=== vga_char_render ===
vga_char_render, supply network:
Drawn at 4 px/micron. Pins as bars on the die edge. Tap cells in grey.
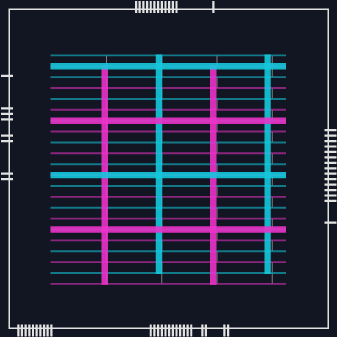

### config.mk
export PLATFORM = sky130hd
export DESIGN_NAME = vga_char_render
export DESIGN_NICKNAME = d
export VERILOG_FILES = /design/src/rtl/vga_char_render.sv
export SDC_FILE = /design/constraint.sdc
export NUM_CORES = 1
export LEC_CHECK = 0
export CAP_MARGIN = 20
export CORE_MARGIN = 10
export CORE_UTILIZATION = 46
export CTS_CLUSTER_DIAMETER = 50
export CTS_CLUSTER_SIZE = 16
export DETAILED_ROUTE_END_ITERATION = 7
export PLACE_DENSITY = 0.82
export SETUP_SLACK_MARGIN = 0.02
export SYNTH_ARGS = -nofsm -noshare
export SYNTH_HDL_FRONTEND = slang
export SYNTH_SLANG_ARGS = --single-unit
export TNS_END_PERCENT = 5
### constraint.sdc
create_clock -name i_px_clk -period 2.55 [get_ports i_px_clk]
set_input_delay 0.51 -clock i_px_clk [delete_from_list [all_inputs] [get_ports i_px_clk]]
set_output_delay 0.51 -clock i_px_clk [all_outputs]
set_load 0.01 [all_outputs]
### src/rtl/vga_char_render.sv
// Character renderer: converts component char/colour/zoom into pixels via the 8x8 font ROM.
// Three-stage pipeline with hsync/vsync/activevideo delayed to stay aligned with the output rgb.
module vga_char_render #(
  parameter logic [2:0] BG        = 3'b000,
  parameter int         BLINK_LOG = 5
) (
  input  logic       i_px_clk,
  input  logic       i_reset,
  input  logic [9:0] i_x,
  input  logic [9:0] i_y,
  input  logic       i_activevideo,
  input  logic       i_hsync_in,
  input  logic       i_vsync_in,
  input  logic [7:0] i_char_in,
  input  logic [2:0] i_color_in,
  input  logic [1:0] i_zoom_in,
  input  logic       i_h2a_in,
  output logic [9:0] o_font_addr,
  input  logic [7:0] i_font_data,
  output logic [2:0] o_rgb,
  output logic       o_hsync,
  output logic       o_vsync
);

  localparam logic [2:0] BLACK = 3'b000;

  logic [9:0]         r_x_d1;
  logic [9:0]         r_y_d1;
  logic               r_act_d1, r_act_d2;
  logic               r_hs_d1, r_hs_d2, r_hs_d3;
  logic               r_vs_d1, r_vs_d2, r_vs_d3;
  logic [9:0]         r_font_addr;
  logic [2:0]         r_col;
  logic [2:0]         r_color;
  logic               r_blink;
  logic               r_draw;
  logic [2:0]         r_rgb;
  logic [BLINK_LOG:0] r_frame;

  logic [1:0] w_zoom;
  logic [3:0] w_nib;
  logic [6:0] w_glyph;
  logic [2:0] w_row;
  logic [2:0] w_col;
  logic       w_bit;
  logic       w_phase;
  logic       w_vs_fall;

  // Zoom 3 is clamped to 2; shifting then taking 3 bits equals a variable part-select.
  assign w_zoom  = (i_zoom_in == 2'd3) ? 2'd2 : i_zoom_in;
  assign w_nib   = i_char_in[3:0];
  assign w_glyph = i_h2a_in ? ((w_nib < 4'd10) ? (7'h30 + {3'b000, w_nib})
                                               : (7'h37 + {3'b000, w_nib}))
                            : i_char_in[6:0];
  assign w_row   = r_y_d1[w_zoom +: 3];
  assign w_col   = r_x_d1[w_zoom +: 3];

  assign w_bit     = i_font_data[3'd7 - r_col];
  assign w_phase   = r_frame[BLINK_LOG];
  // r_vs_d1 holds last cycle's vsync_in, so this marks the falling edge.
  assign w_vs_fall = r_vs_d1 & ~i_vsync_in;

  always_ff @(posedge i_px_clk) begin
    if (i_reset) begin
      r_x_d1      <= '0;
      r_y_d1      <= '0;
      r_act_d1    <= 1'b0;
      r_act_d2    <= 1'b0;
      r_hs_d1     <= 1'b1;
      r_hs_d2     <= 1'b1;
      r_hs_d3     <= 1'b1;
      r_vs_d1     <= 1'b1;
      r_vs_d2     <= 1'b1;
      r_vs_d3     <= 1'b1;
      r_font_addr <= '0;
      r_col       <= '0;
      r_color     <= '0;
      r_blink     <= 1'b0;
      r_draw      <= 1'b0;
      r_rgb       <= 3'b000;
      r_frame     <= '0;
    end else begin
      r_x_d1   <= i_x;
      r_y_d1   <= i_y;
      r_act_d1 <= i_activevideo;
      r_act_d2 <= r_act_d1;
      r_hs_d1  <= i_hsync_in;
      r_hs_d2  <= r_hs_d1;
      r_hs_d3  <= r_hs_d2;
      r_vs_d1  <= i_vsync_in;
      r_vs_d2  <= r_vs_d1;
      r_vs_d3  <= r_vs_d2;

      r_font_addr <= {w_glyph, w_row};
      r_col       <= w_col;
      r_color     <= i_color_in;
      r_blink     <= i_char_in[7] & ~i_h2a_in;
      r_draw      <= (i_color_in != BLACK);

      if (!r_act_d2)
        r_rgb <= 3'b000;
      else if (r_draw && w_bit && !(r_blink && w_phase))
        r_rgb <= r_color;
      else
        r_rgb <= BG;

      if (w_vs_fall)
        r_frame <= r_frame + {{BLINK_LOG{1'b0}}, 1'b1};
    end
  end

  assign o_font_addr = r_font_addr;
  assign o_rgb       = r_rgb;
  assign o_hsync     = r_hs_d3;
  assign o_vsync     = r_vs_d3;

endmodule
=== load_store_unit ===
## src/rtl/load_store_unit.sv

```systemverilog
// load_store_unit: multi-cycle bridge between the core's memory port and the
// data-memory bus. Builds one aligned word transaction per load/store, stalls
// the core while it is in flight and returns the loaded word right-justified.
module load_store_unit #(
  parameter int TIMEOUT_CYCLES = 255
) (
  input  logic        clk,
  input  logic        reset,
  input  logic        mem_req,
  input  logic        mem_we,
  input  logic [2:0]  mem_funct3,
  input  logic [31:0] address,
  input  logic [31:0] write_data,
  output logic [31:0] read_data,
  output logic        stall,
  output logic        misaligned,
  output logic        bus_error,
  output logic        bus_req,
  output logic        bus_we,
  output logic [31:0] bus_addr,
  output logic [3:0]  bus_be,
  output logic [31:0] bus_wdata,
  input  logic        bus_gnt,
  input  logic        bus_rvalid,
  input  logic [31:0] bus_rdata,
  input  logic        bus_err
);

  typedef enum logic [1:0] {IDLE, REQ, WAIT, DONE} LsuState;

  localparam int CntW = (TIMEOUT_CYCLES > 1) ? $clog2(TIMEOUT_CYCLES + 1) : 1;

  LsuState          lsuState_q, lsuState_d;
  logic [CntW-1:0]  timeoutCnt_q;
  logic [1:0]       offset_q;
  logic [31:0]      busAddr_q, busWdata_q, readData_q;
  logic [3:0]       busBe_q;
  logic             busWe_q, busError_q;

  logic             accessAligned, accept, inFlight, timeoutHit, respDone;
  logic [3:0]       beNext;
  logic [31:0]      wdataNext;
  logic             unusedFunct3;

  // The sign/unsigned bit of funct3 belongs to the load-extension stage.
  assign unusedFunct3 = mem_funct3[2];

  assign inFlight   = (lsuState_q == REQ) || (lsuState_q == WAIT);
  assign accept     = (lsuState_q == IDLE) && mem_req && accessAligned;
  assign respDone   = (lsuState_q == WAIT) && bus_rvalid;
  assign timeoutHit = (TIMEOUT_CYCLES != 0) && inFlight &&
                      (32'(timeoutCnt_q) == 32'(TIMEOUT_CYCLES - 1));

  // Size-dependent alignment check; the 11 encoding never counts as aligned.
  always_comb begin
    accessAligned = 1'b0;
    case (mem_funct3[1:0])
      2'b00:   accessAligned = 1'b1;
      2'b01:   accessAligned = ~address[0];
      2'b10:   accessAligned = (address[1:0] == 2'b00);
      default: accessAligned = 1'b0;
    endcase
  end

  // Byte enables and lane-replicated write data for the access about to start.
  always_comb begin
    beNext    = 4'b1111;
    wdataNext = write_data;
    case (mem_funct3[1:0])
      2'b00: begin
        beNext    = 4'b0001 << address[1:0];
        wdataNext = {4{write_data[7:0]}};
      end
      2'b01: begin
        beNext    = 4'b0011 << address[1:0];
        wdataNext = {2{write_data[15:0]}};
      end
      default: begin
        beNext    = 4'b1111;
        wdataNext = write_data;
      end
    endcase
  end

  // State register; reset drops straight back to IDLE, killing any access.
  always_ff @(posedge clk or posedge reset) begin
    if (reset) lsuState_q <= IDLE;
    else       lsuState_q <= lsuState_d;
  end

  // Next-state logic; a timeout in REQ wins over a same-cycle grant, while in
  // WAIT a response arriving with the timeout wins.
  always_comb begin
    lsuState_d = lsuState_q;
    case (lsuState_q)
      IDLE: if (accept) lsuState_d = REQ;
      REQ: begin
        if (timeoutHit)   lsuState_d = DONE;
        else if (bus_gnt) lsuState_d = WAIT;
      end
      WAIT: begin
        if (bus_rvalid)      lsuState_d = DONE;
        else if (timeoutHit) lsuState_d = DONE;
      end
      default: lsuState_d = IDLE;
    endcase
  end

  // Core-facing and bus-request outputs decoded from the current state.
  always_comb begin
    bus_req    = (lsuState_q == REQ);
    stall      = accept || inFlight;
    misaligned = (lsuState_q == IDLE) && mem_req && !accessAligned;
  end

  // Transaction registers, timeout counter, load result and fault flag.
  always_ff @(posedge clk or posedge reset) begin
    if (reset) begin
      busAddr_q    <= 32'h0;
      busWdata_q   <= 32'h0;
      busBe_q      <= 4'b0000;
      busWe_q      <= 1'b0;
      offset_q     <= 2'b00;
      readData_q   <= 32'h0;
      busError_q   <= 1'b0;
      timeoutCnt_q <= '0;
    end else begin
      if (accept) begin
        busAddr_q  <= {address[31:2], 2'b00};
        busWe_q    <= mem_we;
        busBe_q    <= beNext;
        busWdata_q <= wdataNext;
        offset_q   <= address[1:0];
      end
      if (accept)        timeoutCnt_q <= '0;
      else if (inFlight) timeoutCnt_q <= timeoutCnt_q + 1'b1;
      if (respDone) begin
        if (bus_err)       readData_q <= 32'h0;
        else if (!busWe_q) readData_q <= bus_rdata >> {offset_q, 3'b000};
      end else if (timeoutHit) begin
        readData_q <= 32'h0;
      end
      busError_q <= respDone ? bus_err : timeoutHit;
    end
  end

  assign bus_addr  = busAddr_q;
  assign bus_we    = busWe_q;
  assign bus_be    = busBe_q;
  assign bus_wdata = busWdata_q;
  assign read_data = readData_q;
  assign bus_error = busError_q;

endmodule

```

## config.mk

```make
export PLATFORM = sky130hd
export DESIGN_NAME = load_store_unit
export DESIGN_NICKNAME = d
export VERILOG_FILES = /design/src/rtl/load_store_unit.sv
export SDC_FILE = /design/constraint.sdc
export NUM_CORES = 1
export LEC_CHECK = 0
export CORE_ASPECT_RATIO = 2
export CORE_MARGIN = 2
export CORE_UTILIZATION = 47
export DETAILED_ROUTE_END_ITERATION = 8
export PLACE_DENSITY = 0.86
export SYNTH_ARGS = -nofsm -noshare
export SYNTH_HDL_FRONTEND = slang
export SYNTH_SLANG_ARGS = --single-unit
```

## constraint.sdc

```tcl
create_clock -name clk -period 7.7 [get_ports clk]
set_input_delay 1.155 -clock clk [delete_from_list [all_inputs] [get_ports clk]]
set_output_delay 1.155 -clock clk [all_outputs]
set_load 0.005 [all_outputs]
```

=== iterative_div_unit ===
**src/rtl/iterative_div_unit_pkg.sv**
```systemverilog
// Shared types for the functional units: operation codes, unit occupancy
// state and the divider FSM encoding.
package mgt_01_package;

   localparam int unsigned XLEN = 32;

   localparam bit TRUE  = 1'b1;
   localparam bit FALSE = 1'b0;

   typedef enum logic [1:0] {
      DIV_  = 2'd0,
      DIVU_ = 2'd1,
      REM_  = 2'd2,
      REMU_ = 2'd3
   } div_ops_e;

   typedef enum logic {
      FREE = 1'b0,
      BUSY = 1'b1
   } fu_state_e;

   typedef enum logic [1:0] {
      IDLE    = 2'd0,
      PREPARE = 2'd1,
      DIVIDE  = 2'd2,
      RESTORE = 2'd3
   } div_fsm_e;

   function automatic logic is_signed_op(input div_ops_e op);
      return (op == DIV_) || (op == REM_);
   endfunction

   function automatic logic is_rem_op(input div_ops_e op);
      return (op == REM_) || (op == REMU_);
   endfunction

endpackage

```
**src/rtl/iterative_div_unit.sv**
```systemverilog
// Iterative restoring radix-2 divider: one quotient bit per cycle, signed and
// unsigned quotient/remainder, with optional single-cycle handling of divide
// by zero and signed overflow.
module iterative_div_unit
   import mgt_01_package::*;
#(
   parameter int unsigned DATA_WIDTH = XLEN,
   parameter bit          EARLY_EXIT = TRUE
) (
   input  logic                  clk_i,
   input  logic                  rst_i,
   input  logic [DATA_WIDTH-1:0] dividend_i,
   input  logic [DATA_WIDTH-1:0] divisor_i,
   input  div_ops_e              operation_i,
   input  logic                  valid_i,
   input  logic                  abort_i,
   output logic [DATA_WIDTH-1:0] result_o,
   output logic                  valid_o,
   output logic                  divide_by_zero_o,
   output fu_state_e             state_o
);

   localparam int unsigned CNT_W = $clog2(DATA_WIDTH);
   localparam logic [DATA_WIDTH-1:0] MOST_NEG = {1'b1, {(DATA_WIDTH-1){1'b0}}};

   div_fsm_e              state_q, state_d;
   div_ops_e              op_q;
   logic [DATA_WIDTH-1:0] dividend_q, divisor_q;
   logic [DATA_WIDTH-1:0] quo_q, dvs_q;
   logic [DATA_WIDTH:0]   rem_q;
   logic [CNT_W-1:0]      cnt_q;
   logic                  dz_q, ovf_q, early_q;

   logic                  dz_in, ovf_in, accept;
   logic                  sgn_dd, sgn_dv, op_rem;
   logic [DATA_WIDTH-1:0] abs_dd, abs_dv;
   logic [DATA_WIDTH:0]   rem_shift, rem_diff;
   logic [DATA_WIDTH-1:0] quo_fix, rem_fix, special_res, final_res;

   // Request decode: special cases are detected on the raw operands
   always_comb begin
      dz_in  = (divisor_i == '0);
      ovf_in = is_signed_op(operation_i) && (dividend_i == MOST_NEG) && (divisor_i == '1);
      accept = (state_q == IDLE) && valid_i && !abort_i;
   end

   // State register
   always_ff @(posedge clk_i or posedge rst_i) begin
      if (rst_i) state_q <= IDLE;
      else       state_q <= state_d;
   end

   // Next-state logic; abort always returns to IDLE
   always_comb begin
      state_d = state_q;
      case (state_q)
         IDLE:    if (accept && !(EARLY_EXIT && (dz_in || ovf_in))) state_d = PREPARE;
         PREPARE: state_d = abort_i ? IDLE : DIVIDE;
         DIVIDE:  if (abort_i)          state_d = IDLE;
                  else if (cnt_q == '0) state_d = RESTORE;
         RESTORE: state_d = IDLE;
         default: state_d = IDLE;
      endcase
   end

   // FSM outputs
   always_comb begin
      state_o = (state_q == IDLE) ? FREE : BUSY;
   end

   // Datapath arithmetic: magnitudes, one restoring step, sign fix-up
   always_comb begin
      op_rem    = is_rem_op(op_q);
      sgn_dd    = is_signed_op(op_q) && dividend_q[DATA_WIDTH-1];
      sgn_dv    = is_signed_op(op_q) && divisor_q[DATA_WIDTH-1];
      abs_dd    = sgn_dd ? -dividend_q : dividend_q;
      abs_dv    = sgn_dv ? -divisor_q  : divisor_q;
      rem_shift = (rem_q << 1) | {{DATA_WIDTH{1'b0}}, quo_q[DATA_WIDTH-1]};
      rem_diff  = rem_shift - {1'b0, dvs_q};
      quo_fix   = (sgn_dd ^ sgn_dv) ? -quo_q : quo_q;
      rem_fix   = sgn_dd ? -rem_q[DATA_WIDTH-1:0] : rem_q[DATA_WIDTH-1:0];
      if (dz_q) special_res = op_rem ? dividend_q : '1;
      else      special_res = op_rem ? '0 : dividend_q;
      if (dz_q || ovf_q) final_res = special_res;
      else               final_res = op_rem ? rem_fix : quo_fix;
   end

   // Operand capture, iteration and result registers
   always_ff @(posedge clk_i or posedge rst_i) begin
      if (rst_i) begin
         op_q             <= DIV_;
         dividend_q       <= '0;
         divisor_q        <= '0;
         quo_q            <= '0;
         dvs_q            <= '0;
         rem_q            <= '0;
         cnt_q            <= '0;
         dz_q             <= 1'b0;
         ovf_q            <= 1'b0;
         early_q          <= 1'b0;
         result_o         <= '0;
         valid_o          <= 1'b0;
         divide_by_zero_o <= 1'b0;
      end else begin
         valid_o <= 1'b0;
         early_q <= EARLY_EXIT && accept && (dz_in || ovf_in);
         case (state_q)
            IDLE: begin
               // An early-exit request finishes one cycle after capture while
               // the FSM stays FREE, so its result uses the operands captured
               // last cycle even if a new request is captured on this edge.
               if (early_q && !abort_i) begin
                  result_o         <= special_res;
                  divide_by_zero_o <= dz_q;
                  valid_o          <= 1'b1;
               end
               if (accept) begin
                  op_q       <= operation_i;
                  dividend_q <= dividend_i;
                  divisor_q  <= divisor_i;
                  dz_q       <= dz_in;
                  ovf_q      <= ovf_in;
               end
            end
            PREPARE: begin
               quo_q <= abs_dd;
               dvs_q <= abs_dv;
               rem_q <= '0;
               cnt_q <= CNT_W'(DATA_WIDTH - 1);
            end
            DIVIDE: begin
               if (!abort_i) begin
                  rem_q <= rem_diff[DATA_WIDTH] ? rem_shift : rem_diff;
                  quo_q <= {quo_q[DATA_WIDTH-2:0], ~rem_diff[DATA_WIDTH]};
                  if (cnt_q != '0) cnt_q <= cnt_q - 1'b1;
               end
            end
            RESTORE: begin
               if (!abort_i) begin
                  result_o         <= final_res;
                  divide_by_zero_o <= dz_q;
                  valid_o          <= 1'b1;
               end
            end
            default: ;
         endcase
      end
   end

endmodule

```
**config.mk**
```make
export PLATFORM = sky130hd
export DESIGN_NAME = iterative_div_unit
export DESIGN_NICKNAME = d
export VERILOG_FILES = /design/src/rtl/iterative_div_unit_pkg.sv /design/src/rtl/iterative_div_unit.sv
export SDC_FILE = /design/constraint.sdc
export NUM_CORES = 1
export LEC_CHECK = 0
export CORE_MARGIN = 1.5
export CORE_UTILIZATION = 55
export DETAILED_ROUTE_END_ITERATION = 16
export MAX_ROUTING_LAYER = met4
export PLACE_DENSITY = 0.84
export SYNTH_ARGS = -nofsm -noshare
export SYNTH_HDL_FRONTEND = slang
export SYNTH_SLANG_ARGS = --single-unit
```
**constraint.sdc**
```tcl
create_clock -name clk_i -period 14.05 [get_ports clk_i]
set_input_delay 2.81 -clock clk_i [delete_from_list [all_inputs] [get_ports clk_i]]
set_output_delay 2.81 -clock clk_i [all_outputs]
set_load 0.02 [all_outputs]
```
=== burrito_sequencer ===
File: src/rtl/burrito_pkg.sv
// -----------------------------------------------------------------------------
// burrito_pkg
// Shared definitions for the Burrito program loader / fetch sequencer:
//   - INSTR_W      : instruction word width
//   - *_BIT/*_HI/*_LO : bit positions of the datapath control fields
//   - state_t      : sequencer FSM states
// No ports (package).
// -----------------------------------------------------------------------------
package burrito_pkg;

    localparam int INSTR_W = 20;

    // Field layout of an instruction word: WE | OP | D1 | D2 | RD
    localparam int WE_BIT = 19;
    localparam int OP_HI  = 18;
    localparam int OP_LO  = 15;
    localparam int D1_HI  = 14;
    localparam int D1_LO  = 10;
    localparam int D2_HI  = 9;
    localparam int D2_LO  = 5;
    localparam int RD_HI  = 4;
    localparam int RD_LO  = 0;

    typedef enum logic [2:0] {
        ST_IDLE  = 3'd0,  // no program loaded
        ST_LOAD  = 3'd1,  // receiving program words
        ST_READY = 3'd2,  // program held, waiting for start
        ST_RUN   = 3'd3,  // presenting instructions to the datapath
        ST_DONE  = 3'd4   // program completed
    } state_t;

endpackage

File: src/rtl/burrito_decode.sv
// -----------------------------------------------------------------------------
// burrito_decode
// Purely combinational split of one instruction word into the Burrito
// datapath control fields.
// Ports:
//   word     in  INSTR_W  instruction word
//   w_enable out 1        register write enable
//   op       out 4        ALU opcode
//   d1       out 5        source register 1
//   d2       out 5        source register 2
//   rd       out 5        destination register
// -----------------------------------------------------------------------------
module burrito_decode
    import burrito_pkg::*;
(
    input  logic [INSTR_W-1:0] word,
    output logic               w_enable,
    output logic [3:0]         op,
    output logic [4:0]         d1,
    output logic [4:0]         d2,
    output logic [4:0]         rd
);

    assign w_enable = word[WE_BIT];
    assign op       = word[OP_HI:OP_LO];
    assign d1       = word[D1_HI:D1_LO];
    assign d2       = word[D2_HI:D2_LO];
    assign rd       = word[RD_HI:RD_LO];

endmodule

File: src/rtl/burrito_sequencer.sv
// -----------------------------------------------------------------------------
// burrito_sequencer
// Program loader and instruction fetch sequencer for the Burrito datapath.
// Words arriving on the valid/ready load port are written sequentially into
// an external asynchronous-read RAM. On start the program is read back in
// address order, decoded and presented to the datapath one instruction per
// HOLD cycles.
// Ports:
//   clk, rst          clock; synchronous active-high reset
//   load_valid/data/last, load_ready   program load handshake
//   start             single-cycle run request (READY or DONE only)
//   mem_we/addr/din   RAM write port and shared address
//   mem_dout          RAM combinational read data
//   WEnable/Op/D1/D2/RD  registered datapath control fields
//   instr_valid       fields carry a live instruction
//   busy              sequencer is running
//   done              program completed, held until start or rst
// -----------------------------------------------------------------------------
module burrito_sequencer
    import burrito_pkg::*;
#(
    parameter int ADDR_W = 3,
    parameter int DEPTH  = 6,
    parameter int HOLD   = 1
) (
    input  logic               clk,
    input  logic               rst,
    input  logic               load_valid,
    input  logic [INSTR_W-1:0] load_data,
    input  logic               load_last,
    output logic               load_ready,
    input  logic               start,
    output logic               mem_we,
    output logic [ADDR_W-1:0]  mem_addr,
    output logic [INSTR_W-1:0] mem_din,
    input  logic [INSTR_W-1:0] mem_dout,
    output logic               WEnable,
    output logic [3:0]         Op,
    output logic [4:0]         D1,
    output logic [4:0]         D2,
    output logic [4:0]         RD,
    output logic               instr_valid,
    output logic               busy,
    output logic               done
);

    // One extra bit so pointers and lengths can represent DEPTH itself.
    localparam int PTR_W = ADDR_W + 1;
    localparam int CNT_W = (HOLD > 1) ? $clog2(HOLD) : 1;

    state_t              state_q, state_d;
    logic [PTR_W-1:0]    wptr_q, wptr_d;
    logic [PTR_W-1:0]    pc_q, pc_d;
    logic [PTR_W-1:0]    prog_len_q, prog_len_d;
    logic [CNT_W-1:0]    hold_q, hold_d;

    logic                we_q, we_d;
    logic [ADDR_W-1:0]   waddr_q, waddr_d;
    logic [INSTR_W-1:0]  wdata_q, wdata_d;

    logic                wen_q, wen_d;
    logic [3:0]          op_q, op_d;
    logic [4:0]          d1_q, d1_d;
    logic [4:0]          d2_q, d2_d;
    logic [4:0]          rd_q, rd_d;
    logic                vld_q, vld_d;

    logic                dec_we;
    logic [3:0]          dec_op;
    logic [4:0]          dec_d1;
    logic [4:0]          dec_d2;
    logic [4:0]          dec_rd;
    logic                accept;

    burrito_decode u_decode (
        .word     (mem_dout),
        .w_enable (dec_we),
        .op       (dec_op),
        .d1       (dec_d1),
        .d2       (dec_d2),
        .rd       (dec_rd)
    );

    assign load_ready = ((state_q == ST_IDLE) || (state_q == ST_LOAD)) &&
                        (wptr_q < PTR_W'(DEPTH));
    assign accept     = load_valid && load_ready;

    always_comb begin
        state_d    = state_q;
        wptr_d     = wptr_q;
        pc_d       = pc_q;
        prog_len_d = prog_len_q;
        hold_d     = hold_q;
        we_d       = 1'b0;
        waddr_d    = waddr_q;
        wdata_d    = wdata_q;
        wen_d      = wen_q;
        op_d       = op_q;
        d1_d       = d1_q;
        d2_d       = d2_q;
        rd_d       = rd_q;
        vld_d      = vld_q;

        unique case (state_q)
            ST_IDLE, ST_LOAD: begin
                if (accept) begin
                    // Write is registered: presented to the RAM the cycle
                    // after the handshake.
                    we_d    = 1'b1;
                    waddr_d = wptr_q[ADDR_W-1:0];
                    wdata_d = load_data;
                    wptr_d  = wptr_q + 1'b1;
                    if (load_last || (wptr_q == PTR_W'(DEPTH - 1))) begin
                        state_d    = ST_READY;
                        prog_len_d = wptr_q + 1'b1;
                    end else begin
                        state_d = ST_LOAD;
                    end
                end
            end

            ST_READY, ST_DONE: begin
                if (start) begin
                    state_d = ST_RUN;
                    pc_d    = '0;
                    hold_d  = '0;
                end
            end

            ST_RUN: begin
                if (hold_q == '0) begin
                    if (pc_q == prog_len_q) begin
                        state_d = ST_DONE;
                        wen_d   = 1'b0;
                        op_d    = '0;
                        d1_d    = '0;
                        d2_d    = '0;
                        rd_d    = '0;
                        vld_d   = 1'b0;
                    end else begin
                        // Capture the word at pc and move the address on
                        // immediately; the RAM has the whole hold period to
                        // settle on the next word.
                        wen_d  = dec_we;
                        op_d   = dec_op;
                        d1_d   = dec_d1;
                        d2_d   = dec_d2;
                        rd_d   = dec_rd;
                        vld_d  = 1'b1;
                        pc_d   = pc_q + 1'b1;
                        hold_d = CNT_W'(HOLD - 1);
                    end
                end else begin
                    hold_d = hold_q - 1'b1;
                end
            end

            default: begin
                state_d = ST_IDLE;
            end
        endcase
    end

    always_ff @(posedge clk) begin
        if (rst) begin
            state_q    <= ST_IDLE;
            wptr_q     <= '0;
            pc_q       <= '0;
            prog_len_q <= '0;
            hold_q     <= '0;
            we_q       <= 1'b0;
            waddr_q    <= '0;
            wdata_q    <= '0;
            wen_q      <= 1'b0;
            op_q       <= '0;
            d1_q       <= '0;
            d2_q       <= '0;
            rd_q       <= '0;
            vld_q      <= 1'b0;
        end else begin
            state_q    <= state_d;
            wptr_q     <= wptr_d;
            pc_q       <= pc_d;
            prog_len_q <= prog_len_d;
            hold_q     <= hold_d;
            we_q       <= we_d;
            waddr_q    <= waddr_d;
            wdata_q    <= wdata_d;
            wen_q      <= wen_d;
            op_q       <= op_d;
            d1_q       <= d1_d;
            d2_q       <= d2_d;
            rd_q       <= rd_d;
            vld_q      <= vld_d;
        end
    end

    // The RAM address is shared: fetch address while running, otherwise the
    // address of the most recent load write.
    assign mem_addr    = (state_q == ST_RUN) ? pc_q[ADDR_W-1:0] : waddr_q;
    assign mem_we      = we_q;
    assign mem_din     = wdata_q;
    assign WEnable     = wen_q;
    assign Op          = op_q;
    assign D1          = d1_q;
    assign D2          = d2_q;
    assign RD          = rd_q;
    assign instr_valid = vld_q;
    assign busy        = (state_q == ST_RUN);
    assign done        = (state_q == ST_DONE);

endmodule

File: config.mk
export PLATFORM = sky130hd
export DESIGN_NAME = burrito_sequencer
export DESIGN_NICKNAME = d
export VERILOG_FILES = /design/src/rtl/burrito_pkg.sv /design/src/rtl/burrito_decode.sv /design/src/rtl/burrito_sequencer.sv
export SDC_FILE = /design/constraint.sdc
export NUM_CORES = 1
export LEC_CHECK = 0
export CORE_MARGIN = 1.5
export CORE_UTILIZATION = 40
export DETAILED_ROUTE_END_ITERATION = 10
export GPL_TIMING_DRIVEN = 0
export PLACE_DENSITY_LB_ADDON = 0.3
export SYNTH_ARGS = -nofsm -noshare
export SYNTH_HDL_FRONTEND = slang
export SYNTH_SLANG_ARGS = --single-unit
File: constraint.sdc
create_clock -name clk -period 4.4 [get_ports clk]
set_input_delay 1.1 -clock clk [delete_from_list [all_inputs] [get_ports clk]]
set_output_delay 1.1 -clock clk [all_outputs]
set_load 0.02 [all_outputs]
vga_char_render, placement density heat map:
Drawn at 4 px/micron. The die is cut into 8 by 8 equal tiles; white is low, dark blue is high, 0 to 100% covered.
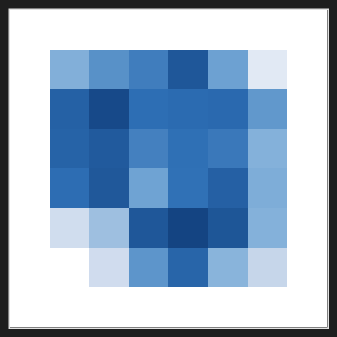
mean over tiles	35%
densest ninth of the die	centre
tiles over 75% full	22%

About 'supply network' of vga_char_render:
net	colour
VSS	magenta
VDD	cyan
signal pins	62
met4 straps	4
met5 straps	4

==> results_dict.tcl, vga_char_render <==
# metrics dict for downstream scripts
set metrics [dict create \
    wl_met1_microns 1370 \
    r2r_setup_slack_ps 1230 \
    first_pass_iters 4 \
    die_h_microns 79.4 \
    ff_count 45 \
    dr_wl_met3_microns 177 \
    comb-power_w 0.000165 \
    period_minus_slack_ps 1730 \
    status "finished clean" \
    maxPowerGroup "sequential cells" \
    nFillCells 281 \
    edf_count 0 \
    skew_ps 1.97 \
    gp_congestion 0.763 \
    timing.hold.ws_ps 420 \
    antenna_cells 0 \
    syn_inst 153 \
]
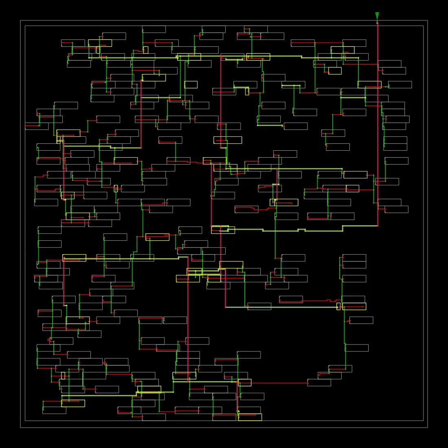
iterative_div_unit: the clock network
clock group power: 0.000611 W
Worst Skew: 25.7 ps
clk latency of the worst-skew pair: 540 ps

==> results_dict.tcl, iterative_div_unit <==
# metrics dict for downstream scripts
set metrics [dict create \
    rows 57 \
    warnings 32 \
    synth.distinct_cells 75 \
    netlist_logic_family_top "AND-OR/OR-AND gates" \
    inverters 64 \
    grt_use_total 0.314 \
    simple_gate_share 0.160 \
    min_period_over_period 0.381 \
    routed_wl_microns 39100 \
    topCellsByArea "dfrtp_1 (38%), mux2_2 (6.2%), a21oi_1 (6.1%)" \
    drv_cap 0 \
    synth_dominant_cell_count "dfrtp_1" \
    wl_met2_microns 17500 \
    ys_seq_share 0.381 \
    path_class "in2reg" \
    ff_count 206 \
    p_clk_frac 0.180 \
    cp_top_family "buffers and inverters" \
    finalNetCount 1712 \
    status "finished clean" \
    use_met2 0.467 \
    drcViolationCount 0 \
]
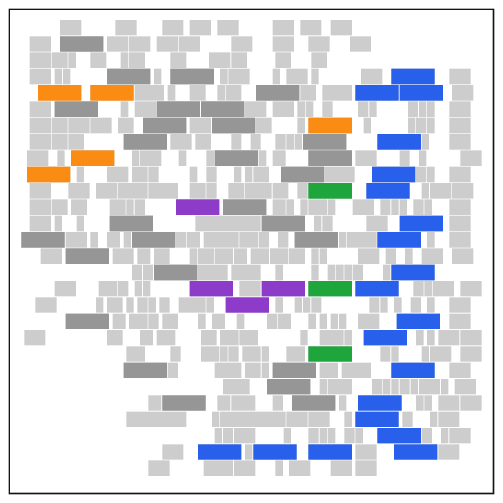
burrito_sequencer: sequential cells coloured by netlist name
Drawn at 6 px/micron. Other sequential cells in the stronger grey, the rest of the logic in the fainter grey.
netlist name	colour	sequential cells
D2	orange	5
waddr_q	green	3
prog_len_q	purple	4
mem_din	blue	20
not coloured	28

==> results_dict.tcl, burrito_sequencer <==
# metrics dict for downstream scripts
set metrics [dict create \
    layout-drive-gt1-share 0.0755 \
    largest_area_cell "dfxtp_1" \
    ant_nets 0 \
    tritoncts "yes" \
    n_tap_cell 75 \
    dr_wl_met3_microns 452 \
    synth.distinct_cells 38 \
    muxShareOfSynthArea 0.00417 \
    ys_cells 277 \
    flop_area_sq_um 1200 \
    power.total_w 0.00136 \
    hold_class "reg2reg" \
    status "finished clean" \
    yosys-stat-area_sq_um 2400 \
    cts.sinks 60 \
    relSlewSlack 0.629 \
    area_dominant_class "flip-flops and latches" \
    io_pins 93 \
    signal_buffer_area_fraction 0.280 \
    cts_buffer_depth 2 \
    r2r_cells 5 \
    die_x_microns 80.5 \
    cpPeakStageDelay_ps 650 \
    wl_met1_microns 2740 \
    xor_area_frac 0.0292 \
    final_common_cell "clkdlybuf4s50_1" \
    cp-endpoint "mem_addr[2]" \
    inverters 4 \
    min_from "mem_din[7]" \
    period_minus_slack_ps 3670 \
]
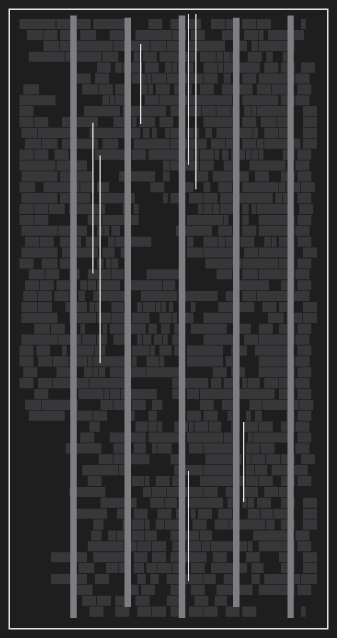
load_store_unit: met4 routing
Drawn at 4 px/micron. Supply wires on this layer in grey.
wire length on this layer	237 microns
nets with wire on the layer	7
share of all routed wire	1.8%

==> results_dict.tcl, load_store_unit <==
# metrics dict for downstream scripts
set metrics [dict create \
    numCtsBuffers 9 \
    clk_share 0.0353 \
    clockBufferCount 9 \
    finalMaxSlewViolations 0 \
    hold_class "reg2reg" \
    yosys-stat-area_sq_um 5320 \
    synth_dominant_cell_count "dfrtp_1" \
    pwr-share-seq 0.388 \
    clk_pin_slew_ps 80 \
    routed_wl_microns 13600 \
    status "finished clean" \
    postCtsHoldBufs 0 \
    top_layer_used "met4" \
    use_met2 0.361 \
    pwr-share-comb 0.451 \
]

=== seg7_scan_driver ===
`src/rtl/seg7_pkg.sv`:
```
// Shared constants and helpers for the 8-digit seven-segment scan driver.
package seg7_pkg;

    // Active-low segment patterns {g,f,e,d,c,b,a} for nibbles 0..F.
    localparam logic [6:0] SEG_TABLE [16] = '{
        7'h40, 7'h79, 7'h24, 7'h30, 7'h19, 7'h12, 7'h02, 7'h78,
        7'h00, 7'h10, 7'h08, 7'h03, 7'h46, 7'h21, 7'h06, 7'h0E
    };

    localparam logic [6:0] SEG_BLANK = 7'h7F;
    localparam logic [7:0] AN_OFF    = 8'hFF;

    // Display contents captured at a frame boundary.
    typedef struct packed {
        logic [31:0] data;
        logic [7:0]  dp_mask;
        logic        blank_lz;
    } shadow_t;

    // True when digit idx is a leading zero: idx is not the last digit and
    // every nibble from idx up to the most significant one is zero.
    function automatic logic is_leading_zero(input logic [31:0] data, input logic [2:0] idx);
        logic all_zero;
        all_zero = 1'b1;
        for (int i = 0; i < 8; i++) begin
            if (i >= int'(idx) && data[4*i +: 4] != 4'h0) begin
                all_zero = 1'b0;
            end
        end
        return (idx != 3'd0) && all_zero;
    endfunction

endpackage

```
`src/rtl/hex_to_seg7.sv`:
```
// Combinational nibble to active-low seven-segment decoder.
module hex_to_seg7
    import seg7_pkg::*;
(
    input  logic [3:0] nibble,
    output logic [6:0] seg
);

    // Table lookup of the segment pattern for the nibble.
    always_comb begin
        seg = SEG_TABLE[nibble];
    end

endmodule

```
`src/rtl/seg7_scan_driver.sv`:
```
// Time-multiplexed 8-digit seven-segment driver with per-frame shadowed
// contents, decimal points and optional leading-zero blanking.
module seg7_scan_driver
    import seg7_pkg::*;
#(
    parameter int unsigned SCAN_DIV = 100000
) (
    input  logic        clk,
    input  logic        reset,
    input  logic [31:0] disp_data,
    input  logic [7:0]  dp_mask,
    input  logic        blank_lz,
    output logic [7:0]  an,
    output logic [6:0] seg,
    output logic        dp,
    output logic        frame_done
);

    localparam int unsigned CntW = (SCAN_DIV > 1) ? $clog2(SCAN_DIV) : 1;
    localparam logic [CntW-1:0] CntMax = CntW'(SCAN_DIV - 1);

    logic [CntW-1:0] cnt_q;
    logic [2:0]      idx_q;
    shadow_t         shadow_q;
    logic            tick;

    logic [3:0]      digit_nib;
    logic [6:0]      seg_dec;
    logic            digit_blank;
    logic [7:0]      an_d;
    logic [6:0]      seg_d;
    logic            dp_d;

    assign tick = (cnt_q == CntMax);

    // Prescaler, digit index, shadow load and frame pulse.
    always_ff @(posedge clk) begin
        if (!reset) begin
            cnt_q      <= '0;
            idx_q      <= 3'd0;
            shadow_q   <= '0;
            frame_done <= 1'b0;
        end else begin
            frame_done <= 1'b0;
            if (tick) begin
                cnt_q <= '0;
                idx_q <= idx_q + 3'd1;
                if (idx_q == 3'd7) begin
                    shadow_q.data     <= disp_data;
                    shadow_q.dp_mask  <= dp_mask;
                    shadow_q.blank_lz <= blank_lz;
                    frame_done        <= 1'b1;
                end
            end else begin
                cnt_q <= cnt_q + CntW'(1);
            end
        end
    end

    assign digit_nib = shadow_q.data[4*idx_q +: 4];

    hex_to_seg7 u_dec (
        .nibble (digit_nib),
        .seg    (seg_dec)
    );

    // Next output values for the digit currently selected by idx.
    always_comb begin
        digit_blank = shadow_q.blank_lz && is_leading_zero(shadow_q.data, idx_q);
        an_d        = ~(8'b1 << idx_q);
        seg_d       = seg_dec;
        dp_d        = ~shadow_q.dp_mask[idx_q];
        if (digit_blank) begin
            an_d  = AN_OFF;
            seg_d = SEG_BLANK;
            dp_d  = 1'b1;
        end
    end

    // Registered display outputs, one clock behind idx/shadow.
    always_ff @(posedge clk) begin
        if (!reset) begin
            an  <= AN_OFF;
            seg <= SEG_BLANK;
            dp  <= 1'b1;
        end else begin
            an  <= an_d;
            seg <= seg_d;
            dp  <= dp_d;
        end
    end

endmodule
```
`config.mk`:
```
export PLATFORM = sky130hd
export DESIGN_NAME = seg7_scan_driver
export DESIGN_NICKNAME = d
export VERILOG_FILES = /design/src/rtl/seg7_pkg.sv /design/src/rtl/hex_to_seg7.sv /design/src/rtl/seg7_scan_driver.sv
export SDC_FILE = /design/constraint.sdc
export NUM_CORES = 1
export LEC_CHECK = 0
export ABC_AREA = 1
export CAP_MARGIN = 30
export CORE_AREA = 2 2 114 116
export DETAILED_ROUTE_END_ITERATION = 16
export DIE_AREA = 0 0 116 118
export GPL_ROUTABILITY_DRIVEN = 0
export PLACE_DENSITY = 0.52
export SYNTH_ARGS = -nofsm -noshare
export SYNTH_HDL_FRONTEND = slang
export SYNTH_SLANG_ARGS = --single-unit
export TNS_END_PERCENT = 50
```
`constraint.sdc`:
```
create_clock -name clk -period 2.1 [get_ports clk]
set_input_delay 0.42 -clock clk [delete_from_list [all_inputs] [get_ports clk]]
set_output_delay 0.42 -clock clk [all_outputs]
set_load 0.03 [all_outputs]
```
=== io_responder ===
--- config.mk ---
export PLATFORM = sky130hd
export DESIGN_NAME = io_responder
export DESIGN_NICKNAME = d
export VERILOG_FILES = /design/src/rtl/io_responder_pkg.sv /design/src/rtl/uart_tx_ser.sv /design/src/rtl/io_responder.sv
export SDC_FILE = /design/constraint.sdc
export NUM_CORES = 1
export LEC_CHECK = 0
export CAP_MARGIN = 30
export CORE_AREA = 10 10 128 130
export DETAILED_ROUTE_END_ITERATION = 10
export DIE_AREA = 0 0 138 140
export PLACE_DENSITY_LB_ADDON = 0.12
export SLEW_MARGIN = 20
export SYNTH_ARGS = -nofsm -noshare
export SYNTH_HDL_FRONTEND = slang
export SYNTH_SLANG_ARGS = --single-unit
--- constraint.sdc ---
create_clock -name clk -period 6.75 [get_ports clk]
set_input_delay 1.35 -clock clk [delete_from_list [all_inputs] [get_ports clk]]
set_output_delay 1.35 -clock clk [all_outputs]
set_load 0.005 [all_outputs]
--- src/rtl/io_responder_pkg.sv ---
// IO map shared by the core, the SOC and io_responder: address decode bits,
// status-register layout and serializer state encodings.
package io_responder_pkg;

  // Address bit that selects IO space, and the bit holding word index 0.
  localparam int IO_SPACE_BIT = 22;
  localparam int WORD_LSB     = 2;

  // Word-address one-hot indices (relative to WORD_LSB).
  localparam int LEDS      = 0;
  localparam int UART_DATA = 1;
  localparam int UART_STAT = 2;
  localparam int NUM_REGS  = 3;

  // UART_STAT layout; writing 1 to the OVF position clears the sticky flag.
  localparam int STAT_FULL    = 0;
  localparam int STAT_BUSY    = 1;
  localparam int STAT_OVF     = 2;
  localparam int STAT_CNT_LSB = 8;

  typedef enum logic [1:0] {
    SER_IDLE  = 2'd0,
    SER_START = 2'd1,
    SER_DATA  = 2'd2,
    SER_STOP  = 2'd3
  } ser_state_t;

endpackage

--- src/rtl/uart_tx_ser.sv ---
// 8N1 transmit serializer: accepts one byte when idle (valid/ready) and shifts
// it out LSB first with a start and stop bit, CLKS_PER_BIT clocks per bit.
module uart_tx_ser
  import io_responder_pkg::*;
#(
  parameter int CLKS_PER_BIT = 234
) (
  input  logic       clk,
  input  logic       resetn,
  input  logic       in_valid,
  input  logic [7:0] in_data,
  output logic       in_ready,
  output logic       txd,
  output logic       busy
);

  localparam int CW = $clog2(CLKS_PER_BIT);

  ser_state_t    state;
  logic [CW-1:0] baud_cnt;
  logic [2:0]    bit_idx;
  logic [7:0]    shift;
  logic          bit_end;

  assign bit_end  = (baud_cnt == CW'(CLKS_PER_BIT - 1));
  assign in_ready = (state == SER_IDLE);
  assign busy     = (state != SER_IDLE);

  // txd is loaded one edge ahead of each bit so the line changes exactly
  // when the state does.
  always_ff @(posedge clk) begin
    if (!resetn) begin
      state    <= SER_IDLE;
      baud_cnt <= '0;
      bit_idx  <= '0;
      shift    <= '0;
      txd      <= 1'b1;
    end else begin
      case (state)
        SER_IDLE: begin
          baud_cnt <= '0;
          txd      <= 1'b1;
          if (in_valid) begin
            shift   <= in_data;
            bit_idx <= '0;
            txd     <= 1'b0;
            state   <= SER_START;
          end
        end
        SER_START: begin
          if (bit_end) begin
            baud_cnt <= '0;
            txd      <= shift[0];
            state    <= SER_DATA;
          end else begin
            baud_cnt <= baud_cnt + CW'(1);
          end
        end
        SER_DATA: begin
          if (bit_end) begin
            baud_cnt <= '0;
            if (bit_idx == 3'd7) begin
              txd   <= 1'b1;
              state <= SER_STOP;
            end else begin
              bit_idx <= bit_idx + 3'd1;
              shift   <= shift >> 1;
              txd     <= shift[1];
            end
          end else begin
            baud_cnt <= baud_cnt + CW'(1);
          end
        end
        SER_STOP: begin
          if (bit_end) begin
            baud_cnt <= '0;
            state    <= SER_IDLE;
          end else begin
            baud_cnt <= baud_cnt + CW'(1);
          end
        end
        default: state <= SER_IDLE;
      endcase
    end
  end

endmodule

--- src/rtl/io_responder.sv ---
// IO responder: one-hot register decode for LEDs, UART TX data (via FIFO) and
// UART status/control, driving the board LEDs and the serial TX line.
module io_responder
  import io_responder_pkg::*;
#(
  parameter int CLKS_PER_BIT = 234,
  parameter int FIFO_DEPTH   = 16,
  parameter int LED_W        = 6
) (
  input  logic             clk,
  input  logic             resetn,
  input  logic [31:0]      io_addr,
  input  logic [31:0]      io_wdata,
  input  logic             io_wr,
  output logic [31:0]      io_rdata,
  output logic [LED_W-1:0] leds,
  output logic             uart_txd
);

  localparam int PTR_W = $clog2(FIFO_DEPTH);
  localparam int CNT_W = PTR_W + 1;

  logic [NUM_REGS-1:0] sel;
  logic [7:0]          fifo_mem [FIFO_DEPTH];
  logic [PTR_W-1:0]    wr_ptr;
  logic [PTR_W-1:0]    rd_ptr;
  logic [CNT_W-1:0]    count;
  logic                full;
  logic                empty;
  logic                push_req;
  logic                push;
  logic                pop;
  logic                ovf;
  logic                ovf_set;
  logic                ovf_clr;
  logic                ser_ready;
  logic                ser_busy;
  logic                busy;
  logic [31:0]         stat_word;
  logic                unused_io;

  generate
    for (genvar gi = 0; gi < NUM_REGS; gi++) begin : g_sel
      assign sel[gi] = io_addr[IO_SPACE_BIT] & io_addr[WORD_LSB + gi];
    end
  endgenerate

  assign full     = (count == CNT_W'(FIFO_DEPTH));
  assign empty    = (count == '0);
  assign push_req = io_wr & sel[UART_DATA];
  assign push     = push_req & ~full;
  assign pop      = ser_ready & ~empty;
  assign ovf_set  = push_req & full;
  assign ovf_clr  = io_wr & sel[UART_STAT] & io_wdata[STAT_OVF];
  assign busy     = ~empty | ser_busy;

  // Only a subset of address/data bits is decoded.
  assign unused_io = ^{io_addr, io_wdata};

  always_ff @(posedge clk) begin
    if (push) begin
      fifo_mem[wr_ptr] <= io_wdata[7:0];
    end
  end

  always_ff @(posedge clk) begin
    if (!resetn) begin
      wr_ptr <= '0;
      rd_ptr <= '0;
      count  <= '0;
    end else begin
      if (push) begin
        wr_ptr <= wr_ptr + PTR_W'(1);
      end
      if (pop) begin
        rd_ptr <= rd_ptr + PTR_W'(1);
      end
      case ({push, pop})
        2'b10:   count <= count + CNT_W'(1);
        2'b01:   count <= count - CNT_W'(1);
        default: count <= count;
      endcase
    end
  end

  // A set in the same cycle as a clear wins, so no overflow is ever lost.
  always_ff @(posedge clk) begin
    if (!resetn) begin
      ovf  <= 1'b0;
      leds <= '0;
    end else begin
      if (ovf_set) begin
        ovf <= 1'b1;
      end else if (ovf_clr) begin
        ovf <= 1'b0;
      end
      if (io_wr && sel[LEDS]) begin
        leds <= io_wdata[LED_W-1:0];
      end
    end
  end

  always_comb begin
    stat_word                          = '0;
    stat_word[STAT_FULL]               = full;
    stat_word[STAT_BUSY]               = busy;
    stat_word[STAT_OVF]                = ovf;
    stat_word[STAT_CNT_LSB +: CNT_W]   = count;
  end

  // Multiple selected registers read back as the OR of their values.
  always_comb begin
    io_rdata = '0;
    if (sel[LEDS]) begin
      io_rdata = io_rdata | 32'(leds);
    end
    if (sel[UART_STAT]) begin
      io_rdata = io_rdata | stat_word;
    end
  end

  uart_tx_ser #(
    .CLKS_PER_BIT(CLKS_PER_BIT)
  ) u_ser (
    .clk      (clk),
    .resetn   (resetn),
    .in_valid (~empty),
    .in_data  (fifo_mem[rd_ptr]),
    .in_ready (ser_ready),
    .txd      (uart_txd),
    .busy     (ser_busy)
  );

endmodule

=== m_w_load_stage_flat ===
### config.mk
export PLATFORM = sky130hd
export DESIGN_NAME = m_w_load_stage_flat
export DESIGN_NICKNAME = d
export VERILOG_FILES = /design/src/rtl/m_w_load_stage_pkg.sv /design/src/rtl/m_w_load_stage_if.sv /design/src/rtl/m_w_load_stage_w_dext.sv /design/src/rtl/m_w_load_stage.sv /design/src/flat_wrapper.sv
export SDC_FILE = /design/constraint.sdc
export NUM_CORES = 1
export LEC_CHECK = 0
export CORE_MARGIN = 2
export CORE_UTILIZATION = 49
export CTS_CLUSTER_SIZE = 12
export DETAILED_ROUTE_END_ITERATION = 8
export GPL_TIMING_DRIVEN = 0
export HOLD_SLACK_MARGIN = 0.06
export PLACE_DENSITY = 0.95
export SLEW_MARGIN = 0
export SYNTH_ARGS = -nofsm -noshare
export SYNTH_HDL_FRONTEND = slang
export SYNTH_SLANG_ARGS = --single-unit
### constraint.sdc
create_clock -name clk -period 4.4 [get_ports clk]
set_input_delay 0.44 -clock clk [delete_from_list [all_inputs] [get_ports clk]]
set_output_delay 0.44 -clock clk [all_outputs]
set_load 0.005 [all_outputs]
### src/rtl/m_w_load_stage_pkg.sv
`default_nettype none
// ============================================================================
// Module      : m_w_load_stage_pkg
// Description : Shared load-op / write-data-source codes, the PC reset value
//               and the load misalignment helper for the M/W load stage.
// Revision    : 1.0 - initial release
// ============================================================================
package m_w_load_stage_pkg;

  typedef logic [2:0] loadop_t;
  typedef logic [1:0] wdsel_t;

  // Load type codes
  localparam loadop_t LD_LW  = 3'd0;
  localparam loadop_t LD_LB  = 3'd1;
  localparam loadop_t LD_LBU = 3'd2;
  localparam loadop_t LD_LH  = 3'd3;
  localparam loadop_t LD_LHU = 3'd4;

  // Register write-data source codes (2'd3 selects zero)
  localparam wdsel_t WD_ALU = 2'd0;
  localparam wdsel_t WD_MEM = 2'd1;
  localparam wdsel_t WD_PC8 = 2'd2;

  localparam logic [31:0] PC_RESET_DEFAULT = 32'h0000_3000;

  // Only memory-sourced writes can be misaligned; byte loads and undefined
  // codes never are.
  function automatic logic load_misaligned(input logic [1:0] addr,
                                           input loadop_t    loadop,
                                           input wdsel_t     wdsel);
    logic mis;
    mis = 1'b0;
    if (wdsel == WD_MEM) begin
      case (loadop)
        LD_LH, LD_LHU: mis = addr[0];
        LD_LW:         mis = (addr != 2'b00);
        default:       mis = 1'b0;
      endcase
    end
    return mis;
  endfunction

endpackage : m_w_load_stage_pkg
`default_nettype wire

### src/rtl/m_w_load_stage_if.sv
`default_nettype none
// ============================================================================
// Module      : m_w_load_stage_if
// Description : M-stage inputs and W-stage outputs of the M/W load stage.
//               master = upstream pipeline / environment, slave = the stage.
// Revision    : 1.0 - initial release
// ============================================================================
interface m_w_load_stage_if;

  logic        en;
  logic        flush;
  logic [31:0] M_pc;
  logic [31:0] M_instr;
  logic [31:0] M_aluout;
  logic [31:0] M_dmrd;
  logic [2:0]  M_loadop;
  logic        M_rfwe;
  logic [4:0]  M_rfwa;
  logic [1:0]  M_wdsel;

  logic [31:0] W_pc;
  logic [31:0] W_instr;
  logic        W_rfwe;
  logic [4:0]  W_rfwa;
  logic [31:0] W_rfwd;
  logic        W_misalign;

  modport master (
    output en, flush, M_pc, M_instr, M_aluout, M_dmrd,
           M_loadop, M_rfwe, M_rfwa, M_wdsel,
    input  W_pc, W_instr, W_rfwe, W_rfwa, W_rfwd, W_misalign
  );

  modport slave (
    input  en, flush, M_pc, M_instr, M_aluout, M_dmrd,
           M_loadop, M_rfwe, M_rfwa, M_wdsel,
    output W_pc, W_instr, W_rfwe, W_rfwa, W_rfwd, W_misalign
  );

endinterface : m_w_load_stage_if
`default_nettype wire

### src/rtl/m_w_load_stage_w_dext.sv
`default_nettype none
// ============================================================================
// Module      : m_w_load_stage_w_dext
// Description : W-stage load data extension. Selects a little-endian byte or
//               halfword from the memory word and sign/zero extends it.
// Revision    : 1.0 - initial release
// ============================================================================
module m_w_load_stage_w_dext
  import m_w_load_stage_pkg::*;
(
  input  logic [1:0]  addr_i,
  input  loadop_t     loadop_i,
  input  logic [31:0] word_i,
  output logic [31:0] data_o
);

  logic [7:0]  byte_sel;
  logic [15:0] half_sel;

  // Lane selection: byte lane k = word[8k+7:8k], halfword by addr[1]
  always_comb begin
    byte_sel = 8'h00;
    case (addr_i)
      2'd0:    byte_sel = word_i[7:0];
      2'd1:    byte_sel = word_i[15:8];
      2'd2:    byte_sel = word_i[23:16];
      default: byte_sel = word_i[31:24];
    endcase
    half_sel = addr_i[1] ? word_i[31:16] : word_i[15:0];
  end

  // Extension by load type; LW and undefined codes pass the whole word
  always_comb begin
    data_o = word_i;
    case (loadop_i)
      LD_LB:   data_o = {{24{byte_sel[7]}}, byte_sel};
      LD_LBU:  data_o = {24'h000000, byte_sel};
      LD_LH:   data_o = {{16{half_sel[15]}}, half_sel};
      LD_LHU:  data_o = {16'h0000, half_sel};
      default: data_o = word_i;
    endcase
  end

endmodule : m_w_load_stage_w_dext
`default_nettype wire

### src/rtl/m_w_load_stage.sv
`default_nettype none
// ============================================================================
// Module      : m_w_load_stage
// Description : M/W pipeline register fused with W-stage load extension.
//               All W outputs derive from registered fields only.
// Revision    : 1.0 - initial release
// ============================================================================
module m_w_load_stage
  import m_w_load_stage_pkg::*;
#(
  parameter logic [31:0] PC_RESET = PC_RESET_DEFAULT
) (
  input  logic             clk,
  input  logic             reset,
  m_w_load_stage_if.slave  bus
);

  logic [31:0] pc_q;
  logic [31:0] instr_q;
  logic [31:0] aluout_q;
  logic [31:0] dmrd_q;
  loadop_t     loadop_q;
  logic        rfwe_q;
  logic [4:0]  rfwa_q;
  wdsel_t      wdsel_q;
  logic        misalign_q;

  logic        misalign_d;
  logic [31:0] ext_data;
  logic [31:0] rfwd;

  // Misalignment is decided from the M-stage fields at latch time
  always_comb begin
    misalign_d = load_misaligned(bus.M_aluout[1:0], bus.M_loadop, bus.M_wdsel);
  end

  // Pipeline register: reset > flush > enable > hold
  always_ff @(posedge clk) begin
    if (reset || bus.flush) begin
      pc_q       <= PC_RESET;
      instr_q    <= 32'h0;
      aluout_q   <= 32'h0;
      dmrd_q     <= 32'h0;
      loadop_q   <= LD_LW;
      rfwe_q     <= 1'b0;
      rfwa_q     <= 5'd0;
      wdsel_q    <= WD_ALU;
      misalign_q <= 1'b0;
    end else if (bus.en) begin
      pc_q       <= bus.M_pc;
      instr_q    <= bus.M_instr;
      aluout_q   <= bus.M_aluout;
      dmrd_q     <= bus.M_dmrd;
      loadop_q   <= bus.M_loadop;
      rfwe_q     <= bus.M_rfwe;
      rfwa_q     <= bus.M_rfwa;
      wdsel_q    <= bus.M_wdsel;
      misalign_q <= misalign_d;
    end
  end

  m_w_load_stage_w_dext u_w_dext (
    .addr_i   (aluout_q[1:0]),
    .loadop_i (loadop_q),
    .word_i   (dmrd_q),
    .data_o   (ext_data)
  );

  // Write-data source select; misaligned loads still show extended data
  always_comb begin
    rfwd = 32'h0;
    case (wdsel_q)
      WD_ALU:  rfwd = aluout_q;
      WD_MEM:  rfwd = ext_data;
      WD_PC8:  rfwd = pc_q + 32'd8;
      default: rfwd = 32'h0;
    endcase
  end

  // Write enable suppressed for misaligned loads and for $0
  always_comb begin
    bus.W_pc       = pc_q;
    bus.W_instr    = instr_q;
    bus.W_rfwa     = rfwa_q;
    bus.W_rfwd     = rfwd;
    bus.W_misalign = misalign_q;
    bus.W_rfwe     = rfwe_q && !misalign_q && (rfwa_q != 5'd0);
  end

endmodule : m_w_load_stage
`default_nettype wire
### src/flat_wrapper.sv
// flat-port wrapper written by rule: the top's interface ports become plain ports
module m_w_load_stage_flat import m_w_load_stage_pkg::*;
#(
  parameter logic [31:0] PC_RESET = PC_RESET_DEFAULT
)
  (clk, reset, bus_en, bus_flush, bus_M_pc, bus_M_instr, bus_M_aluout, bus_M_dmrd, bus_M_loadop, bus_M_rfwe, bus_M_rfwa, bus_M_wdsel, bus_W_pc, bus_W_instr, bus_W_rfwe, bus_W_rfwa, bus_W_rfwd, bus_W_misalign);
  m_w_load_stage_if bus_i ();
  input  logic clk;
  input  logic reset;
  input wire logic [$bits(bus_i.en)-1:0] bus_en;
  input wire logic [$bits(bus_i.flush)-1:0] bus_flush;
  input wire logic [$bits(bus_i.M_pc)-1:0] bus_M_pc;
  input wire logic [$bits(bus_i.M_instr)-1:0] bus_M_instr;
  input wire logic [$bits(bus_i.M_aluout)-1:0] bus_M_aluout;
  input wire logic [$bits(bus_i.M_dmrd)-1:0] bus_M_dmrd;
  input wire logic [$bits(bus_i.M_loadop)-1:0] bus_M_loadop;
  input wire logic [$bits(bus_i.M_rfwe)-1:0] bus_M_rfwe;
  input wire logic [$bits(bus_i.M_rfwa)-1:0] bus_M_rfwa;
  input wire logic [$bits(bus_i.M_wdsel)-1:0] bus_M_wdsel;
  output wire logic [$bits(bus_i.W_pc)-1:0] bus_W_pc;
  output wire logic [$bits(bus_i.W_instr)-1:0] bus_W_instr;
  output wire logic [$bits(bus_i.W_rfwe)-1:0] bus_W_rfwe;
  output wire logic [$bits(bus_i.W_rfwa)-1:0] bus_W_rfwa;
  output wire logic [$bits(bus_i.W_rfwd)-1:0] bus_W_rfwd;
  output wire logic [$bits(bus_i.W_misalign)-1:0] bus_W_misalign;
  assign bus_i.en = bus_en;
  assign bus_i.flush = bus_flush;
  assign bus_i.M_pc = bus_M_pc;
  assign bus_i.M_instr = bus_M_instr;
  assign bus_i.M_aluout = bus_M_aluout;
  assign bus_i.M_dmrd = bus_M_dmrd;
  assign bus_i.M_loadop = bus_M_loadop;
  assign bus_i.M_rfwe = bus_M_rfwe;
  assign bus_i.M_rfwa = bus_M_rfwa;
  assign bus_i.M_wdsel = bus_M_wdsel;
  assign bus_W_pc = bus_i.W_pc;
  assign bus_W_instr = bus_i.W_instr;
  assign bus_W_rfwe = bus_i.W_rfwe;
  assign bus_W_rfwa = bus_i.W_rfwa;
  assign bus_W_rfwd = bus_i.W_rfwd;
  assign bus_W_misalign = bus_i.W_misalign;
  m_w_load_stage #(.PC_RESET(PC_RESET)) u_core (.clk(clk), .reset(reset), .bus(bus_i));
endmodule

==> gallery <==
The clock network.
picture 1
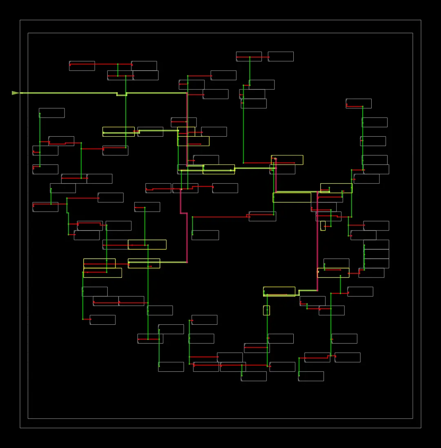
picture 2
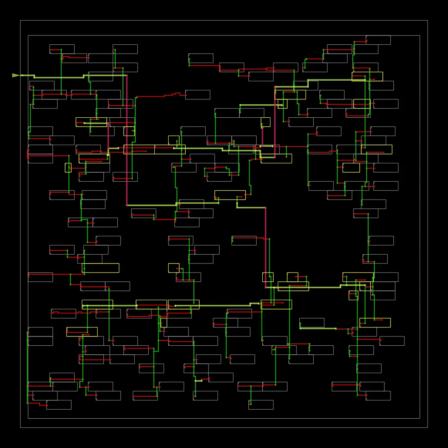
picture 3
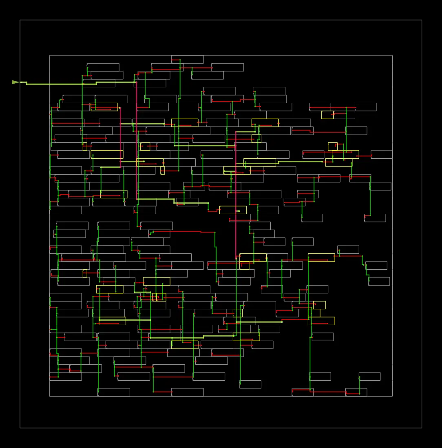
- fewest sequential cells: picture 1
- m_w_load_stage_flat = picture 2
- seg7_scan_driver = picture 1
- io_responder = picture 3

m_w_load_stage_flat, routed metal, one colour a layer:
Drawn at 4 px/micron.
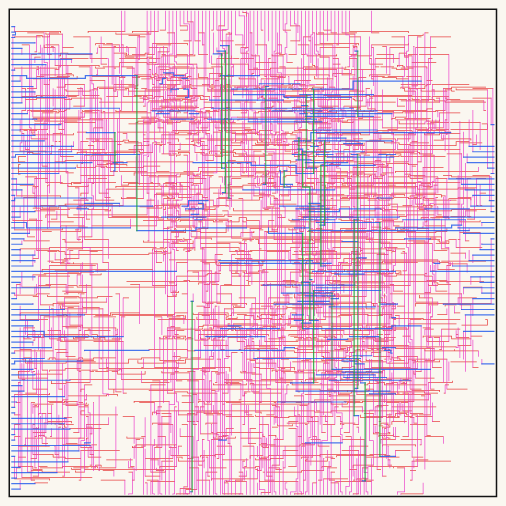
layer	colour	wire length
met4	green	632 microns
met3	blue	2350 microns
met1	red	9360 microns
met2	magenta	11800 microns

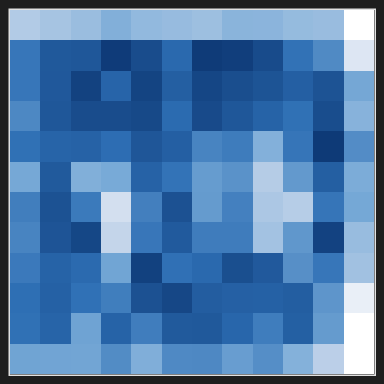
m_w_load_stage_flat: placement density heat map
Drawn at 3 px/micron. The die is cut into 12 by 12 equal tiles; white is low, dark blue is high, 0 to 100% covered.
tiles over 75% full	42%
nearly empty tiles	2.1%
fullest tile	96%
mean over tiles	66%

==> results_dict.tcl, m_w_load_stage_flat <==
# metrics dict for downstream scripts
set metrics [dict create \
    muxShareOfSynthArea 0.235 \
    netlist_logic_family_top "multiplexers" \
    dp_hpwl_microns 18300 \
    drcViolationCount 0 \
    fmax_ghz 0.287 \
    chipArea_sq_um 14800 \
    pg_seq_w 0.00135 \
    common_cells "nor2_1 (161), mux2i_1 (157), dfxtp_1 (140)" \
    r2r_setup_slack_ps 2880 \
    ys_cells 743 \
    cts_max_level 4 \
    power_leakage_nw 3.87 \
    cts_resized 0 \
    maxPowerGroup "clock" \
    fa_ha_area_frac 0.00185 \
    status "finished clean" \
    xor_area_frac 0.0350 \
    final_common_cell "clkdlybuf4s50_1" \
]
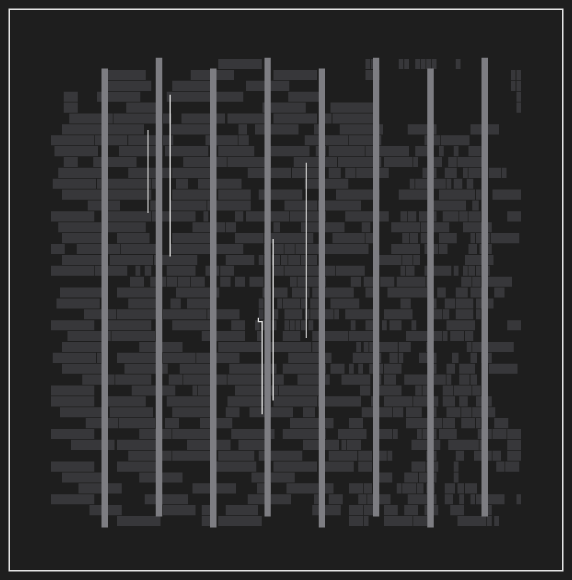
io_responder: met4 routing
Drawn at 4 px/micron. Supply wires on this layer in grey.
nets with wire on the layer	4
wire length on this layer	169 microns
main direction	vertical
longest straight run	43.5 microns
share of all routed wire	1.2%

==> results_dict.tcl, io_responder <==
# metrics dict for downstream scripts
set metrics [dict create \
    startpoint_type "input pin" \
    grt_max_degree 33 \
    finalNetCount 612 \
    tritoncts "yes" \
    grt.busiest_layer "met2" \
    numCtsBuffers 17 \
    die_x_microns 138 \
    powerClk_w 0.000966 \
    wl_per_cell_microns 19.5 \
    p_clk_frac 0.332 \
    buffers 41 \
    cp.depth 9 \
    slowest_stage "clkdlybuf4s50_1" \
    cts_setup_buffers 0 \
    fp_util 0.537 \
    pg_seq_w 0.00126 \
    area_dominant_class "flip-flops and latches" \
    topCellsByArea "edfxtp_1 (52%), dfxtp_1 (12%), mux4_2 (9.7%)" \
    fmax_ghz 0.229 \
    top_area_frac 0.519 \
    status "finished clean" \
    largest_register "fifo_mem" \
    final_common_cell "edfxtp_1" \
    hold_class "reg2reg" \
    timing.hold.ws_ps 469 \
    worst_slew_pin_slew_ps 911 \
]
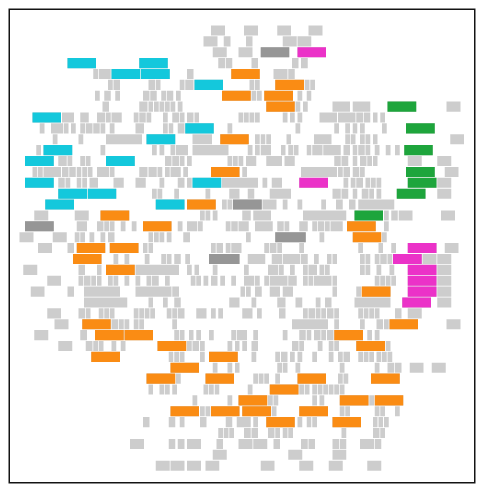
seg7_scan_driver: sequential cells coloured by netlist name
Drawn at 4 px/micron. Other sequential cells in the stronger grey, the rest of the logic in the fainter grey.
netlist name	colour	sequential cells
shadow_q	orange	41
cnt_q	cyan	17
seg	green	7
an	magenta	8

==> results_dict.tcl, seg7_scan_driver <==
# metrics dict for downstream scripts
set metrics [dict create \
    path_class "reg2reg" \
    slowest_stage "dfxtp_2" \
    grt_pass1_vias 3389 \
    switching_share 0.189 \
    async_reset_ff_frac 0 \
    period_minus_slack_ps 1880 \
    core_area_sq_um 12400 \
    fmax_ghz 0.531 \
    synth_area_sq_um 3930 \
    cp-endpoint "seg[1]" \
    cts_root_buf "clkbuf_16" \
    buffers 76 \
    status "finished clean" \
    wl_met2_microns 4110 \
    grt_max_degree 69 \
]

=== addr_sequencer ===
addr_sequencer, sequential cells coloured by netlist name:
Drawn at 6 px/micron. Other sequential cells in the stronger grey, the rest of the logic in the fainter grey.
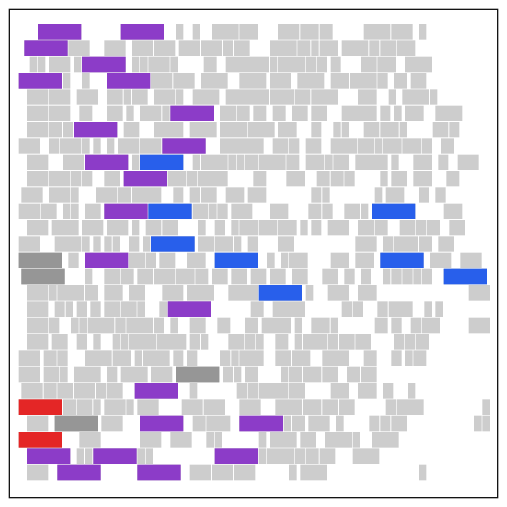

<file path="src/rtl/addr_seq_pkg.sv">
// Shared types for the programmable MSS address sequencer.
// Widths, sweep modes, FSM states and the shadow config bundle.
package addr_seq_pkg;

  localparam int SEQ_ADDR_W   = 8;
  localparam int SEQ_STRIDE_W = 4;
  localparam int SEQ_PASS_W   = 8;

  typedef enum logic [1:0] {
    WRAP     = 2'd0,
    ONESHOT  = 2'd1,
    PINGPONG = 2'd2,
    RSVD     = 2'd3
  } addr_mode_e;

  typedef enum logic [1:0] {
    IDLE = 2'd0,
    RUN  = 2'd1,
    DONE = 2'd2
  } seq_state_e;

  typedef struct packed {
    logic [SEQ_ADDR_W-1:0]   base;
    logic [SEQ_ADDR_W-1:0]   limit;
    logic [SEQ_STRIDE_W-1:0] stride;
    addr_mode_e              mode;
  } seq_cfg_t;

  function automatic logic cfg_bad(seq_cfg_t c);
    return (c.base > c.limit) || (c.stride == '0) || (c.mode == RSVD);
  endfunction

endpackage

</file>
<file path="src/rtl/addr_seq_step.sv">
// Combinational next-address / turnaround calculation.
// Overflow is judged in ADDR_W+1 bits so the sweep never wraps mod 2**ADDR_W.
module addr_seq_step
  import addr_seq_pkg::*;
(
  input  logic [SEQ_ADDR_W-1:0] addr,
  input  logic                  dir_dn,
  input  seq_cfg_t              cfg,
  output logic [SEQ_ADDR_W-1:0] nxt_addr,
  output logic                  nxt_dn,
  output logic                  wrapped,
  output logic                  finished
);

  localparam int W1 = SEQ_ADDR_W + 1;

  logic [SEQ_ADDR_W-1:0] str_a;
  logic [SEQ_ADDR_W-1:0] up_a;
  logic [SEQ_ADDR_W-1:0] dn_a;
  logic [W1-1:0]         up_x;
  logic [W1-1:0]         floor_x;
  logic                  over;
  logic                  under;

  assign str_a   = {{(SEQ_ADDR_W-SEQ_STRIDE_W){1'b0}}, cfg.stride};
  assign up_a    = addr + str_a;
  assign dn_a    = addr - str_a;
  assign up_x    = {1'b0, addr} + {1'b0, str_a};
  assign floor_x = {1'b0, cfg.base} + {1'b0, str_a};
  assign over    = up_x > {1'b0, cfg.limit};
  // under: stepping down would cross below base
  assign under   = {1'b0, addr} < floor_x;

  always_comb begin
    nxt_addr = addr;
    nxt_dn   = dir_dn;
    wrapped  = 1'b0;
    finished = 1'b0;
    case (cfg.mode)
      WRAP: begin
        if (over) begin
          nxt_addr = cfg.base;
          wrapped  = 1'b1;
        end else begin
          nxt_addr = up_a;
        end
      end
      ONESHOT: begin
        if (over) finished = 1'b1;
        else      nxt_addr = up_a;
      end
      PINGPONG: begin
        if (!dir_dn) begin
          if (over) begin
            nxt_dn   = 1'b1;
            wrapped  = 1'b1;
            nxt_addr = under ? cfg.base : dn_a;
          end else begin
            nxt_addr = up_a;
          end
        end else begin
          if (under) begin
            nxt_dn   = 1'b0;
            wrapped  = 1'b1;
            nxt_addr = over ? cfg.limit : up_a;
          end else begin
            nxt_addr = dn_a;
          end
        end
      end
      default: begin
        nxt_addr = addr;
      end
    endcase
  end

endmodule

</file>
<file path="src/rtl/addr_sequencer.sv">
// Programmable address sweep generator: wrap / one-shot / ping-pong.
// Define ADDR_SEQ_PASS_CNT_EN to build the saturating pass counter.
module addr_sequencer
  import addr_seq_pkg::*;
#(
  parameter int ADDR_W   = SEQ_ADDR_W,
  parameter int STRIDE_W = SEQ_STRIDE_W,
  parameter int PASS_W   = SEQ_PASS_W
) (
  input  logic                CLK,
  input  logic                RESET,
  input  logic                cfg_load,
  input  logic [ADDR_W-1:0]   cfg_base,
  input  logic [ADDR_W-1:0]   cfg_limit,
  input  logic [STRIDE_W-1:0] cfg_stride,
  input  logic [1:0]          cfg_mode,
  input  logic                start,
  input  logic                stop,
  input  logic                en,
  input  logic                en1,
  input  logic                addr_ready,
  output logic [ADDR_W-1:0]   addr,
  output logic                addr_valid,
  output logic                busy,
  output logic                wrap_pulse,
  output logic                done,
  output logic                cfg_err,
  output logic [PASS_W-1:0]   pass_cnt
);

  seq_state_e state_q, state_d;
  seq_cfg_t   cfg_q, cfg_d, cfg_in, cfg_use;
  logic [ADDR_W-1:0] addr_q, addr_d;
  logic valid_q, valid_d;
  logic busy_q, busy_d;
  logic wrap_q, wrap_d;
  logic done_q, done_d;
  logic err_q, err_d;
  logic dir_q, dir_d;
  logic beat;

  logic [ADDR_W-1:0] step_addr;
  logic step_dn, step_wrap, step_fin;

  assign cfg_in = '{base:   cfg_base,
                    limit:  cfg_limit,
                    stride: cfg_stride,
                    mode:   addr_mode_e'(cfg_mode)};

  assign beat = (state_q == RUN) && valid_q && addr_ready && en && en1;

  addr_seq_step u_step (
    .addr     (addr_q),
    .dir_dn   (dir_q),
    .cfg      (cfg_q),
    .nxt_addr (step_addr),
    .nxt_dn   (step_dn),
    .wrapped  (step_wrap),
    .finished (step_fin)
  );

  always_comb begin
    state_d = state_q;
    cfg_d   = cfg_q;
    cfg_use = cfg_q;
    addr_d  = addr_q;
    valid_d = valid_q;
    busy_d  = busy_q;
    wrap_d  = 1'b0;
    done_d  = done_q;
    err_d   = 1'b0;
    dir_d   = dir_q;
    // a load in the start cycle is what that start sweeps with
    if (cfg_load && state_q != RUN) begin
      cfg_d   = cfg_in;
      cfg_use = cfg_in;
      done_d  = 1'b0;
    end
    case (state_q)
      RUN: begin
        if (stop) begin
          state_d = IDLE;
          valid_d = 1'b0;
          busy_d  = 1'b0;
        end else if (beat) begin
          addr_d = step_addr;
          dir_d  = step_dn;
          wrap_d = step_wrap;
          if (step_fin) begin
            state_d = DONE;
            valid_d = 1'b0;
            busy_d  = 1'b0;
            done_d  = 1'b1;
          end
        end
      end
      default: begin
        if (start) begin
          if (cfg_bad(cfg_use)) begin
            err_d = 1'b1;
          end else begin
            state_d = RUN;
            addr_d  = cfg_use.base;
            valid_d = 1'b1;
            busy_d  = 1'b1;
            done_d  = 1'b0;
            dir_d   = 1'b0;
          end
        end
      end
    endcase
  end

  always_ff @(posedge CLK) begin
    if (RESET) begin
      state_q <= IDLE;
      cfg_q   <= '{base: '0, limit: '1, stride: 4'd1, mode: WRAP};
      addr_q  <= '0;
      valid_q <= 1'b0;
      busy_q  <= 1'b0;
      wrap_q  <= 1'b0;
      done_q  <= 1'b0;
      err_q   <= 1'b0;
      dir_q   <= 1'b0;
    end else begin
      state_q <= state_d;
      cfg_q   <= cfg_d;
      addr_q  <= addr_d;
      valid_q <= valid_d;
      busy_q  <= busy_d;
      wrap_q  <= wrap_d;
      done_q  <= done_d;
      err_q   <= err_d;
      dir_q   <= dir_d;
    end
  end

`ifdef ADDR_SEQ_PASS_CNT_EN
  logic [PASS_W-1:0] pass_q, pass_d;

  always_comb begin
    pass_d = pass_q;
    if (state_q != RUN && start && !cfg_bad(cfg_use)) begin
      pass_d = '0;
    end else if (state_q == RUN && !stop && beat &&
                 (step_wrap || step_fin) && pass_q != '1) begin
      pass_d = pass_q + 1'b1;
    end
  end

  always_ff @(posedge CLK) begin
    if (RESET) pass_q <= '0;
    else       pass_q <= pass_d;
  end

  assign pass_cnt = pass_q;
`else
  assign pass_cnt = '0;
`endif

  assign addr       = addr_q;
  assign addr_valid = valid_q;
  assign busy       = busy_q;
  assign wrap_pulse = wrap_q;
  assign done       = done_q;
  assign cfg_err    = err_q;

endmodule

</file>
<file path="config.mk">
export PLATFORM = sky130hd
export DESIGN_NAME = addr_sequencer
export DESIGN_NICKNAME = d
export VERILOG_FILES = /design/src/rtl/addr_seq_pkg.sv /design/src/rtl/addr_seq_step.sv /design/src/rtl/addr_sequencer.sv
export SDC_FILE = /design/constraint.sdc
export NUM_CORES = 1
export LEC_CHECK = 0
export CORE_UTILIZATION = 56
export DETAILED_ROUTE_END_ITERATION = 6
export MAX_ROUTING_LAYER = met4
export PLACE_DENSITY = 0.83
export SKIP_LAST_GASP = 1
export SYNTH_ARGS = -nofsm -noshare
export SYNTH_HDL_FRONTEND = slang
export SYNTH_SLANG_ARGS = --single-unit
</file>
<file path="constraint.sdc">
create_clock -name CLK -period 4.5 [get_ports CLK]
set_input_delay 1.35 -clock CLK [delete_from_list [all_inputs] [get_ports CLK]]
set_output_delay 1.35 -clock CLK [all_outputs]
set_load 0.02 [all_outputs]
</file>
=== hazard_ctrl_flat ===
==> src/rtl/hazard_ctrl_if.sv <==
// Bundle of hazard detection inputs and pipeline latch controls for hazard_ctrl.
// The slave side is the control unit; the master side is whoever drives the pipeline status.
interface hazard_ctrl_if #(
   parameter int REGW = 5,
   parameter int CNTW = 32
);
   logic [REGW-1:0] id_rs1_i;
   logic [REGW-1:0] id_rs2_i;
   logic            id_use_rs1_i;
   logic            id_use_rs2_i;
   logic            ex_is_load_i;
   logic [REGW-1:0] ex_rd_i;
   logic            ex_br_taken_i;
   logic            ex_mc_start_i;
   logic            mem_wait_i;
   logic            perf_clr_i;

   logic [1:0]      ctr_ifid_o;
   logic [1:0]      ctr_idex_o;
   logic [1:0]      ctr_exmem_o;
   logic [1:0]      ctr_memwb_o;
   logic            pc_hold_o;
   logic            mc_busy_o;
   logic [CNTW-1:0] stall_cnt_o;

   modport slave (
      input  id_rs1_i, id_rs2_i, id_use_rs1_i, id_use_rs2_i,
      input  ex_is_load_i, ex_rd_i, ex_br_taken_i, ex_mc_start_i,
      input  mem_wait_i, perf_clr_i,
      output ctr_ifid_o, ctr_idex_o, ctr_exmem_o, ctr_memwb_o,
      output pc_hold_o, mc_busy_o, stall_cnt_o
   );

   modport master (
      output id_rs1_i, id_rs2_i, id_use_rs1_i, id_use_rs2_i,
      output ex_is_load_i, ex_rd_i, ex_br_taken_i, ex_mc_start_i,
      output mem_wait_i, perf_clr_i,
      input  ctr_ifid_o, ctr_idex_o, ctr_exmem_o, ctr_memwb_o,
      input  pc_hold_o, mc_busy_o, stall_cnt_o
   );
endinterface

==> src/rtl/hazard_ctrl.sv <==
// Pipeline control unit for the 5-stage core: load-use, branch flush, memory wait,
// multi-cycle EX op sequencing, and a saturating stall-cycle counter.
module hazard_ctrl #(
   parameter int REGW      = 5,
   parameter int MC_CYCLES = 8,
   parameter int CNTW      = 32
) (
   input  logic         clk,
   input  logic         rst,
   hazard_ctrl_if.slave hz
);
   localparam int CW = $clog2(MC_CYCLES);

   localparam logic [1:0] CTR_NORM  = 2'b00;
   localparam logic [1:0] CTR_SQUSH = 2'b01;
   localparam logic [1:0] CTR_STALL = 2'b10;

   typedef enum logic [1:0] {
      ST_IDLE = 2'd0,
      ST_BUSY = 2'd1,
      ST_DONE = 2'd2
   } state_t;

   state_t          state_q, state_d;
   logic [CW-1:0]   cnt_q, cnt_d;
   logic [CNTW-1:0] stall_q, stall_d;

   logic [REGW-1:0] ex_rd;
   logic            load_use;
   logic            mc_start_ok;
   logic            mc_stall;
   logic [1:0]      ifid, idex, exmem, memwb;
   logic            pc_hold;

   assign ex_rd = hz.ex_rd_i;

   // Register 0 is hardwired zero, so a load targeting it never creates a dependency.
   assign load_use = hz.ex_is_load_i && (ex_rd != '0) &&
                     ((hz.id_use_rs1_i && (hz.id_rs1_i == ex_rd)) ||
                      (hz.id_use_rs2_i && (hz.id_rs2_i == ex_rd)));

   // A taken branch in EX kills a multi-cycle request in the same cycle.
   assign mc_start_ok = (state_q == ST_IDLE) && hz.ex_mc_start_i && !hz.ex_br_taken_i;
   assign mc_stall    = mc_start_ok || ((state_q == ST_BUSY) && (cnt_q != '0));

   always_ff @(posedge clk or negedge rst) begin
      if (!rst) begin
         state_q <= ST_IDLE;
         cnt_q   <= '0;
         stall_q <= '0;
      end else begin
         state_q <= state_d;
         cnt_q   <= cnt_d;
         stall_q <= stall_d;
      end
   end

   always_comb begin
      state_d = state_q;
      cnt_d   = cnt_q;
      case (state_q)
         ST_IDLE: begin
            if (mc_start_ok) begin
               state_d = ST_BUSY;
               cnt_d   = CW'(MC_CYCLES - 2);
            end
         end
         ST_BUSY: begin
            // The count runs down regardless of mem_wait; only the release waits.
            if (cnt_q != '0) begin
               cnt_d = cnt_q - CW'(1);
            end else if (!hz.mem_wait_i) begin
               state_d = ST_IDLE;
            end else begin
               state_d = ST_DONE;
            end
         end
         ST_DONE: begin
            if (!hz.mem_wait_i) begin
               state_d = ST_IDLE;
            end
         end
         default: begin
            state_d = ST_IDLE;
            cnt_d   = '0;
         end
      endcase
   end

   always_comb begin
      ifid  = CTR_NORM;
      idex  = CTR_NORM;
      exmem = CTR_NORM;
      memwb = CTR_NORM;
      if (!rst) begin
         ifid  = CTR_SQUSH;
         idex  = CTR_SQUSH;
         exmem = CTR_SQUSH;
         memwb = CTR_SQUSH;
      end else if (hz.mem_wait_i) begin
         ifid  = CTR_STALL;
         idex  = CTR_STALL;
         exmem = CTR_STALL;
         memwb = CTR_STALL;
      end else if (mc_stall) begin
         // Hold IF/ID/EX while the op iterates; MEM sees a bubble each cycle.
         ifid  = CTR_STALL;
         idex  = CTR_STALL;
         exmem = CTR_SQUSH;
      end else if (hz.ex_br_taken_i) begin
         ifid  = CTR_SQUSH;
         idex  = CTR_SQUSH;
      end else if (load_use) begin
         ifid  = CTR_STALL;
         idex  = CTR_SQUSH;
      end
   end

   assign pc_hold = (ifid == CTR_STALL);

   always_comb begin
      stall_d = stall_q;
      if (hz.perf_clr_i) begin
         stall_d = '0;
      end else if (pc_hold && (stall_q != '1)) begin
         stall_d = stall_q + CNTW'(1);
      end
   end

   assign hz.ctr_ifid_o  = ifid;
   assign hz.ctr_idex_o  = idex;
   assign hz.ctr_exmem_o = exmem;
   assign hz.ctr_memwb_o = memwb;
   assign hz.pc_hold_o   = pc_hold;
   assign hz.mc_busy_o   = rst && (state_q != ST_IDLE);
   assign hz.stall_cnt_o = stall_q;
endmodule
==> src/flat_wrapper.sv <==
// flat-port wrapper written by rule: the top's interface ports become plain ports
module hazard_ctrl_flat 
#(
   parameter int REGW      = 5,
   parameter int MC_CYCLES = 8,
   parameter int CNTW      = 32
)
  (clk, rst, hz_id_rs1_i, hz_id_rs2_i, hz_id_use_rs1_i, hz_id_use_rs2_i, hz_ex_is_load_i, hz_ex_rd_i, hz_ex_br_taken_i, hz_ex_mc_start_i, hz_mem_wait_i, hz_perf_clr_i, hz_ctr_ifid_o, hz_ctr_idex_o, hz_ctr_exmem_o, hz_ctr_memwb_o, hz_pc_hold_o, hz_mc_busy_o, hz_stall_cnt_o);
  hazard_ctrl_if #(.REGW(REGW), .CNTW(CNTW)) hz_i ();
  input  logic clk;
  input  logic rst;
  input wire logic [$bits(hz_i.id_rs1_i)-1:0] hz_id_rs1_i;
  input wire logic [$bits(hz_i.id_rs2_i)-1:0] hz_id_rs2_i;
  input wire logic [$bits(hz_i.id_use_rs1_i)-1:0] hz_id_use_rs1_i;
  input wire logic [$bits(hz_i.id_use_rs2_i)-1:0] hz_id_use_rs2_i;
  input wire logic [$bits(hz_i.ex_is_load_i)-1:0] hz_ex_is_load_i;
  input wire logic [$bits(hz_i.ex_rd_i)-1:0] hz_ex_rd_i;
  input wire logic [$bits(hz_i.ex_br_taken_i)-1:0] hz_ex_br_taken_i;
  input wire logic [$bits(hz_i.ex_mc_start_i)-1:0] hz_ex_mc_start_i;
  input wire logic [$bits(hz_i.mem_wait_i)-1:0] hz_mem_wait_i;
  input wire logic [$bits(hz_i.perf_clr_i)-1:0] hz_perf_clr_i;
  output wire logic [$bits(hz_i.ctr_ifid_o)-1:0] hz_ctr_ifid_o;
  output wire logic [$bits(hz_i.ctr_idex_o)-1:0] hz_ctr_idex_o;
  output wire logic [$bits(hz_i.ctr_exmem_o)-1:0] hz_ctr_exmem_o;
  output wire logic [$bits(hz_i.ctr_memwb_o)-1:0] hz_ctr_memwb_o;
  output wire logic [$bits(hz_i.pc_hold_o)-1:0] hz_pc_hold_o;
  output wire logic [$bits(hz_i.mc_busy_o)-1:0] hz_mc_busy_o;
  output wire logic [$bits(hz_i.stall_cnt_o)-1:0] hz_stall_cnt_o;
  assign hz_i.id_rs1_i = hz_id_rs1_i;
  assign hz_i.id_rs2_i = hz_id_rs2_i;
  assign hz_i.id_use_rs1_i = hz_id_use_rs1_i;
  assign hz_i.id_use_rs2_i = hz_id_use_rs2_i;
  assign hz_i.ex_is_load_i = hz_ex_is_load_i;
  assign hz_i.ex_rd_i = hz_ex_rd_i;
  assign hz_i.ex_br_taken_i = hz_ex_br_taken_i;
  assign hz_i.ex_mc_start_i = hz_ex_mc_start_i;
  assign hz_i.mem_wait_i = hz_mem_wait_i;
  assign hz_i.perf_clr_i = hz_perf_clr_i;
  assign hz_ctr_ifid_o = hz_i.ctr_ifid_o;
  assign hz_ctr_idex_o = hz_i.ctr_idex_o;
  assign hz_ctr_exmem_o = hz_i.ctr_exmem_o;
  assign hz_ctr_memwb_o = hz_i.ctr_memwb_o;
  assign hz_pc_hold_o = hz_i.pc_hold_o;
  assign hz_mc_busy_o = hz_i.mc_busy_o;
  assign hz_stall_cnt_o = hz_i.stall_cnt_o;
  hazard_ctrl #(.REGW(REGW), .MC_CYCLES(MC_CYCLES), .CNTW(CNTW)) u_core (.clk(clk), .rst(rst), .hz(hz_i));
endmodule
==> config.mk <==
export PLATFORM = sky130hd
export DESIGN_NAME = hazard_ctrl_flat
export DESIGN_NICKNAME = d
export VERILOG_FILES = /design/src/rtl/hazard_ctrl_if.sv /design/src/rtl/hazard_ctrl.sv /design/src/flat_wrapper.sv
export SDC_FILE = /design/constraint.sdc
export NUM_CORES = 1
export LEC_CHECK = 0
export CORE_ASPECT_RATIO = 1.25
export CORE_MARGIN = 2
export CORE_UTILIZATION = 53
export DETAILED_ROUTE_END_ITERATION = 10
export PLACE_DENSITY = 0.93
export SYNTH_ARGS = -nofsm -noshare
export SYNTH_HDL_FRONTEND = slang
export SYNTH_SLANG_ARGS = --single-unit
==> constraint.sdc <==
create_clock -name clk -period 6.1 [get_ports clk]
set_input_delay 1.22 -clock clk [delete_from_list [all_inputs] [get_ports clk]]
set_output_delay 1.22 -clock clk [all_outputs]
set_load 0.01 [all_outputs]

==> notes/layouts.md <==
Pictures saved along the way, in no particular order.

Placement density heat map.
image #1
Drawn at 4 px/micron. The die is cut into 7 by 8 equal tiles; white is low, dark blue is high, 0 to 100% covered.
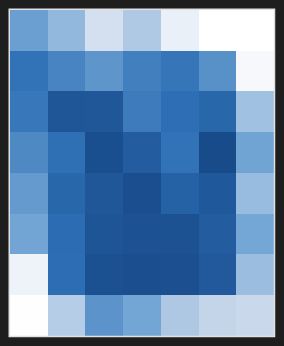
image #2
Drawn at 4 px/micron. The die is cut into 8 by 8 equal tiles; white is low, dark blue is high, 0 to 100% covered.
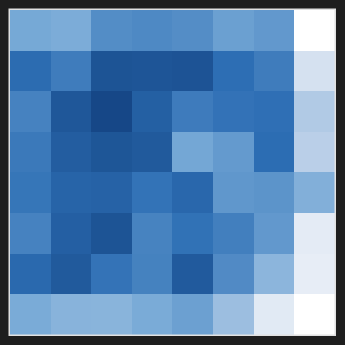
| picture | from |
|---|---|
| image #1 | hazard_ctrl_flat |
| image #2 | addr_sequencer |
- largest die: image #2

Key to image #2:
emptiest ninth of the die	south-east
tiles over 75% full	31%
fullest tile	91%
nearly empty tiles	3.1%
mean over tiles	61%

addr_sequencer, the clock network:
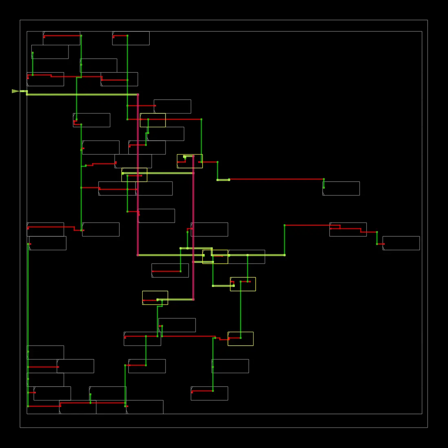
seq_cells: 36
clock group power: 0.000264 W
clk latency of the worst-skew pair: 300 ps
clock buffers: 7

About 'sequential cells coloured by netlist name' of addr_sequencer:
netlist name	colour	sequential cells
state_q	red	2
addr	blue	8
cfg_q	purple	22

==> results_dict.tcl, addr_sequencer <==
# metrics dict for downstream scripts
set metrics [dict create \
    common_cells "ha_1 (38), dfxtp_1 (36), nand2_1 (33)" \
    cp.arrival_ps 4480 \
    status "finished clean" \
    tritoncts "yes" \
    yosys-stat-area_sq_um 3510 \
    via_count 3673 \
    drcViolationCount 0 \
    cts_root_buf "clkbuf_8" \
    fin_util 0.689 \
    topCellsByArea "dfxtp_1 (21%), ha_1 (14%), mux2i_1 (6.6%)" \
    min_from "done" \
    wl_met1_microns 4640 \
    use_met3 0.0629 \
    comb_share 0.607 \
    cp-endpoint "addr[7]" \
    wl_met2_microns 5140 \
]
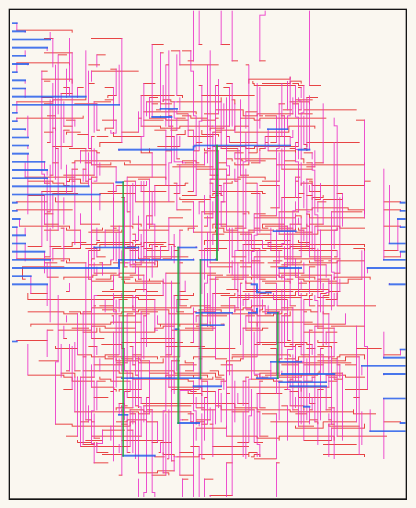
hazard_ctrl_flat: routed metal, one colour a layer
Drawn at 6 px/micron.
layer	colour	wire length
met4	green	124 microns
met1	red	2480 microns
met2	magenta	3160 microns
met3	blue	352 microns

==> results_dict.tcl, hazard_ctrl_flat <==
# metrics dict for downstream scripts
set metrics [dict create \
    status "finished clean" \
    wl_met1_microns 2480 \
    cp_top_family "buffers and inverters" \
    slowest_stage "or4_1" \
    use_met1 0.301 \
    largest_area_cell "dfrtp_1" \
    skew_ps 7.06 \
    simple_gate_share 0.322 \
    clk_share 0.0312 \
    finalHoldViolCount 0 \
    end_kind "primary output" \
    avgViaCountPerCell 6.06 \
    dp_cells 388 \
    fa_ha_area_frac 0.0148 \
    rows 28 \
    topCellsByArea "dfrtp_1 (36%), o31ai_1 (5.3%), or4_1 (5.0%)" \
    worst_slew_pin_slew_ps 528 \
    post-place-ws_ps 1630 \
    hold_class "reg2reg" \
    area_dominant_class "combinational gates" \
    syn_inst 277 \
    areaGrowthSynthToFinish_pct 27.7 \
]

=== instruction_encoder ===
instruction_encoder, sequential cells coloured by netlist name:
Drawn at 4 px/micron. Other sequential cells in the stronger grey, the rest of the logic in the fainter grey.
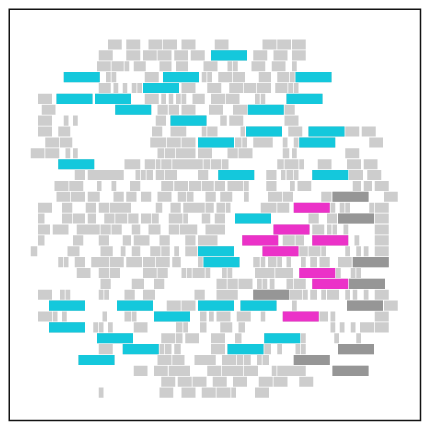

**config.mk**
```make
export PLATFORM = sky130hd
export DESIGN_NAME = instruction_encoder
export DESIGN_NICKNAME = d
export VERILOG_FILES = /design/src/rtl/instruction_encoder.sv
export SDC_FILE = /design/constraint.sdc
export NUM_CORES = 1
export LEC_CHECK = 0
export CAP_MARGIN = 0
export CORE_MARGIN = 5
export CORE_UTILIZATION = 30
export CTS_BUF_LIST = sky130_fd_sc_hd__clkbuf_4 sky130_fd_sc_hd__clkbuf_8 sky130_fd_sc_hd__clkbuf_16
export DETAILED_ROUTE_END_ITERATION = 8
export GPL_TIMING_DRIVEN = 1
export PLACE_DENSITY = 0.68
export SYNTH_ARGS = -nofsm -noshare
export SYNTH_HDL_FRONTEND = slang
export SYNTH_SLANG_ARGS = --single-unit
```
**constraint.sdc**
```tcl
create_clock -name clk -period 2.1 [get_ports clk]
set_input_delay 0.315 -clock clk [delete_from_list [all_inputs] [get_ports clk]]
set_output_delay 0.315 -clock clk [all_outputs]
set_load 0.02 [all_outputs]
```
**src/rtl/instruction_encoder.sv**
```systemverilog
// RV32I field-to-word encoder: one registered output stage with valid/ready on both sides and
// an auto-incrementing byte address. Define ENCODER_ILLEGAL_CHECK_EN to drop unknown opcodes.
module instruction_encoder #(
    parameter int unsigned ADDR_W    = 10,
    parameter int unsigned BASE_ADDR = 0
) (
    input  logic              clk,
    input  logic              rst,
    input  logic              flush,
    input  logic              in_valid,
    output logic              in_ready,
    input  logic [6:0]        opcode,
    input  logic [2:0]        func3,
    input  logic [6:0]        func7,
    input  logic [4:0]        rd,
    input  logic [4:0]        rs1,
    input  logic [4:0]        rs2,
    input  logic [31:0]       imm,
    output logic              out_valid,
    input  logic              out_ready,
    output logic [31:0]       instruction,
    output logic [ADDR_W-1:0] pc_addr,
    output logic              illegal
);

    localparam logic [ADDR_W-1:0] BaseAddr = ADDR_W'(BASE_ADDR);
    localparam logic [ADDR_W-1:0] AddrStep = ADDR_W'(4);

    localparam logic [6:0] OpReg    = 7'b0110011;
    localparam logic [6:0] OpImm    = 7'b0010011;
    localparam logic [6:0] OpLoad   = 7'b0000011;
    localparam logic [6:0] OpJalr   = 7'b1100111;
    localparam logic [6:0] OpStore  = 7'b0100011;
    localparam logic [6:0] OpBranch = 7'b1100011;
    localparam logic [6:0] OpLui    = 7'b0110111;
    localparam logic [6:0] OpAuipc  = 7'b0010111;
    localparam logic [6:0] OpJal    = 7'b1101111;

    typedef enum logic [2:0] {
        FmtR,
        FmtI,
        FmtS,
        FmtB,
        FmtU,
        FmtJ,
        FmtUnknown
    } fmt_e;

    fmt_e              fmt;
    logic [31:0]       enc_word;
    logic              legal;
    logic              accept;
    logic              out_fire;

    logic              out_valid_q, out_valid_d;
    logic [31:0]       instr_q, instr_d;
    logic [ADDR_W-1:0] pc_q, pc_d;
    logic [ADDR_W-1:0] next_addr_q, next_addr_d;

    always_comb begin
        case (opcode)
            OpReg:                   fmt = FmtR;
            OpImm, OpLoad, OpJalr:   fmt = FmtI;
            OpStore:                 fmt = FmtS;
            OpBranch:                fmt = FmtB;
            OpLui, OpAuipc:          fmt = FmtU;
            OpJal:                   fmt = FmtJ;
            default:                 fmt = FmtUnknown;
        endcase
    end

    // Unknown opcodes fall through to the R-type layout when not rejected.
    always_comb begin
        case (fmt)
            FmtI:    enc_word = {imm[11:0], rs1, func3, rd, opcode};
            FmtS:    enc_word = {imm[11:5], rs2, rs1, func3, imm[4:0], opcode};
            FmtB:    enc_word = {imm[12], imm[10:5], rs2, rs1, func3, imm[4:1], imm[11], opcode};
            FmtU:    enc_word = {imm[31:12], rd, opcode};
            FmtJ:    enc_word = {imm[20], imm[10:1], imm[11], imm[19:12], rd, opcode};
            default: enc_word = {func7, rs2, rs1, func3, rd, opcode};
        endcase
    end

`ifdef ENCODER_ILLEGAL_CHECK_EN
    assign legal = (fmt != FmtUnknown);
`else
    assign legal = 1'b1;
`endif

    // Flush blocks acceptance so the offered field set stays with the producer.
    assign in_ready = !flush && (!out_valid_q || out_ready);
    assign accept   = in_valid && in_ready;
    assign out_fire = out_valid_q && out_ready;

    always_comb begin
        out_valid_d = out_valid_q;
        instr_d     = instr_q;
        pc_d        = pc_q;
        next_addr_d = next_addr_q;
        if (flush) begin
            out_valid_d = 1'b0;
            next_addr_d = BaseAddr;
        end else begin
            if (out_fire) begin
                out_valid_d = 1'b0;
            end
            if (accept && legal) begin
                out_valid_d = 1'b1;
                instr_d     = enc_word;
                pc_d        = next_addr_q;
                next_addr_d = next_addr_q + AddrStep;
            end
        end
    end

    always_ff @(posedge clk or posedge rst) begin
        if (rst) begin
            out_valid_q <= 1'b0;
            instr_q     <= '0;
            pc_q        <= '0;
            next_addr_q <= BaseAddr;
        end else begin
            out_valid_q <= out_valid_d;
            instr_q     <= instr_d;
            pc_q        <= pc_d;
            next_addr_q <= next_addr_d;
        end
    end

`ifdef ENCODER_ILLEGAL_CHECK_EN
    logic illegal_q, illegal_d;

    assign illegal_d = accept && !legal;

    always_ff @(posedge clk or posedge rst) begin
        if (rst) begin
            illegal_q <= 1'b0;
        end else begin
            illegal_q <= illegal_d;
        end
    end

    assign illegal = illegal_q;
`else
    assign illegal = 1'b0;
`endif

    assign out_valid   = out_valid_q;
    assign instruction = instr_q;
    assign pc_addr     = pc_q;

endmodule
```
=== me_control ===
$ cat src/rtl/me_control.sv
// Sequencer for the 16-PE systolic motion-estimation array: walks 256 candidate
// displacements, drives ROM addresses, per-PE strobes and comparator captures.
module me_control #(
    parameter int N_PE = 16,
    parameter int R_AW = 8,
    parameter int S_AW = 10
) (
    input  logic                   clock,
    input  logic                   reset_n,
    input  logic                   start,
    output logic [R_AW-1:0]        AddressR,
    output logic [S_AW-1:0]        AddressS1,
    output logic [S_AW-1:0]        AddressS2,
    output logic [N_PE-1:0]        S1S2mux,
    output logic [N_PE-1:0]        newDist,
    output logic                   cmp_valid,
    output logic [3:0]             cmp_pe,
    output logic signed [3:0]      motionX,
    output logic signed [3:0]      motionY,
    output logic                   completed
);

    typedef enum logic [1:0] {IDLE, RUN, DONE} state_t;

    localparam logic [12:0] C_LAST = 13'd4111;

    state_t      state;
    logic [12:0] c;
    logic [3:0]  v, i, j;
    logic        drain;

    assign v     = c[11:8];
    assign i     = c[7:4];
    assign j     = c[3:0];
    assign drain = c[12];

    // Address generation: S1 streams the current row, S2 the previous one
    // offset by 16 columns (wrapping to v+14 at the top of each band).
    logic [4:0] row_s1, row_s2;

    always_comb begin
        AddressR  = '0;
        AddressS1 = '0;
        AddressS2 = '0;
        row_s1    = 5'(v) + 5'(i);
        row_s2    = '0;
        if (state == RUN) begin
            if (!drain) begin
                AddressR  = R_AW'(c[7:0]);
                AddressS1 = S_AW'({row_s1, 1'b0, j});
                if (i != 4'd0) row_s2 = row_s1 - 5'd1;
                else           row_s2 = 5'(v) + 5'd14;
                if (c[12:4] != 9'd0) AddressS2 = S_AW'({row_s2, 1'b1, j});
            end else begin
                AddressS2 = S_AW'({5'd30, 1'b1, j});
            end
        end
    end

    // Next-cycle control for count c. The only PE k that can align with a
    // 256-boundary is k = c[7:0], so everything reduces to slices of c.
    logic [N_PE-1:0] mux_n, nd_n;
    logic            cap_n;
    logic [4:0]      my5;

    always_comb begin
        for (int k = 0; k < N_PE; k++) mux_n[k] = (int'(j) >= k);
        nd_n  = (!drain && i == 4'd0) ? (N_PE'(1) << j) : '0;
        cap_n = (i == 4'd0) && (c[12:8] >= 5'd1) && (c[12:8] <= 5'd16);
        my5   = c[12:8] - 5'd9;
    end

    always_ff @(posedge clock) begin
        if (!reset_n) begin
            state     <= IDLE;
            c         <= '0;
            completed <= 1'b0;
            S1S2mux   <= '0;
            newDist   <= '0;
            cmp_valid <= 1'b0;
            cmp_pe    <= '0;
            motionX   <= '0;
            motionY   <= '0;
        end else begin
            case (state)
                IDLE: if (start) begin
                    state <= RUN;
                    c     <= '0;
                end
                RUN: begin
                    if (c == C_LAST) begin
                        state     <= DONE;
                        completed <= 1'b1;
                    end else begin
                        c <= c + 13'd1;
                    end
                end
                DONE: if (!start) begin
                    state     <= IDLE;
                    completed <= 1'b0;
                    c         <= '0;
                end
                default: state <= IDLE;
            endcase

            if (state == RUN) begin
                S1S2mux   <= mux_n;
                newDist   <= nd_n;
                cmp_valid <= cap_n;
                cmp_pe    <= cap_n ? j : 4'd0;
                motionX   <= cap_n ? signed'({~j[3], j[2:0]}) : 4'sd0;
                motionY   <= cap_n ? signed'(my5[3:0]) : 4'sd0;
            end else begin
                S1S2mux   <= '0;
                newDist   <= '0;
                cmp_valid <= 1'b0;
                cmp_pe    <= '0;
                motionX   <= '0;
                motionY   <= '0;
            end
        end
    end

endmodule

$ cat config.mk
export PLATFORM = sky130hd
export DESIGN_NAME = me_control
export DESIGN_NICKNAME = d
export VERILOG_FILES = /design/src/rtl/me_control.sv
export SDC_FILE = /design/constraint.sdc
export NUM_CORES = 1
export LEC_CHECK = 0
export CELL_PAD_IN_SITES_DETAIL_PLACEMENT = 2
export CELL_PAD_IN_SITES_GLOBAL_PLACEMENT = 2
export CORE_UTILIZATION = 30
export DETAILED_ROUTE_END_ITERATION = 16
export GPL_TIMING_DRIVEN = 0
export PLACE_DENSITY = 0.82
export SYNTH_ARGS = -nofsm -noshare
export SYNTH_HDL_FRONTEND = slang
export SYNTH_SLANG_ARGS = --single-unit
export TNS_END_PERCENT = 50
$ cat constraint.sdc
create_clock -name clock -period 6.84 [get_ports clock]
set_input_delay 1.368 -clock clock [delete_from_list [all_inputs] [get_ports clock]]
set_output_delay 1.368 -clock clock [all_outputs]
set_load 0.02 [all_outputs]
=== shift_exec_stage ===
==> src/rtl/shift_exec_stage_pkg.sv <==
// Shared ALU definitions for the shift execution stage: data width, shift-amount
// width, shift opcodes and a bit-reversal helper.
package shift_exec_stage_pkg;

  localparam int WIDTH   = 32;
  localparam int SHAMT_W = 5;

  typedef enum logic [1:0] {
    SH_SLL = 2'b00,
    SH_SRL = 2'b01,
    SH_SRA = 2'b10,
    SH_ROL = 2'b11
  } sh_op_e;

  function automatic logic [WIDTH-1:0] bit_rev(input logic [WIDTH-1:0] a);
    logic [WIDTH-1:0] r;
    for (int i = 0; i < WIDTH; i++) r[i] = a[WIDTH-1-i];
    return r;
  endfunction

endpackage

==> src/rtl/shift_exec_stage_shift_core.sv <==
// Combinational shift core: two left shifters plus bit-reversal wiring give
// SLL, SRL, SRA and ROL.
module left_shifter
  import shift_exec_stage_pkg::*;
(
  input  logic [WIDTH-1:0]   i_a,
  input  logic [SHAMT_W-1:0] i_s,
  output logic [WIDTH-1:0]   o_z
);
  assign o_z = i_a << i_s;
endmodule

module shift_core
  import shift_exec_stage_pkg::*;
(
  input  logic [WIDTH-1:0]   i_x,
  input  logic [SHAMT_W-1:0] i_shamt,
  input  sh_op_e             i_op,
  output logic [WIDTH-1:0]   o_z
);
  logic [WIDTH-1:0]   w_x_rev;
  logic [WIDTH-1:0]   w_a_in, w_a_out;
  logic [WIDTH-1:0]   w_b_in, w_b_out;
  logic [SHAMT_W-1:0] w_b_s;
  logic [WIDTH-1:0]   w_srl, w_mask, w_sra, w_rol;

  assign w_x_rev = bit_rev(i_x);

  // Shifter A: sll(x,s) for SLL/ROL, sll(rev(x),s) for SRL/SRA.
  assign w_a_in = (i_op == SH_SLL || i_op == SH_ROL) ? i_x : w_x_rev;

  // Shifter B: SRA fill mask source, or the wrap-around half of ROL using
  // amount (32-s) mod 32; the s==0 case is bypassed below.
  assign w_b_in = (i_op == SH_ROL) ? w_x_rev : '1;
  assign w_b_s  = (i_op == SH_ROL) ? (~i_shamt + 1'b1) : i_shamt;

  left_shifter u_shl_a (.i_a(w_a_in), .i_s(i_shamt), .o_z(w_a_out));
  left_shifter u_shl_b (.i_a(w_b_in), .i_s(w_b_s),   .o_z(w_b_out));

  assign w_srl  = bit_rev(w_a_out);
  assign w_mask = bit_rev(w_b_out);
  assign w_sra  = w_srl | (i_x[WIDTH-1] ? ~w_mask : '0);
  assign w_rol  = (i_shamt == '0) ? i_x : (w_a_out | bit_rev(w_b_out));

  always_comb begin
    // NOTE: default assignment first so no path leaves o_z unassigned (no latch).
    o_z = w_a_out;
    case (i_op)
      SH_SLL: o_z = w_a_out;
      SH_SRL: o_z = w_srl;
      SH_SRA: o_z = w_sra;
      SH_ROL: o_z = w_rol;
      default: o_z = w_a_out;
    endcase
  end
endmodule

==> src/rtl/shift_exec_stage.sv <==
// Two-stage shift execution pipeline: operand capture, registered result with
// backpressure, and a saturating completed-operation counter.
module shift_exec_stage
  import shift_exec_stage_pkg::*;
#(
  parameter int WIDTH = 32,
  parameter int CNT_W = 16
) (
  input  logic               clk,
  input  logic               rst_n,
  input  logic               in_valid,
  output logic               in_ready,
  input  logic [WIDTH-1:0]   in_x,
  input  logic [SHAMT_W-1:0] in_shamt,
  input  logic [1:0]         in_op,
  output logic               out_valid,
  input  logic               out_ready,
  output logic [WIDTH-1:0]   out_z,
  output logic               out_zero,
  output logic [CNT_W-1:0]   op_count
);
  logic               r_s1_valid, r_s2_valid;
  logic [WIDTH-1:0]   r_x, r_z;
  logic [SHAMT_W-1:0] r_shamt;
  sh_op_e             r_op;
  logic               r_zero;
  logic [CNT_W-1:0]   r_count;

  logic             w_s2_free, w_s1_adv, w_in_hs, w_out_hs;
  logic [WIDTH-1:0] w_result;

  assign w_s2_free = !r_s2_valid || out_ready;
  assign w_s1_adv  = r_s1_valid && w_s2_free;
  assign in_ready  = !r_s1_valid || w_s2_free;
  assign w_in_hs   = in_valid && in_ready;
  assign w_out_hs  = r_s2_valid && out_ready;

  shift_core u_core (.i_x(r_x), .i_shamt(r_shamt), .i_op(r_op), .o_z(w_result));

  // NOTE: sequential state uses non-blocking assignments so every register
  // samples pre-edge values regardless of statement order.
  always_ff @(posedge clk or negedge rst_n) begin
    if (!rst_n) begin
      r_s1_valid <= 1'b0;
      r_x        <= '0;
      r_shamt    <= '0;
      r_op       <= SH_SLL;
    end else if (w_in_hs) begin
      r_s1_valid <= 1'b1;
      r_x        <= in_x;
      r_shamt    <= in_shamt;
      r_op       <= sh_op_e'(in_op);
    end else if (w_s1_adv) begin
      r_s1_valid <= 1'b0;
    end
  end

  always_ff @(posedge clk or negedge rst_n) begin
    if (!rst_n) begin
      r_s2_valid <= 1'b0;
      r_z        <= '0;
      r_zero     <= 1'b0;
    end else if (w_s1_adv) begin
      r_s2_valid <= 1'b1;
      r_z        <= w_result;
      r_zero     <= (w_result == '0);
    end else if (out_ready) begin
      r_s2_valid <= 1'b0;
    end
  end

  always_ff @(posedge clk or negedge rst_n) begin
    if (!rst_n)                        r_count <= '0;
    else if (w_out_hs && r_count != '1) r_count <= r_count + 1'b1;
  end

  assign out_valid = r_s2_valid;
  assign out_z     = r_z;
  assign out_zero  = r_zero;
  assign op_count  = r_count;
endmodule

==> config.mk <==
export PLATFORM = sky130hd
export DESIGN_NAME = shift_exec_stage
export DESIGN_NICKNAME = d
export VERILOG_FILES = /design/src/rtl/shift_exec_stage_pkg.sv /design/src/rtl/shift_exec_stage_shift_core.sv /design/src/rtl/shift_exec_stage.sv
export SDC_FILE = /design/constraint.sdc
export NUM_CORES = 1
export LEC_CHECK = 0
export ABC_CLOCK_PERIOD_IN_PS = 11650
export CAP_MARGIN = 10
export CORE_UTILIZATION = 50
export CTS_CLUSTER_DIAMETER = 60
export DETAILED_ROUTE_END_ITERATION = 16
export PLACE_DENSITY = 0.71
export SLEW_MARGIN = 10
export SYNTH_ARGS = -nofsm -noshare
export SYNTH_HDL_FRONTEND = slang
export SYNTH_SLANG_ARGS = --single-unit
export TNS_END_PERCENT = 10
==> constraint.sdc <==
create_clock -name clk -period 11.65 [get_ports clk]
set_input_delay 2.33 -clock clk [delete_from_list [all_inputs] [get_ports clk]]
set_output_delay 2.33 -clock clk [all_outputs]
set_load 0.02 [all_outputs]
shift_exec_stage, met4 routing:
Drawn at 4 px/micron. Supply wires on this layer in grey.
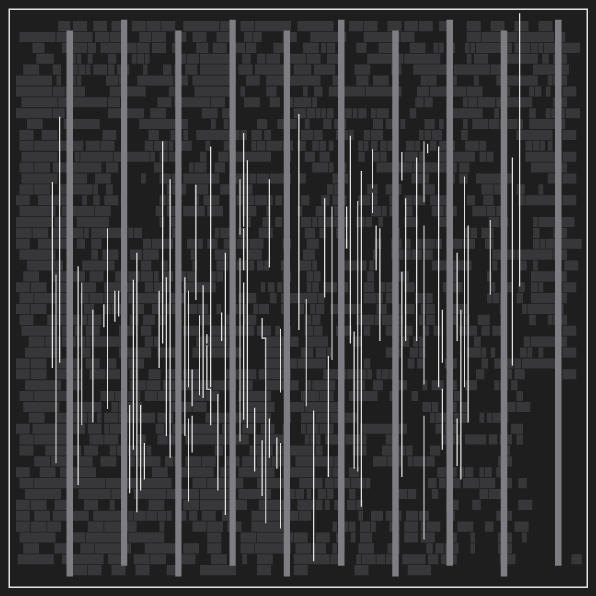
share of all routed wire	6.1%
wire length on this layer	2520 microns
nets with wire on the layer	66

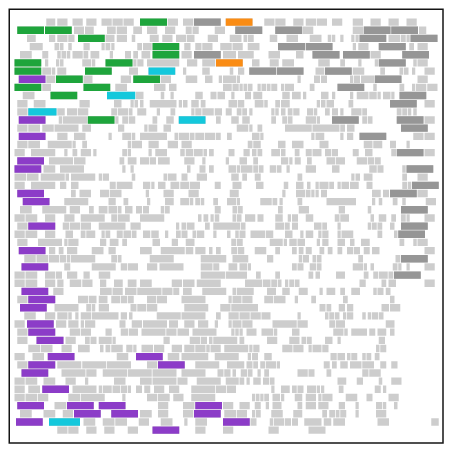
shift_exec_stage: sequential cells coloured by netlist name
Drawn at 3 px/micron. Other sequential cells in the stronger grey, the rest of the logic in the fainter grey.
netlist name	colour	sequential cells
r_shamt	cyan	5
r_op	orange	2
op_count	green	16
r_x	purple	32

==> results_dict.tcl, shift_exec_stage <==
# metrics dict for downstream scripts
set metrics [dict create \
    ys_seq_share 0.223 \
    gp_congestion 1.02 \
    finalNetCount 1197 \
    synth_dominant_cell_count "nand2_1" \
    layout-drive-gt1-share 0.181 \
    status "finished clean" \
    skew_ps 17.4 \
    pg_seq_w 0.000538 \
    comb_share 0.643 \
    min_to "out_z[2]" \
    core_area_sq_um 19700 \
    edf_count 0 \
    antenna_found_initial 0 \
    synth-seq-cells 90 \
    tritoncts "yes" \
    warnings 29 \
    wl_per_cell_microns 29.1 \
    startpoint "out_ready" \
    p_int_w 0.00115 \
    buffers 111 \
]
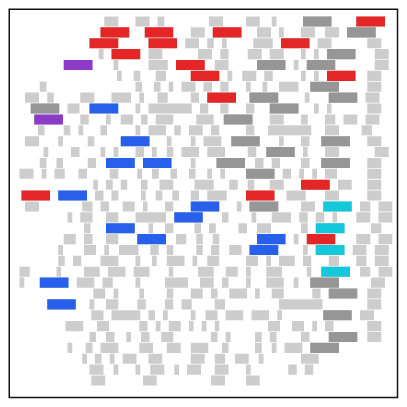
me_control: sequential cells coloured by netlist name
Drawn at 4 px/micron. Other sequential cells in the stronger grey, the rest of the logic in the fainter grey.
netlist name	colour	sequential cells
state	purple	2
cmp_pe	cyan	4
S1S2mux	red	16
c	blue	13
not coloured	23

==> results_dict.tcl, me_control <==
# metrics dict for downstream scripts
set metrics [dict create \
    status "finished clean" \
    slowest_stage "dfxtp_1" \
    cts_buffer_depth 2 \
    design_area_sq_um 3830 \
    end_kind "primary output" \
    finalHoldViolCount 0 \
    wl_met2_microns 4330 \
    lay_top_cells "clkdlybuf4s50_1 (75), dfxtp_1 (58), nor2_1 (44)" \
    grt_use_total 0.198 \
    synth.distinct_cells 44 \
    io_pins 77 \
    dr_wl_met3_microns 257 \
    grt_max_degree 13 \
    nFillCells 954 \
    fin_util 0.439 \
    portBuffers 75 \
]
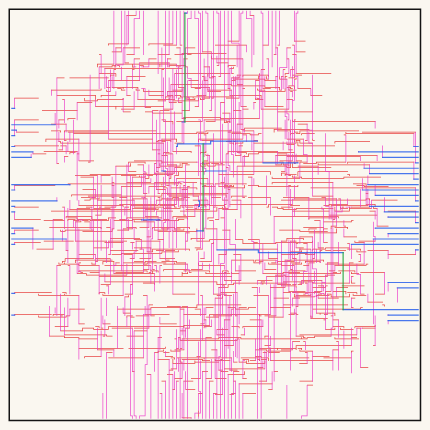
instruction_encoder: routed metal, one colour a layer
Drawn at 4 px/micron.
layer	colour	wire length
met4	green	63.2 microns
met3	blue	364 microns
met2	magenta	4260 microns
met1	red	3790 microns

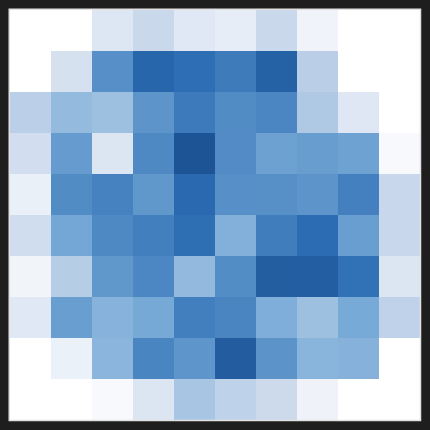
instruction_encoder: placement density heat map
Drawn at 4 px/micron. The die is cut into 10 by 10 equal tiles; white is low, dark blue is high, 0 to 100% covered.
tiles over 75% full	9.0%
nearly empty tiles	14%
densest ninth of the die	centre
mean over tiles	40%
fullest tile	86%

## Picture notes: 'sequential cells coloured by netlist name' of instruction_encoder
netlist name	colour	sequential cells
next_addr_q	magenta	8
instruction	cyan	32

==> results_dict.tcl, instruction_encoder <==
# metrics dict for downstream scripts
set metrics [dict create \
    min_to "instruction[4]" \
    cp_top_family "AND-OR/OR-AND gates" \
    cts_max_level 2 \
    syn_inst 291 \
    largest_reg_flops 32 \
    synthFlopType "dfrtp_1" \
    p_per_area_nw_per_um2 582 \
    whs_path_depth 4 \
    setup_viol 0 \
    syn_avg_cell_area_sq_um 8.81 \
    cts_root_buf "clkbuf_8" \
    ys_cells 291 \
    combGateArea_sq_um 1390 \
    muxShareOfSynthArea 0 \
    edf_count 0 \
    final_common_cell "clkdlybuf4s50_1" \
    finalHoldViolCount 0 \
    gp_congestion 0.826 \
    final_cells 549 \
    numCtsBuffers 5 \
    comb_cells 224 \
    pwr-share-seq 0.442 \
    finalMaxSlewViolations 0 \
    status "finished clean" \
    via_count 2698 \
    pwr-share-comb 0.316 \
    ir_worst_vdd_mv 0.305 \
    grt_pass1_wl_microns 13800 \
    min_period_over_period 0.938 \
]

==> gallery <==
The clock network.
(a)
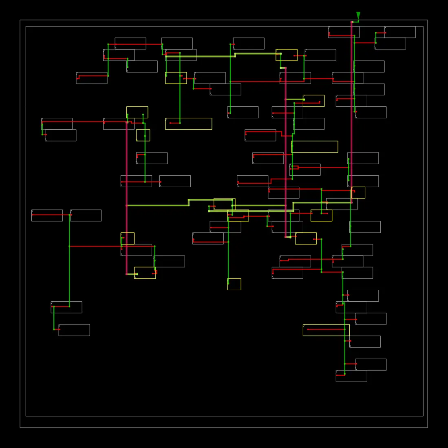
(b)
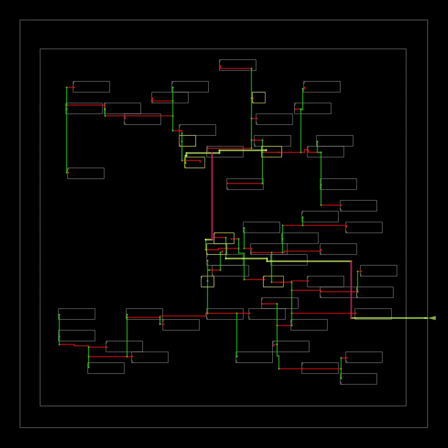
(c)
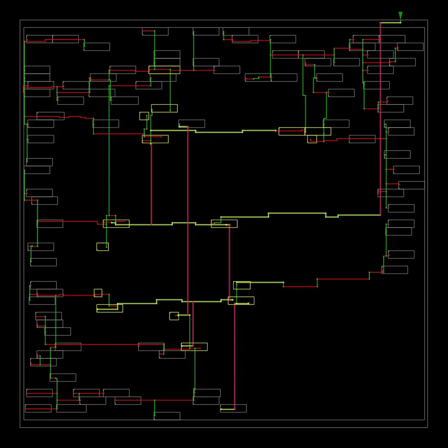
shift_exec_stage is (c).
instruction_encoder is (b).
me_control is (a).
- fewest clock buffers: (b)


=== dm_write_streamer ===
dm_write_streamer, routed metal, one colour a layer:
Drawn at 6 px/micron.
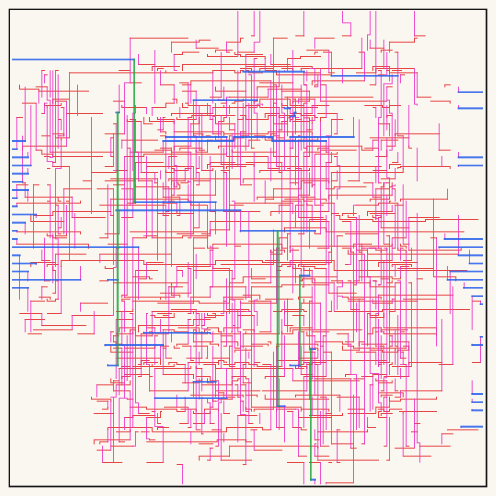
dm_write_streamer, supply network:
Drawn at 4 px/micron. Pins as bars on the die edge. Tap cells in grey.
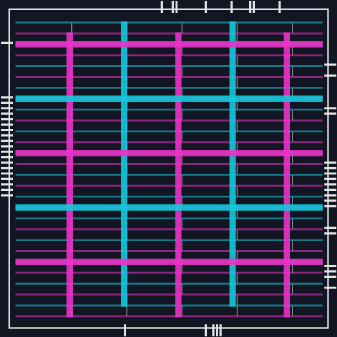
dm_write_streamer, the clock network:
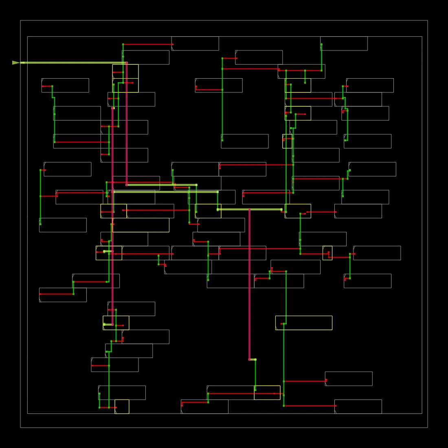
===== src/rtl/dm_write_streamer_pkg.sv =====
// dm_write_streamer_pkg: shared state encoding, default widths and write latency.
// Rev 1.0
`default_nettype none

package dm_write_streamer_pkg;

  localparam int DEF_AW         = 8;
  localparam int DEF_DW         = 8;
  localparam int DEF_LW         = 8;
  localparam int MEM_WR_LATENCY = 1;

  typedef enum logic [1:0] {
    ST_IDLE = 2'd0,
    ST_RUN  = 2'd1,
    ST_DONE = 2'd2
  } state_e;

endpackage

`default_nettype wire


===== src/rtl/dm_write_streamer_wr_ptr.sv =====
// wr_ptr: base register plus walking write pointer (load, rewind, increment).
// Rev 1.0
`default_nettype none

module wr_ptr
  import dm_write_streamer_pkg::*;
#(
  parameter int AW = DEF_AW
) (
  input  logic          clk_i,
  input  logic          rst_ni,
  input  logic          load_i,
  input  logic [AW-1:0] load_val_i,
  input  logic          rewind_i,
  input  logic          inc_i,
  output logic [AW-1:0] ptr_o
);

  logic [AW-1:0] base_q;
  logic [AW-1:0] ptr_q;

  always_ff @(posedge clk_i or negedge rst_ni) begin
    if (!rst_ni) begin
      base_q <= '0;
      ptr_q  <= '0;
    end else begin
      if (load_i) base_q <= load_val_i;
      // Rewind wins so a new transfer always starts exactly at base.
      if (rewind_i)   ptr_q <= base_q;
      else if (inc_i) ptr_q <= ptr_q + AW'(1);
    end
  end

  assign ptr_o = ptr_q;

endmodule

`default_nettype wire


===== src/rtl/dm_write_streamer.sv =====
// dm_write_streamer: streams valid/ready beats into consecutive data-memory addresses.
// Rev 1.0
`default_nettype none

module dm_write_streamer
  import dm_write_streamer_pkg::*;
#(
  parameter int AW = DEF_AW,
  parameter int DW = DEF_DW,
  parameter int LW = DEF_LW
) (
  input  logic          Clk_i,
  input  logic          RSTn_i,
  input  logic          Wen_i,
  input  logic          LenWen_i,
  input  logic [7:0]    BusOut_i,
  input  logic          start_i,
  input  logic          abort_i,
  input  logic          in_valid_i,
  input  logic [DW-1:0] in_data_i,
  output logic          in_ready_o,
  input  logic          mem_stall_i,
  output logic          mem_we_o,
  output logic [AW-1:0] mem_addr_o,
  output logic [DW-1:0] mem_wdata_o,
  output logic          busy_o,
  output logic          done_o,
  output logic [LW-1:0] count_o
);

  state_e        state_q, state_d;
  logic [LW-1:0] len_q, len_d;
  logic [LW-1:0] remain_q, remain_d;
  logic [LW-1:0] count_q, count_d;
  logic          mem_we_q, mem_we_d;
  logic [AW-1:0] mem_addr_q, mem_addr_d;
  logic [DW-1:0] mem_wdata_q, mem_wdata_d;

  logic [AW-1:0] bus_base;
  logic [LW-1:0] bus_len;
  logic [AW-1:0] ptr;
  logic          is_idle;
  logic          accept;
  logic          rewind;

  // Narrow or zero-extend the 8-bit bus to each register width.
  always_comb begin
    bus_base = '0;
    bus_len  = '0;
    for (int i = 0; i < AW && i < 8; i++) bus_base[i] = BusOut_i[i];
    for (int i = 0; i < LW && i < 8; i++) bus_len[i]  = BusOut_i[i];
  end

  assign is_idle    = (state_q == ST_IDLE);
  assign in_ready_o = (state_q == ST_RUN) && !mem_stall_i && !abort_i;
  assign accept     = in_ready_o && in_valid_i;
  assign rewind     = is_idle && start_i && (len_q != '0);

  wr_ptr #(.AW(AW)) u_wr_ptr (
    .clk_i      (Clk_i),
    .rst_ni     (RSTn_i),
    .load_i     (is_idle && Wen_i),
    .load_val_i (bus_base),
    .rewind_i   (rewind),
    .inc_i      (accept),
    .ptr_o      (ptr)
  );

  always_ff @(posedge Clk_i or negedge RSTn_i) begin
    if (!RSTn_i) begin
      state_q     <= ST_IDLE;
      len_q       <= '0;
      remain_q    <= '0;
      count_q     <= '0;
      mem_we_q    <= 1'b0;
      mem_addr_q  <= '0;
      mem_wdata_q <= '0;
    end else begin
      state_q     <= state_d;
      len_q       <= len_d;
      remain_q    <= remain_d;
      count_q     <= count_d;
      mem_we_q    <= mem_we_d;
      mem_addr_q  <= mem_addr_d;
      mem_wdata_q <= mem_wdata_d;
    end
  end

  always_comb begin
    state_d     = state_q;
    len_d       = len_q;
    remain_d    = remain_q;
    count_d     = count_q;
    mem_we_d    = 1'b0;
    mem_addr_d  = mem_addr_q;
    mem_wdata_d = mem_wdata_q;
    unique case (state_q)
      ST_IDLE: begin
        if (LenWen_i) len_d = bus_len;
        if (start_i) begin
          count_d = '0;
          if (len_q != '0) begin
            state_d  = ST_RUN;
            remain_d = len_q;
          end else begin
            state_d = ST_DONE;
          end
        end
      end
      ST_RUN: begin
        if (abort_i) begin
          state_d = ST_IDLE;
        end else if (accept) begin
          mem_we_d    = 1'b1;
          mem_addr_d  = ptr;
          mem_wdata_d = in_data_i;
          remain_d    = remain_q - LW'(1);
          count_d     = count_q + LW'(1);
          if (remain_q == LW'(1)) state_d = ST_DONE;
        end
      end
      ST_DONE: state_d = ST_IDLE;
      default: state_d = ST_IDLE;
    endcase
  end

  assign mem_we_o    = mem_we_q;
  assign mem_addr_o  = mem_addr_q;
  assign mem_wdata_o = mem_wdata_q;
  assign busy_o      = (state_q == ST_RUN);
  assign done_o      = (state_q == ST_DONE);
  assign count_o     = count_q;

endmodule

`default_nettype wire


===== config.mk =====
export PLATFORM = sky130hd
export DESIGN_NAME = dm_write_streamer
export DESIGN_NICKNAME = d
export VERILOG_FILES = /design/src/rtl/dm_write_streamer_pkg.sv /design/src/rtl/dm_write_streamer_wr_ptr.sv /design/src/rtl/dm_write_streamer.sv
export SDC_FILE = /design/constraint.sdc
export NUM_CORES = 1
export LEC_CHECK = 0
export ABC_AREA = 1
export CAP_MARGIN = 25
export CORE_UTILIZATION = 49
export CTS_BUF_LIST = sky130_fd_sc_hd__clkbuf_4 sky130_fd_sc_hd__clkbuf_8
export DETAILED_ROUTE_END_ITERATION = 16
export GPL_ROUTABILITY_DRIVEN = 0
export PLACE_DENSITY = 0.79
export SETUP_SLACK_MARGIN = 0.2
export SKIP_CTS_REPAIR_TIMING = 1
export SYNTH_ARGS = -nofsm -noshare
export SYNTH_HDL_FRONTEND = slang
export SYNTH_HIERARCHICAL = 1
export SYNTH_SLANG_ARGS = --single-unit

===== constraint.sdc =====
create_clock -name Clk_i -period 1.8 [get_ports Clk_i]
set_clock_uncertainty 0.15 [all_clocks]
set_input_delay 0.36 -clock Clk_i [delete_from_list [all_inputs] [get_ports Clk_i]]
set_output_delay 0.36 -clock Clk_i [all_outputs]
set_load 0.05 [all_outputs]

==> results_dict.tcl <==
# metrics dict for downstream scripts
set metrics [dict create \
    r2r-end "count_o[3]" \
    power.total_w 0.00726 \
    pwr-share-seq 0.328 \
    comb_share 0.335 \
    grt_max_degree 60 \
    syn_avg_cell_area_sq_um 8.51 \
    signal_buffer_area_fraction 0.186 \
    yosys-stat-area_sq_um 2930 \
    area_dominant_class "flip-flops and latches" \
    netlist_logic_family_top "simple AND/OR/NAND/NOR gates" \
    dp_hpwl_microns 4650 \
    pwr-share-comb 0.491 \
    crit_required_ps 1290 \
    dp_cells 479 \
    antenna_cells 0 \
    startpoint_type "flip-flop" \
    setup_viol 2 \
    status "finished, violations left" \
    place_area_sq_um 3680 \
    violations "setup timing" \
    design_area_sq_um 3980 \
    via_count 2556 \
    cpPeakStageDelay_ps 430 \
    grt_use_total 0.233 \
    use_met3 0.0437 \
    clk_pin_slew_ps 70 \
    fin_ws_ps -79.1 \
]
## Picture notes: 'routed metal, one colour a layer' of dm_write_streamer
layer	colour	wire length
met4	green	132 microns
met3	blue	323 microns
met2	magenta	3290 microns
met1	red	2880 microns

## Picture notes: 'supply network' of dm_write_streamer
net	colour
VSS	magenta
VDD	cyan
rows	27
tap cells	72

## Picture notes: 'the clock network' of dm_write_streamer
CTS Buf Count: 9
clock buffers: 10
Clock Sinks: 59
seq_cells: 59
clk latency of the worst-skew pair: 330 ps



==> layout pictures side by side <==
Met4 routing.
panel A
Drawn at 4 px/micron. Supply wires on this layer in grey.
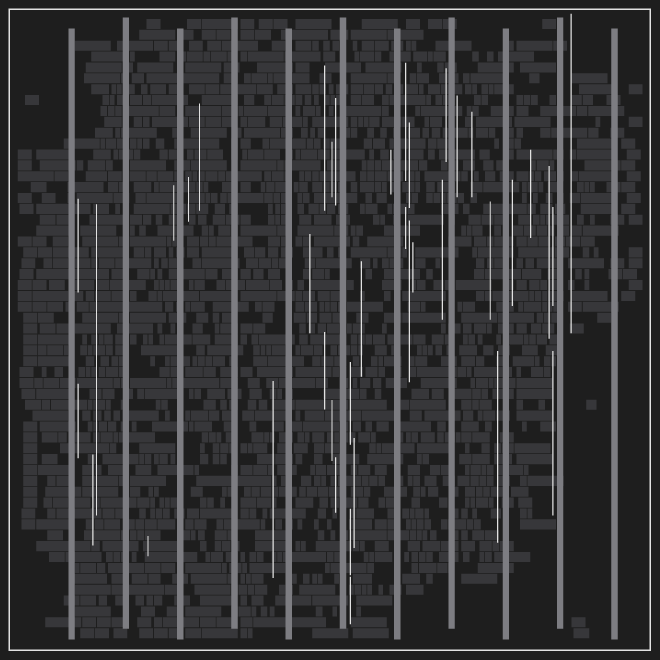
panel B
Drawn at 4 px/micron. Supply wires on this layer in grey.
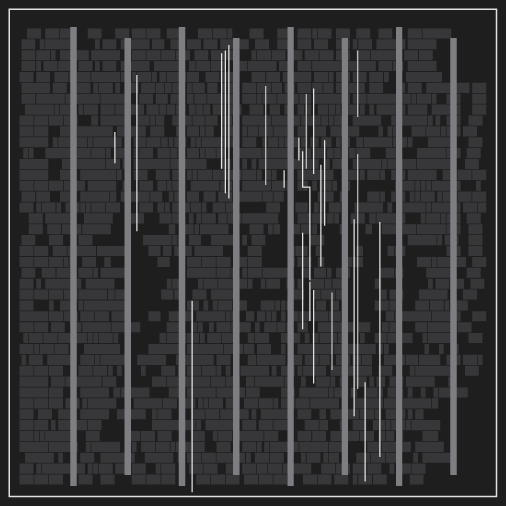
panel C
Drawn at 4 px/micron. Supply wires on this layer in grey.
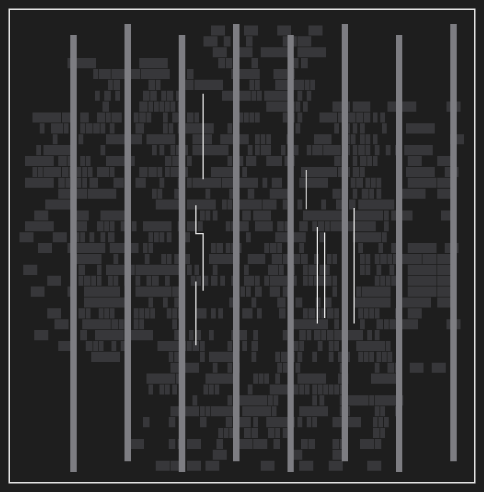
panel D
Drawn at 8 px/micron. Supply wires on this layer in grey.
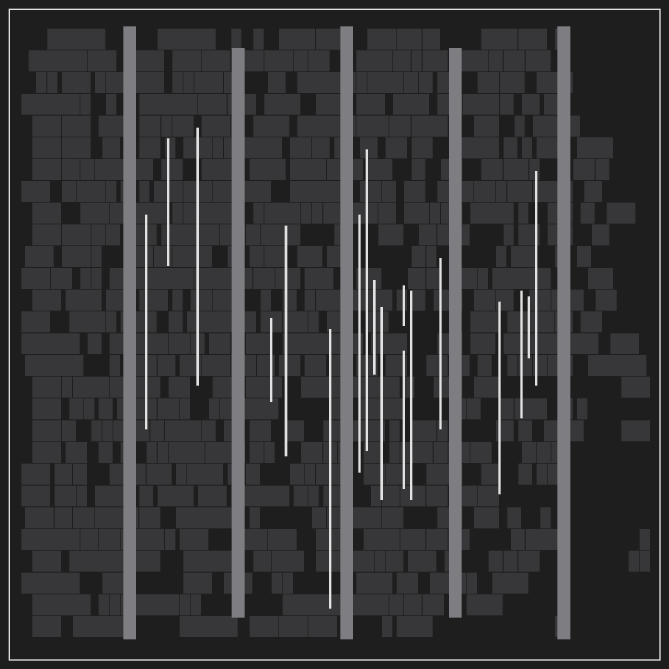
| from | picture |
|---|---|
| seg7_scan_driver | panel C |
| m_w_load_stage_flat | panel B |
| iterative_div_unit | panel A |
| addr_sequencer | panel D |


## Gallery

Placement density heat map.
Plate I
Drawn at 4 px/micron. The die is cut into 8 by 8 equal tiles; white is low, dark blue is high, 0 to 100% covered.
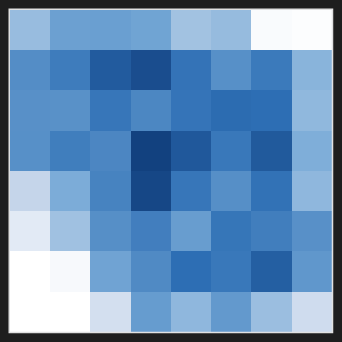
Plate II
Drawn at 2 px/micron. The die is cut into 14 by 14 equal tiles; white is low, dark blue is high, 0 to 100% covered.
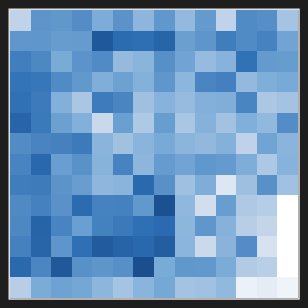
Plate III
Drawn at 4 px/micron. The die is cut into 8 by 8 equal tiles; white is low, dark blue is high, 0 to 100% covered.
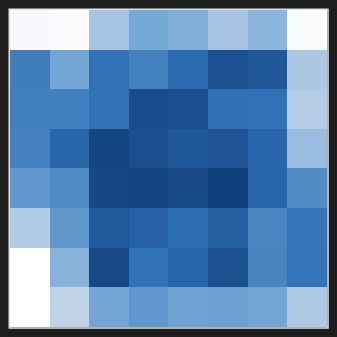
Plate IV
Drawn at 3 px/micron. The die is cut into 12 by 12 equal tiles; white is low, dark blue is high, 0 to 100% covered.
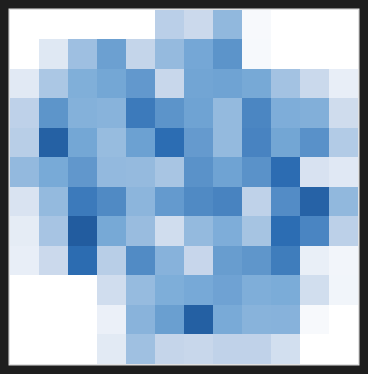
Plate V
Drawn at 3 px/micron. The die is cut into 8 by 15 equal tiles; white is low, dark blue is high, 0 to 100% covered.
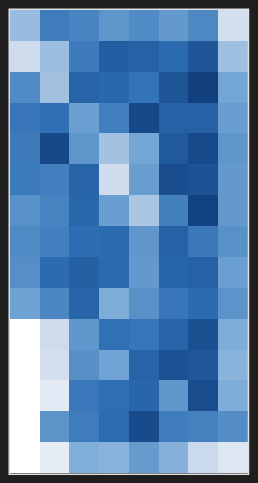
Plate VI
Drawn at 2 px/micron. The die is cut into 16 by 16 equal tiles; white is low, dark blue is high, 0 to 100% covered.
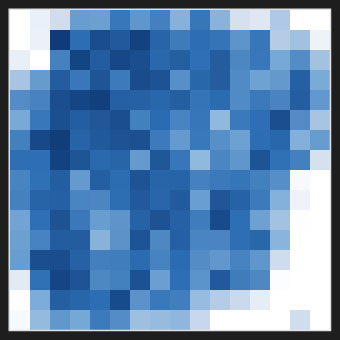
| from | picture |
|---|---|
| dm_write_streamer | Plate III |
| seg7_scan_driver | Plate IV |
| iterative_div_unit | Plate VI |
| burrito_sequencer | Plate I |
| shift_exec_stage | Plate II |
| load_store_unit | Plate V |

Key to Plate II:
tiles over 75% full	9.2%
nearly empty tiles	2.0%
emptiest ninth of the die	south-east
fullest tile	88%
mean over tiles	53%

No activity file was given, so power comes from the tool's default toggle rates.
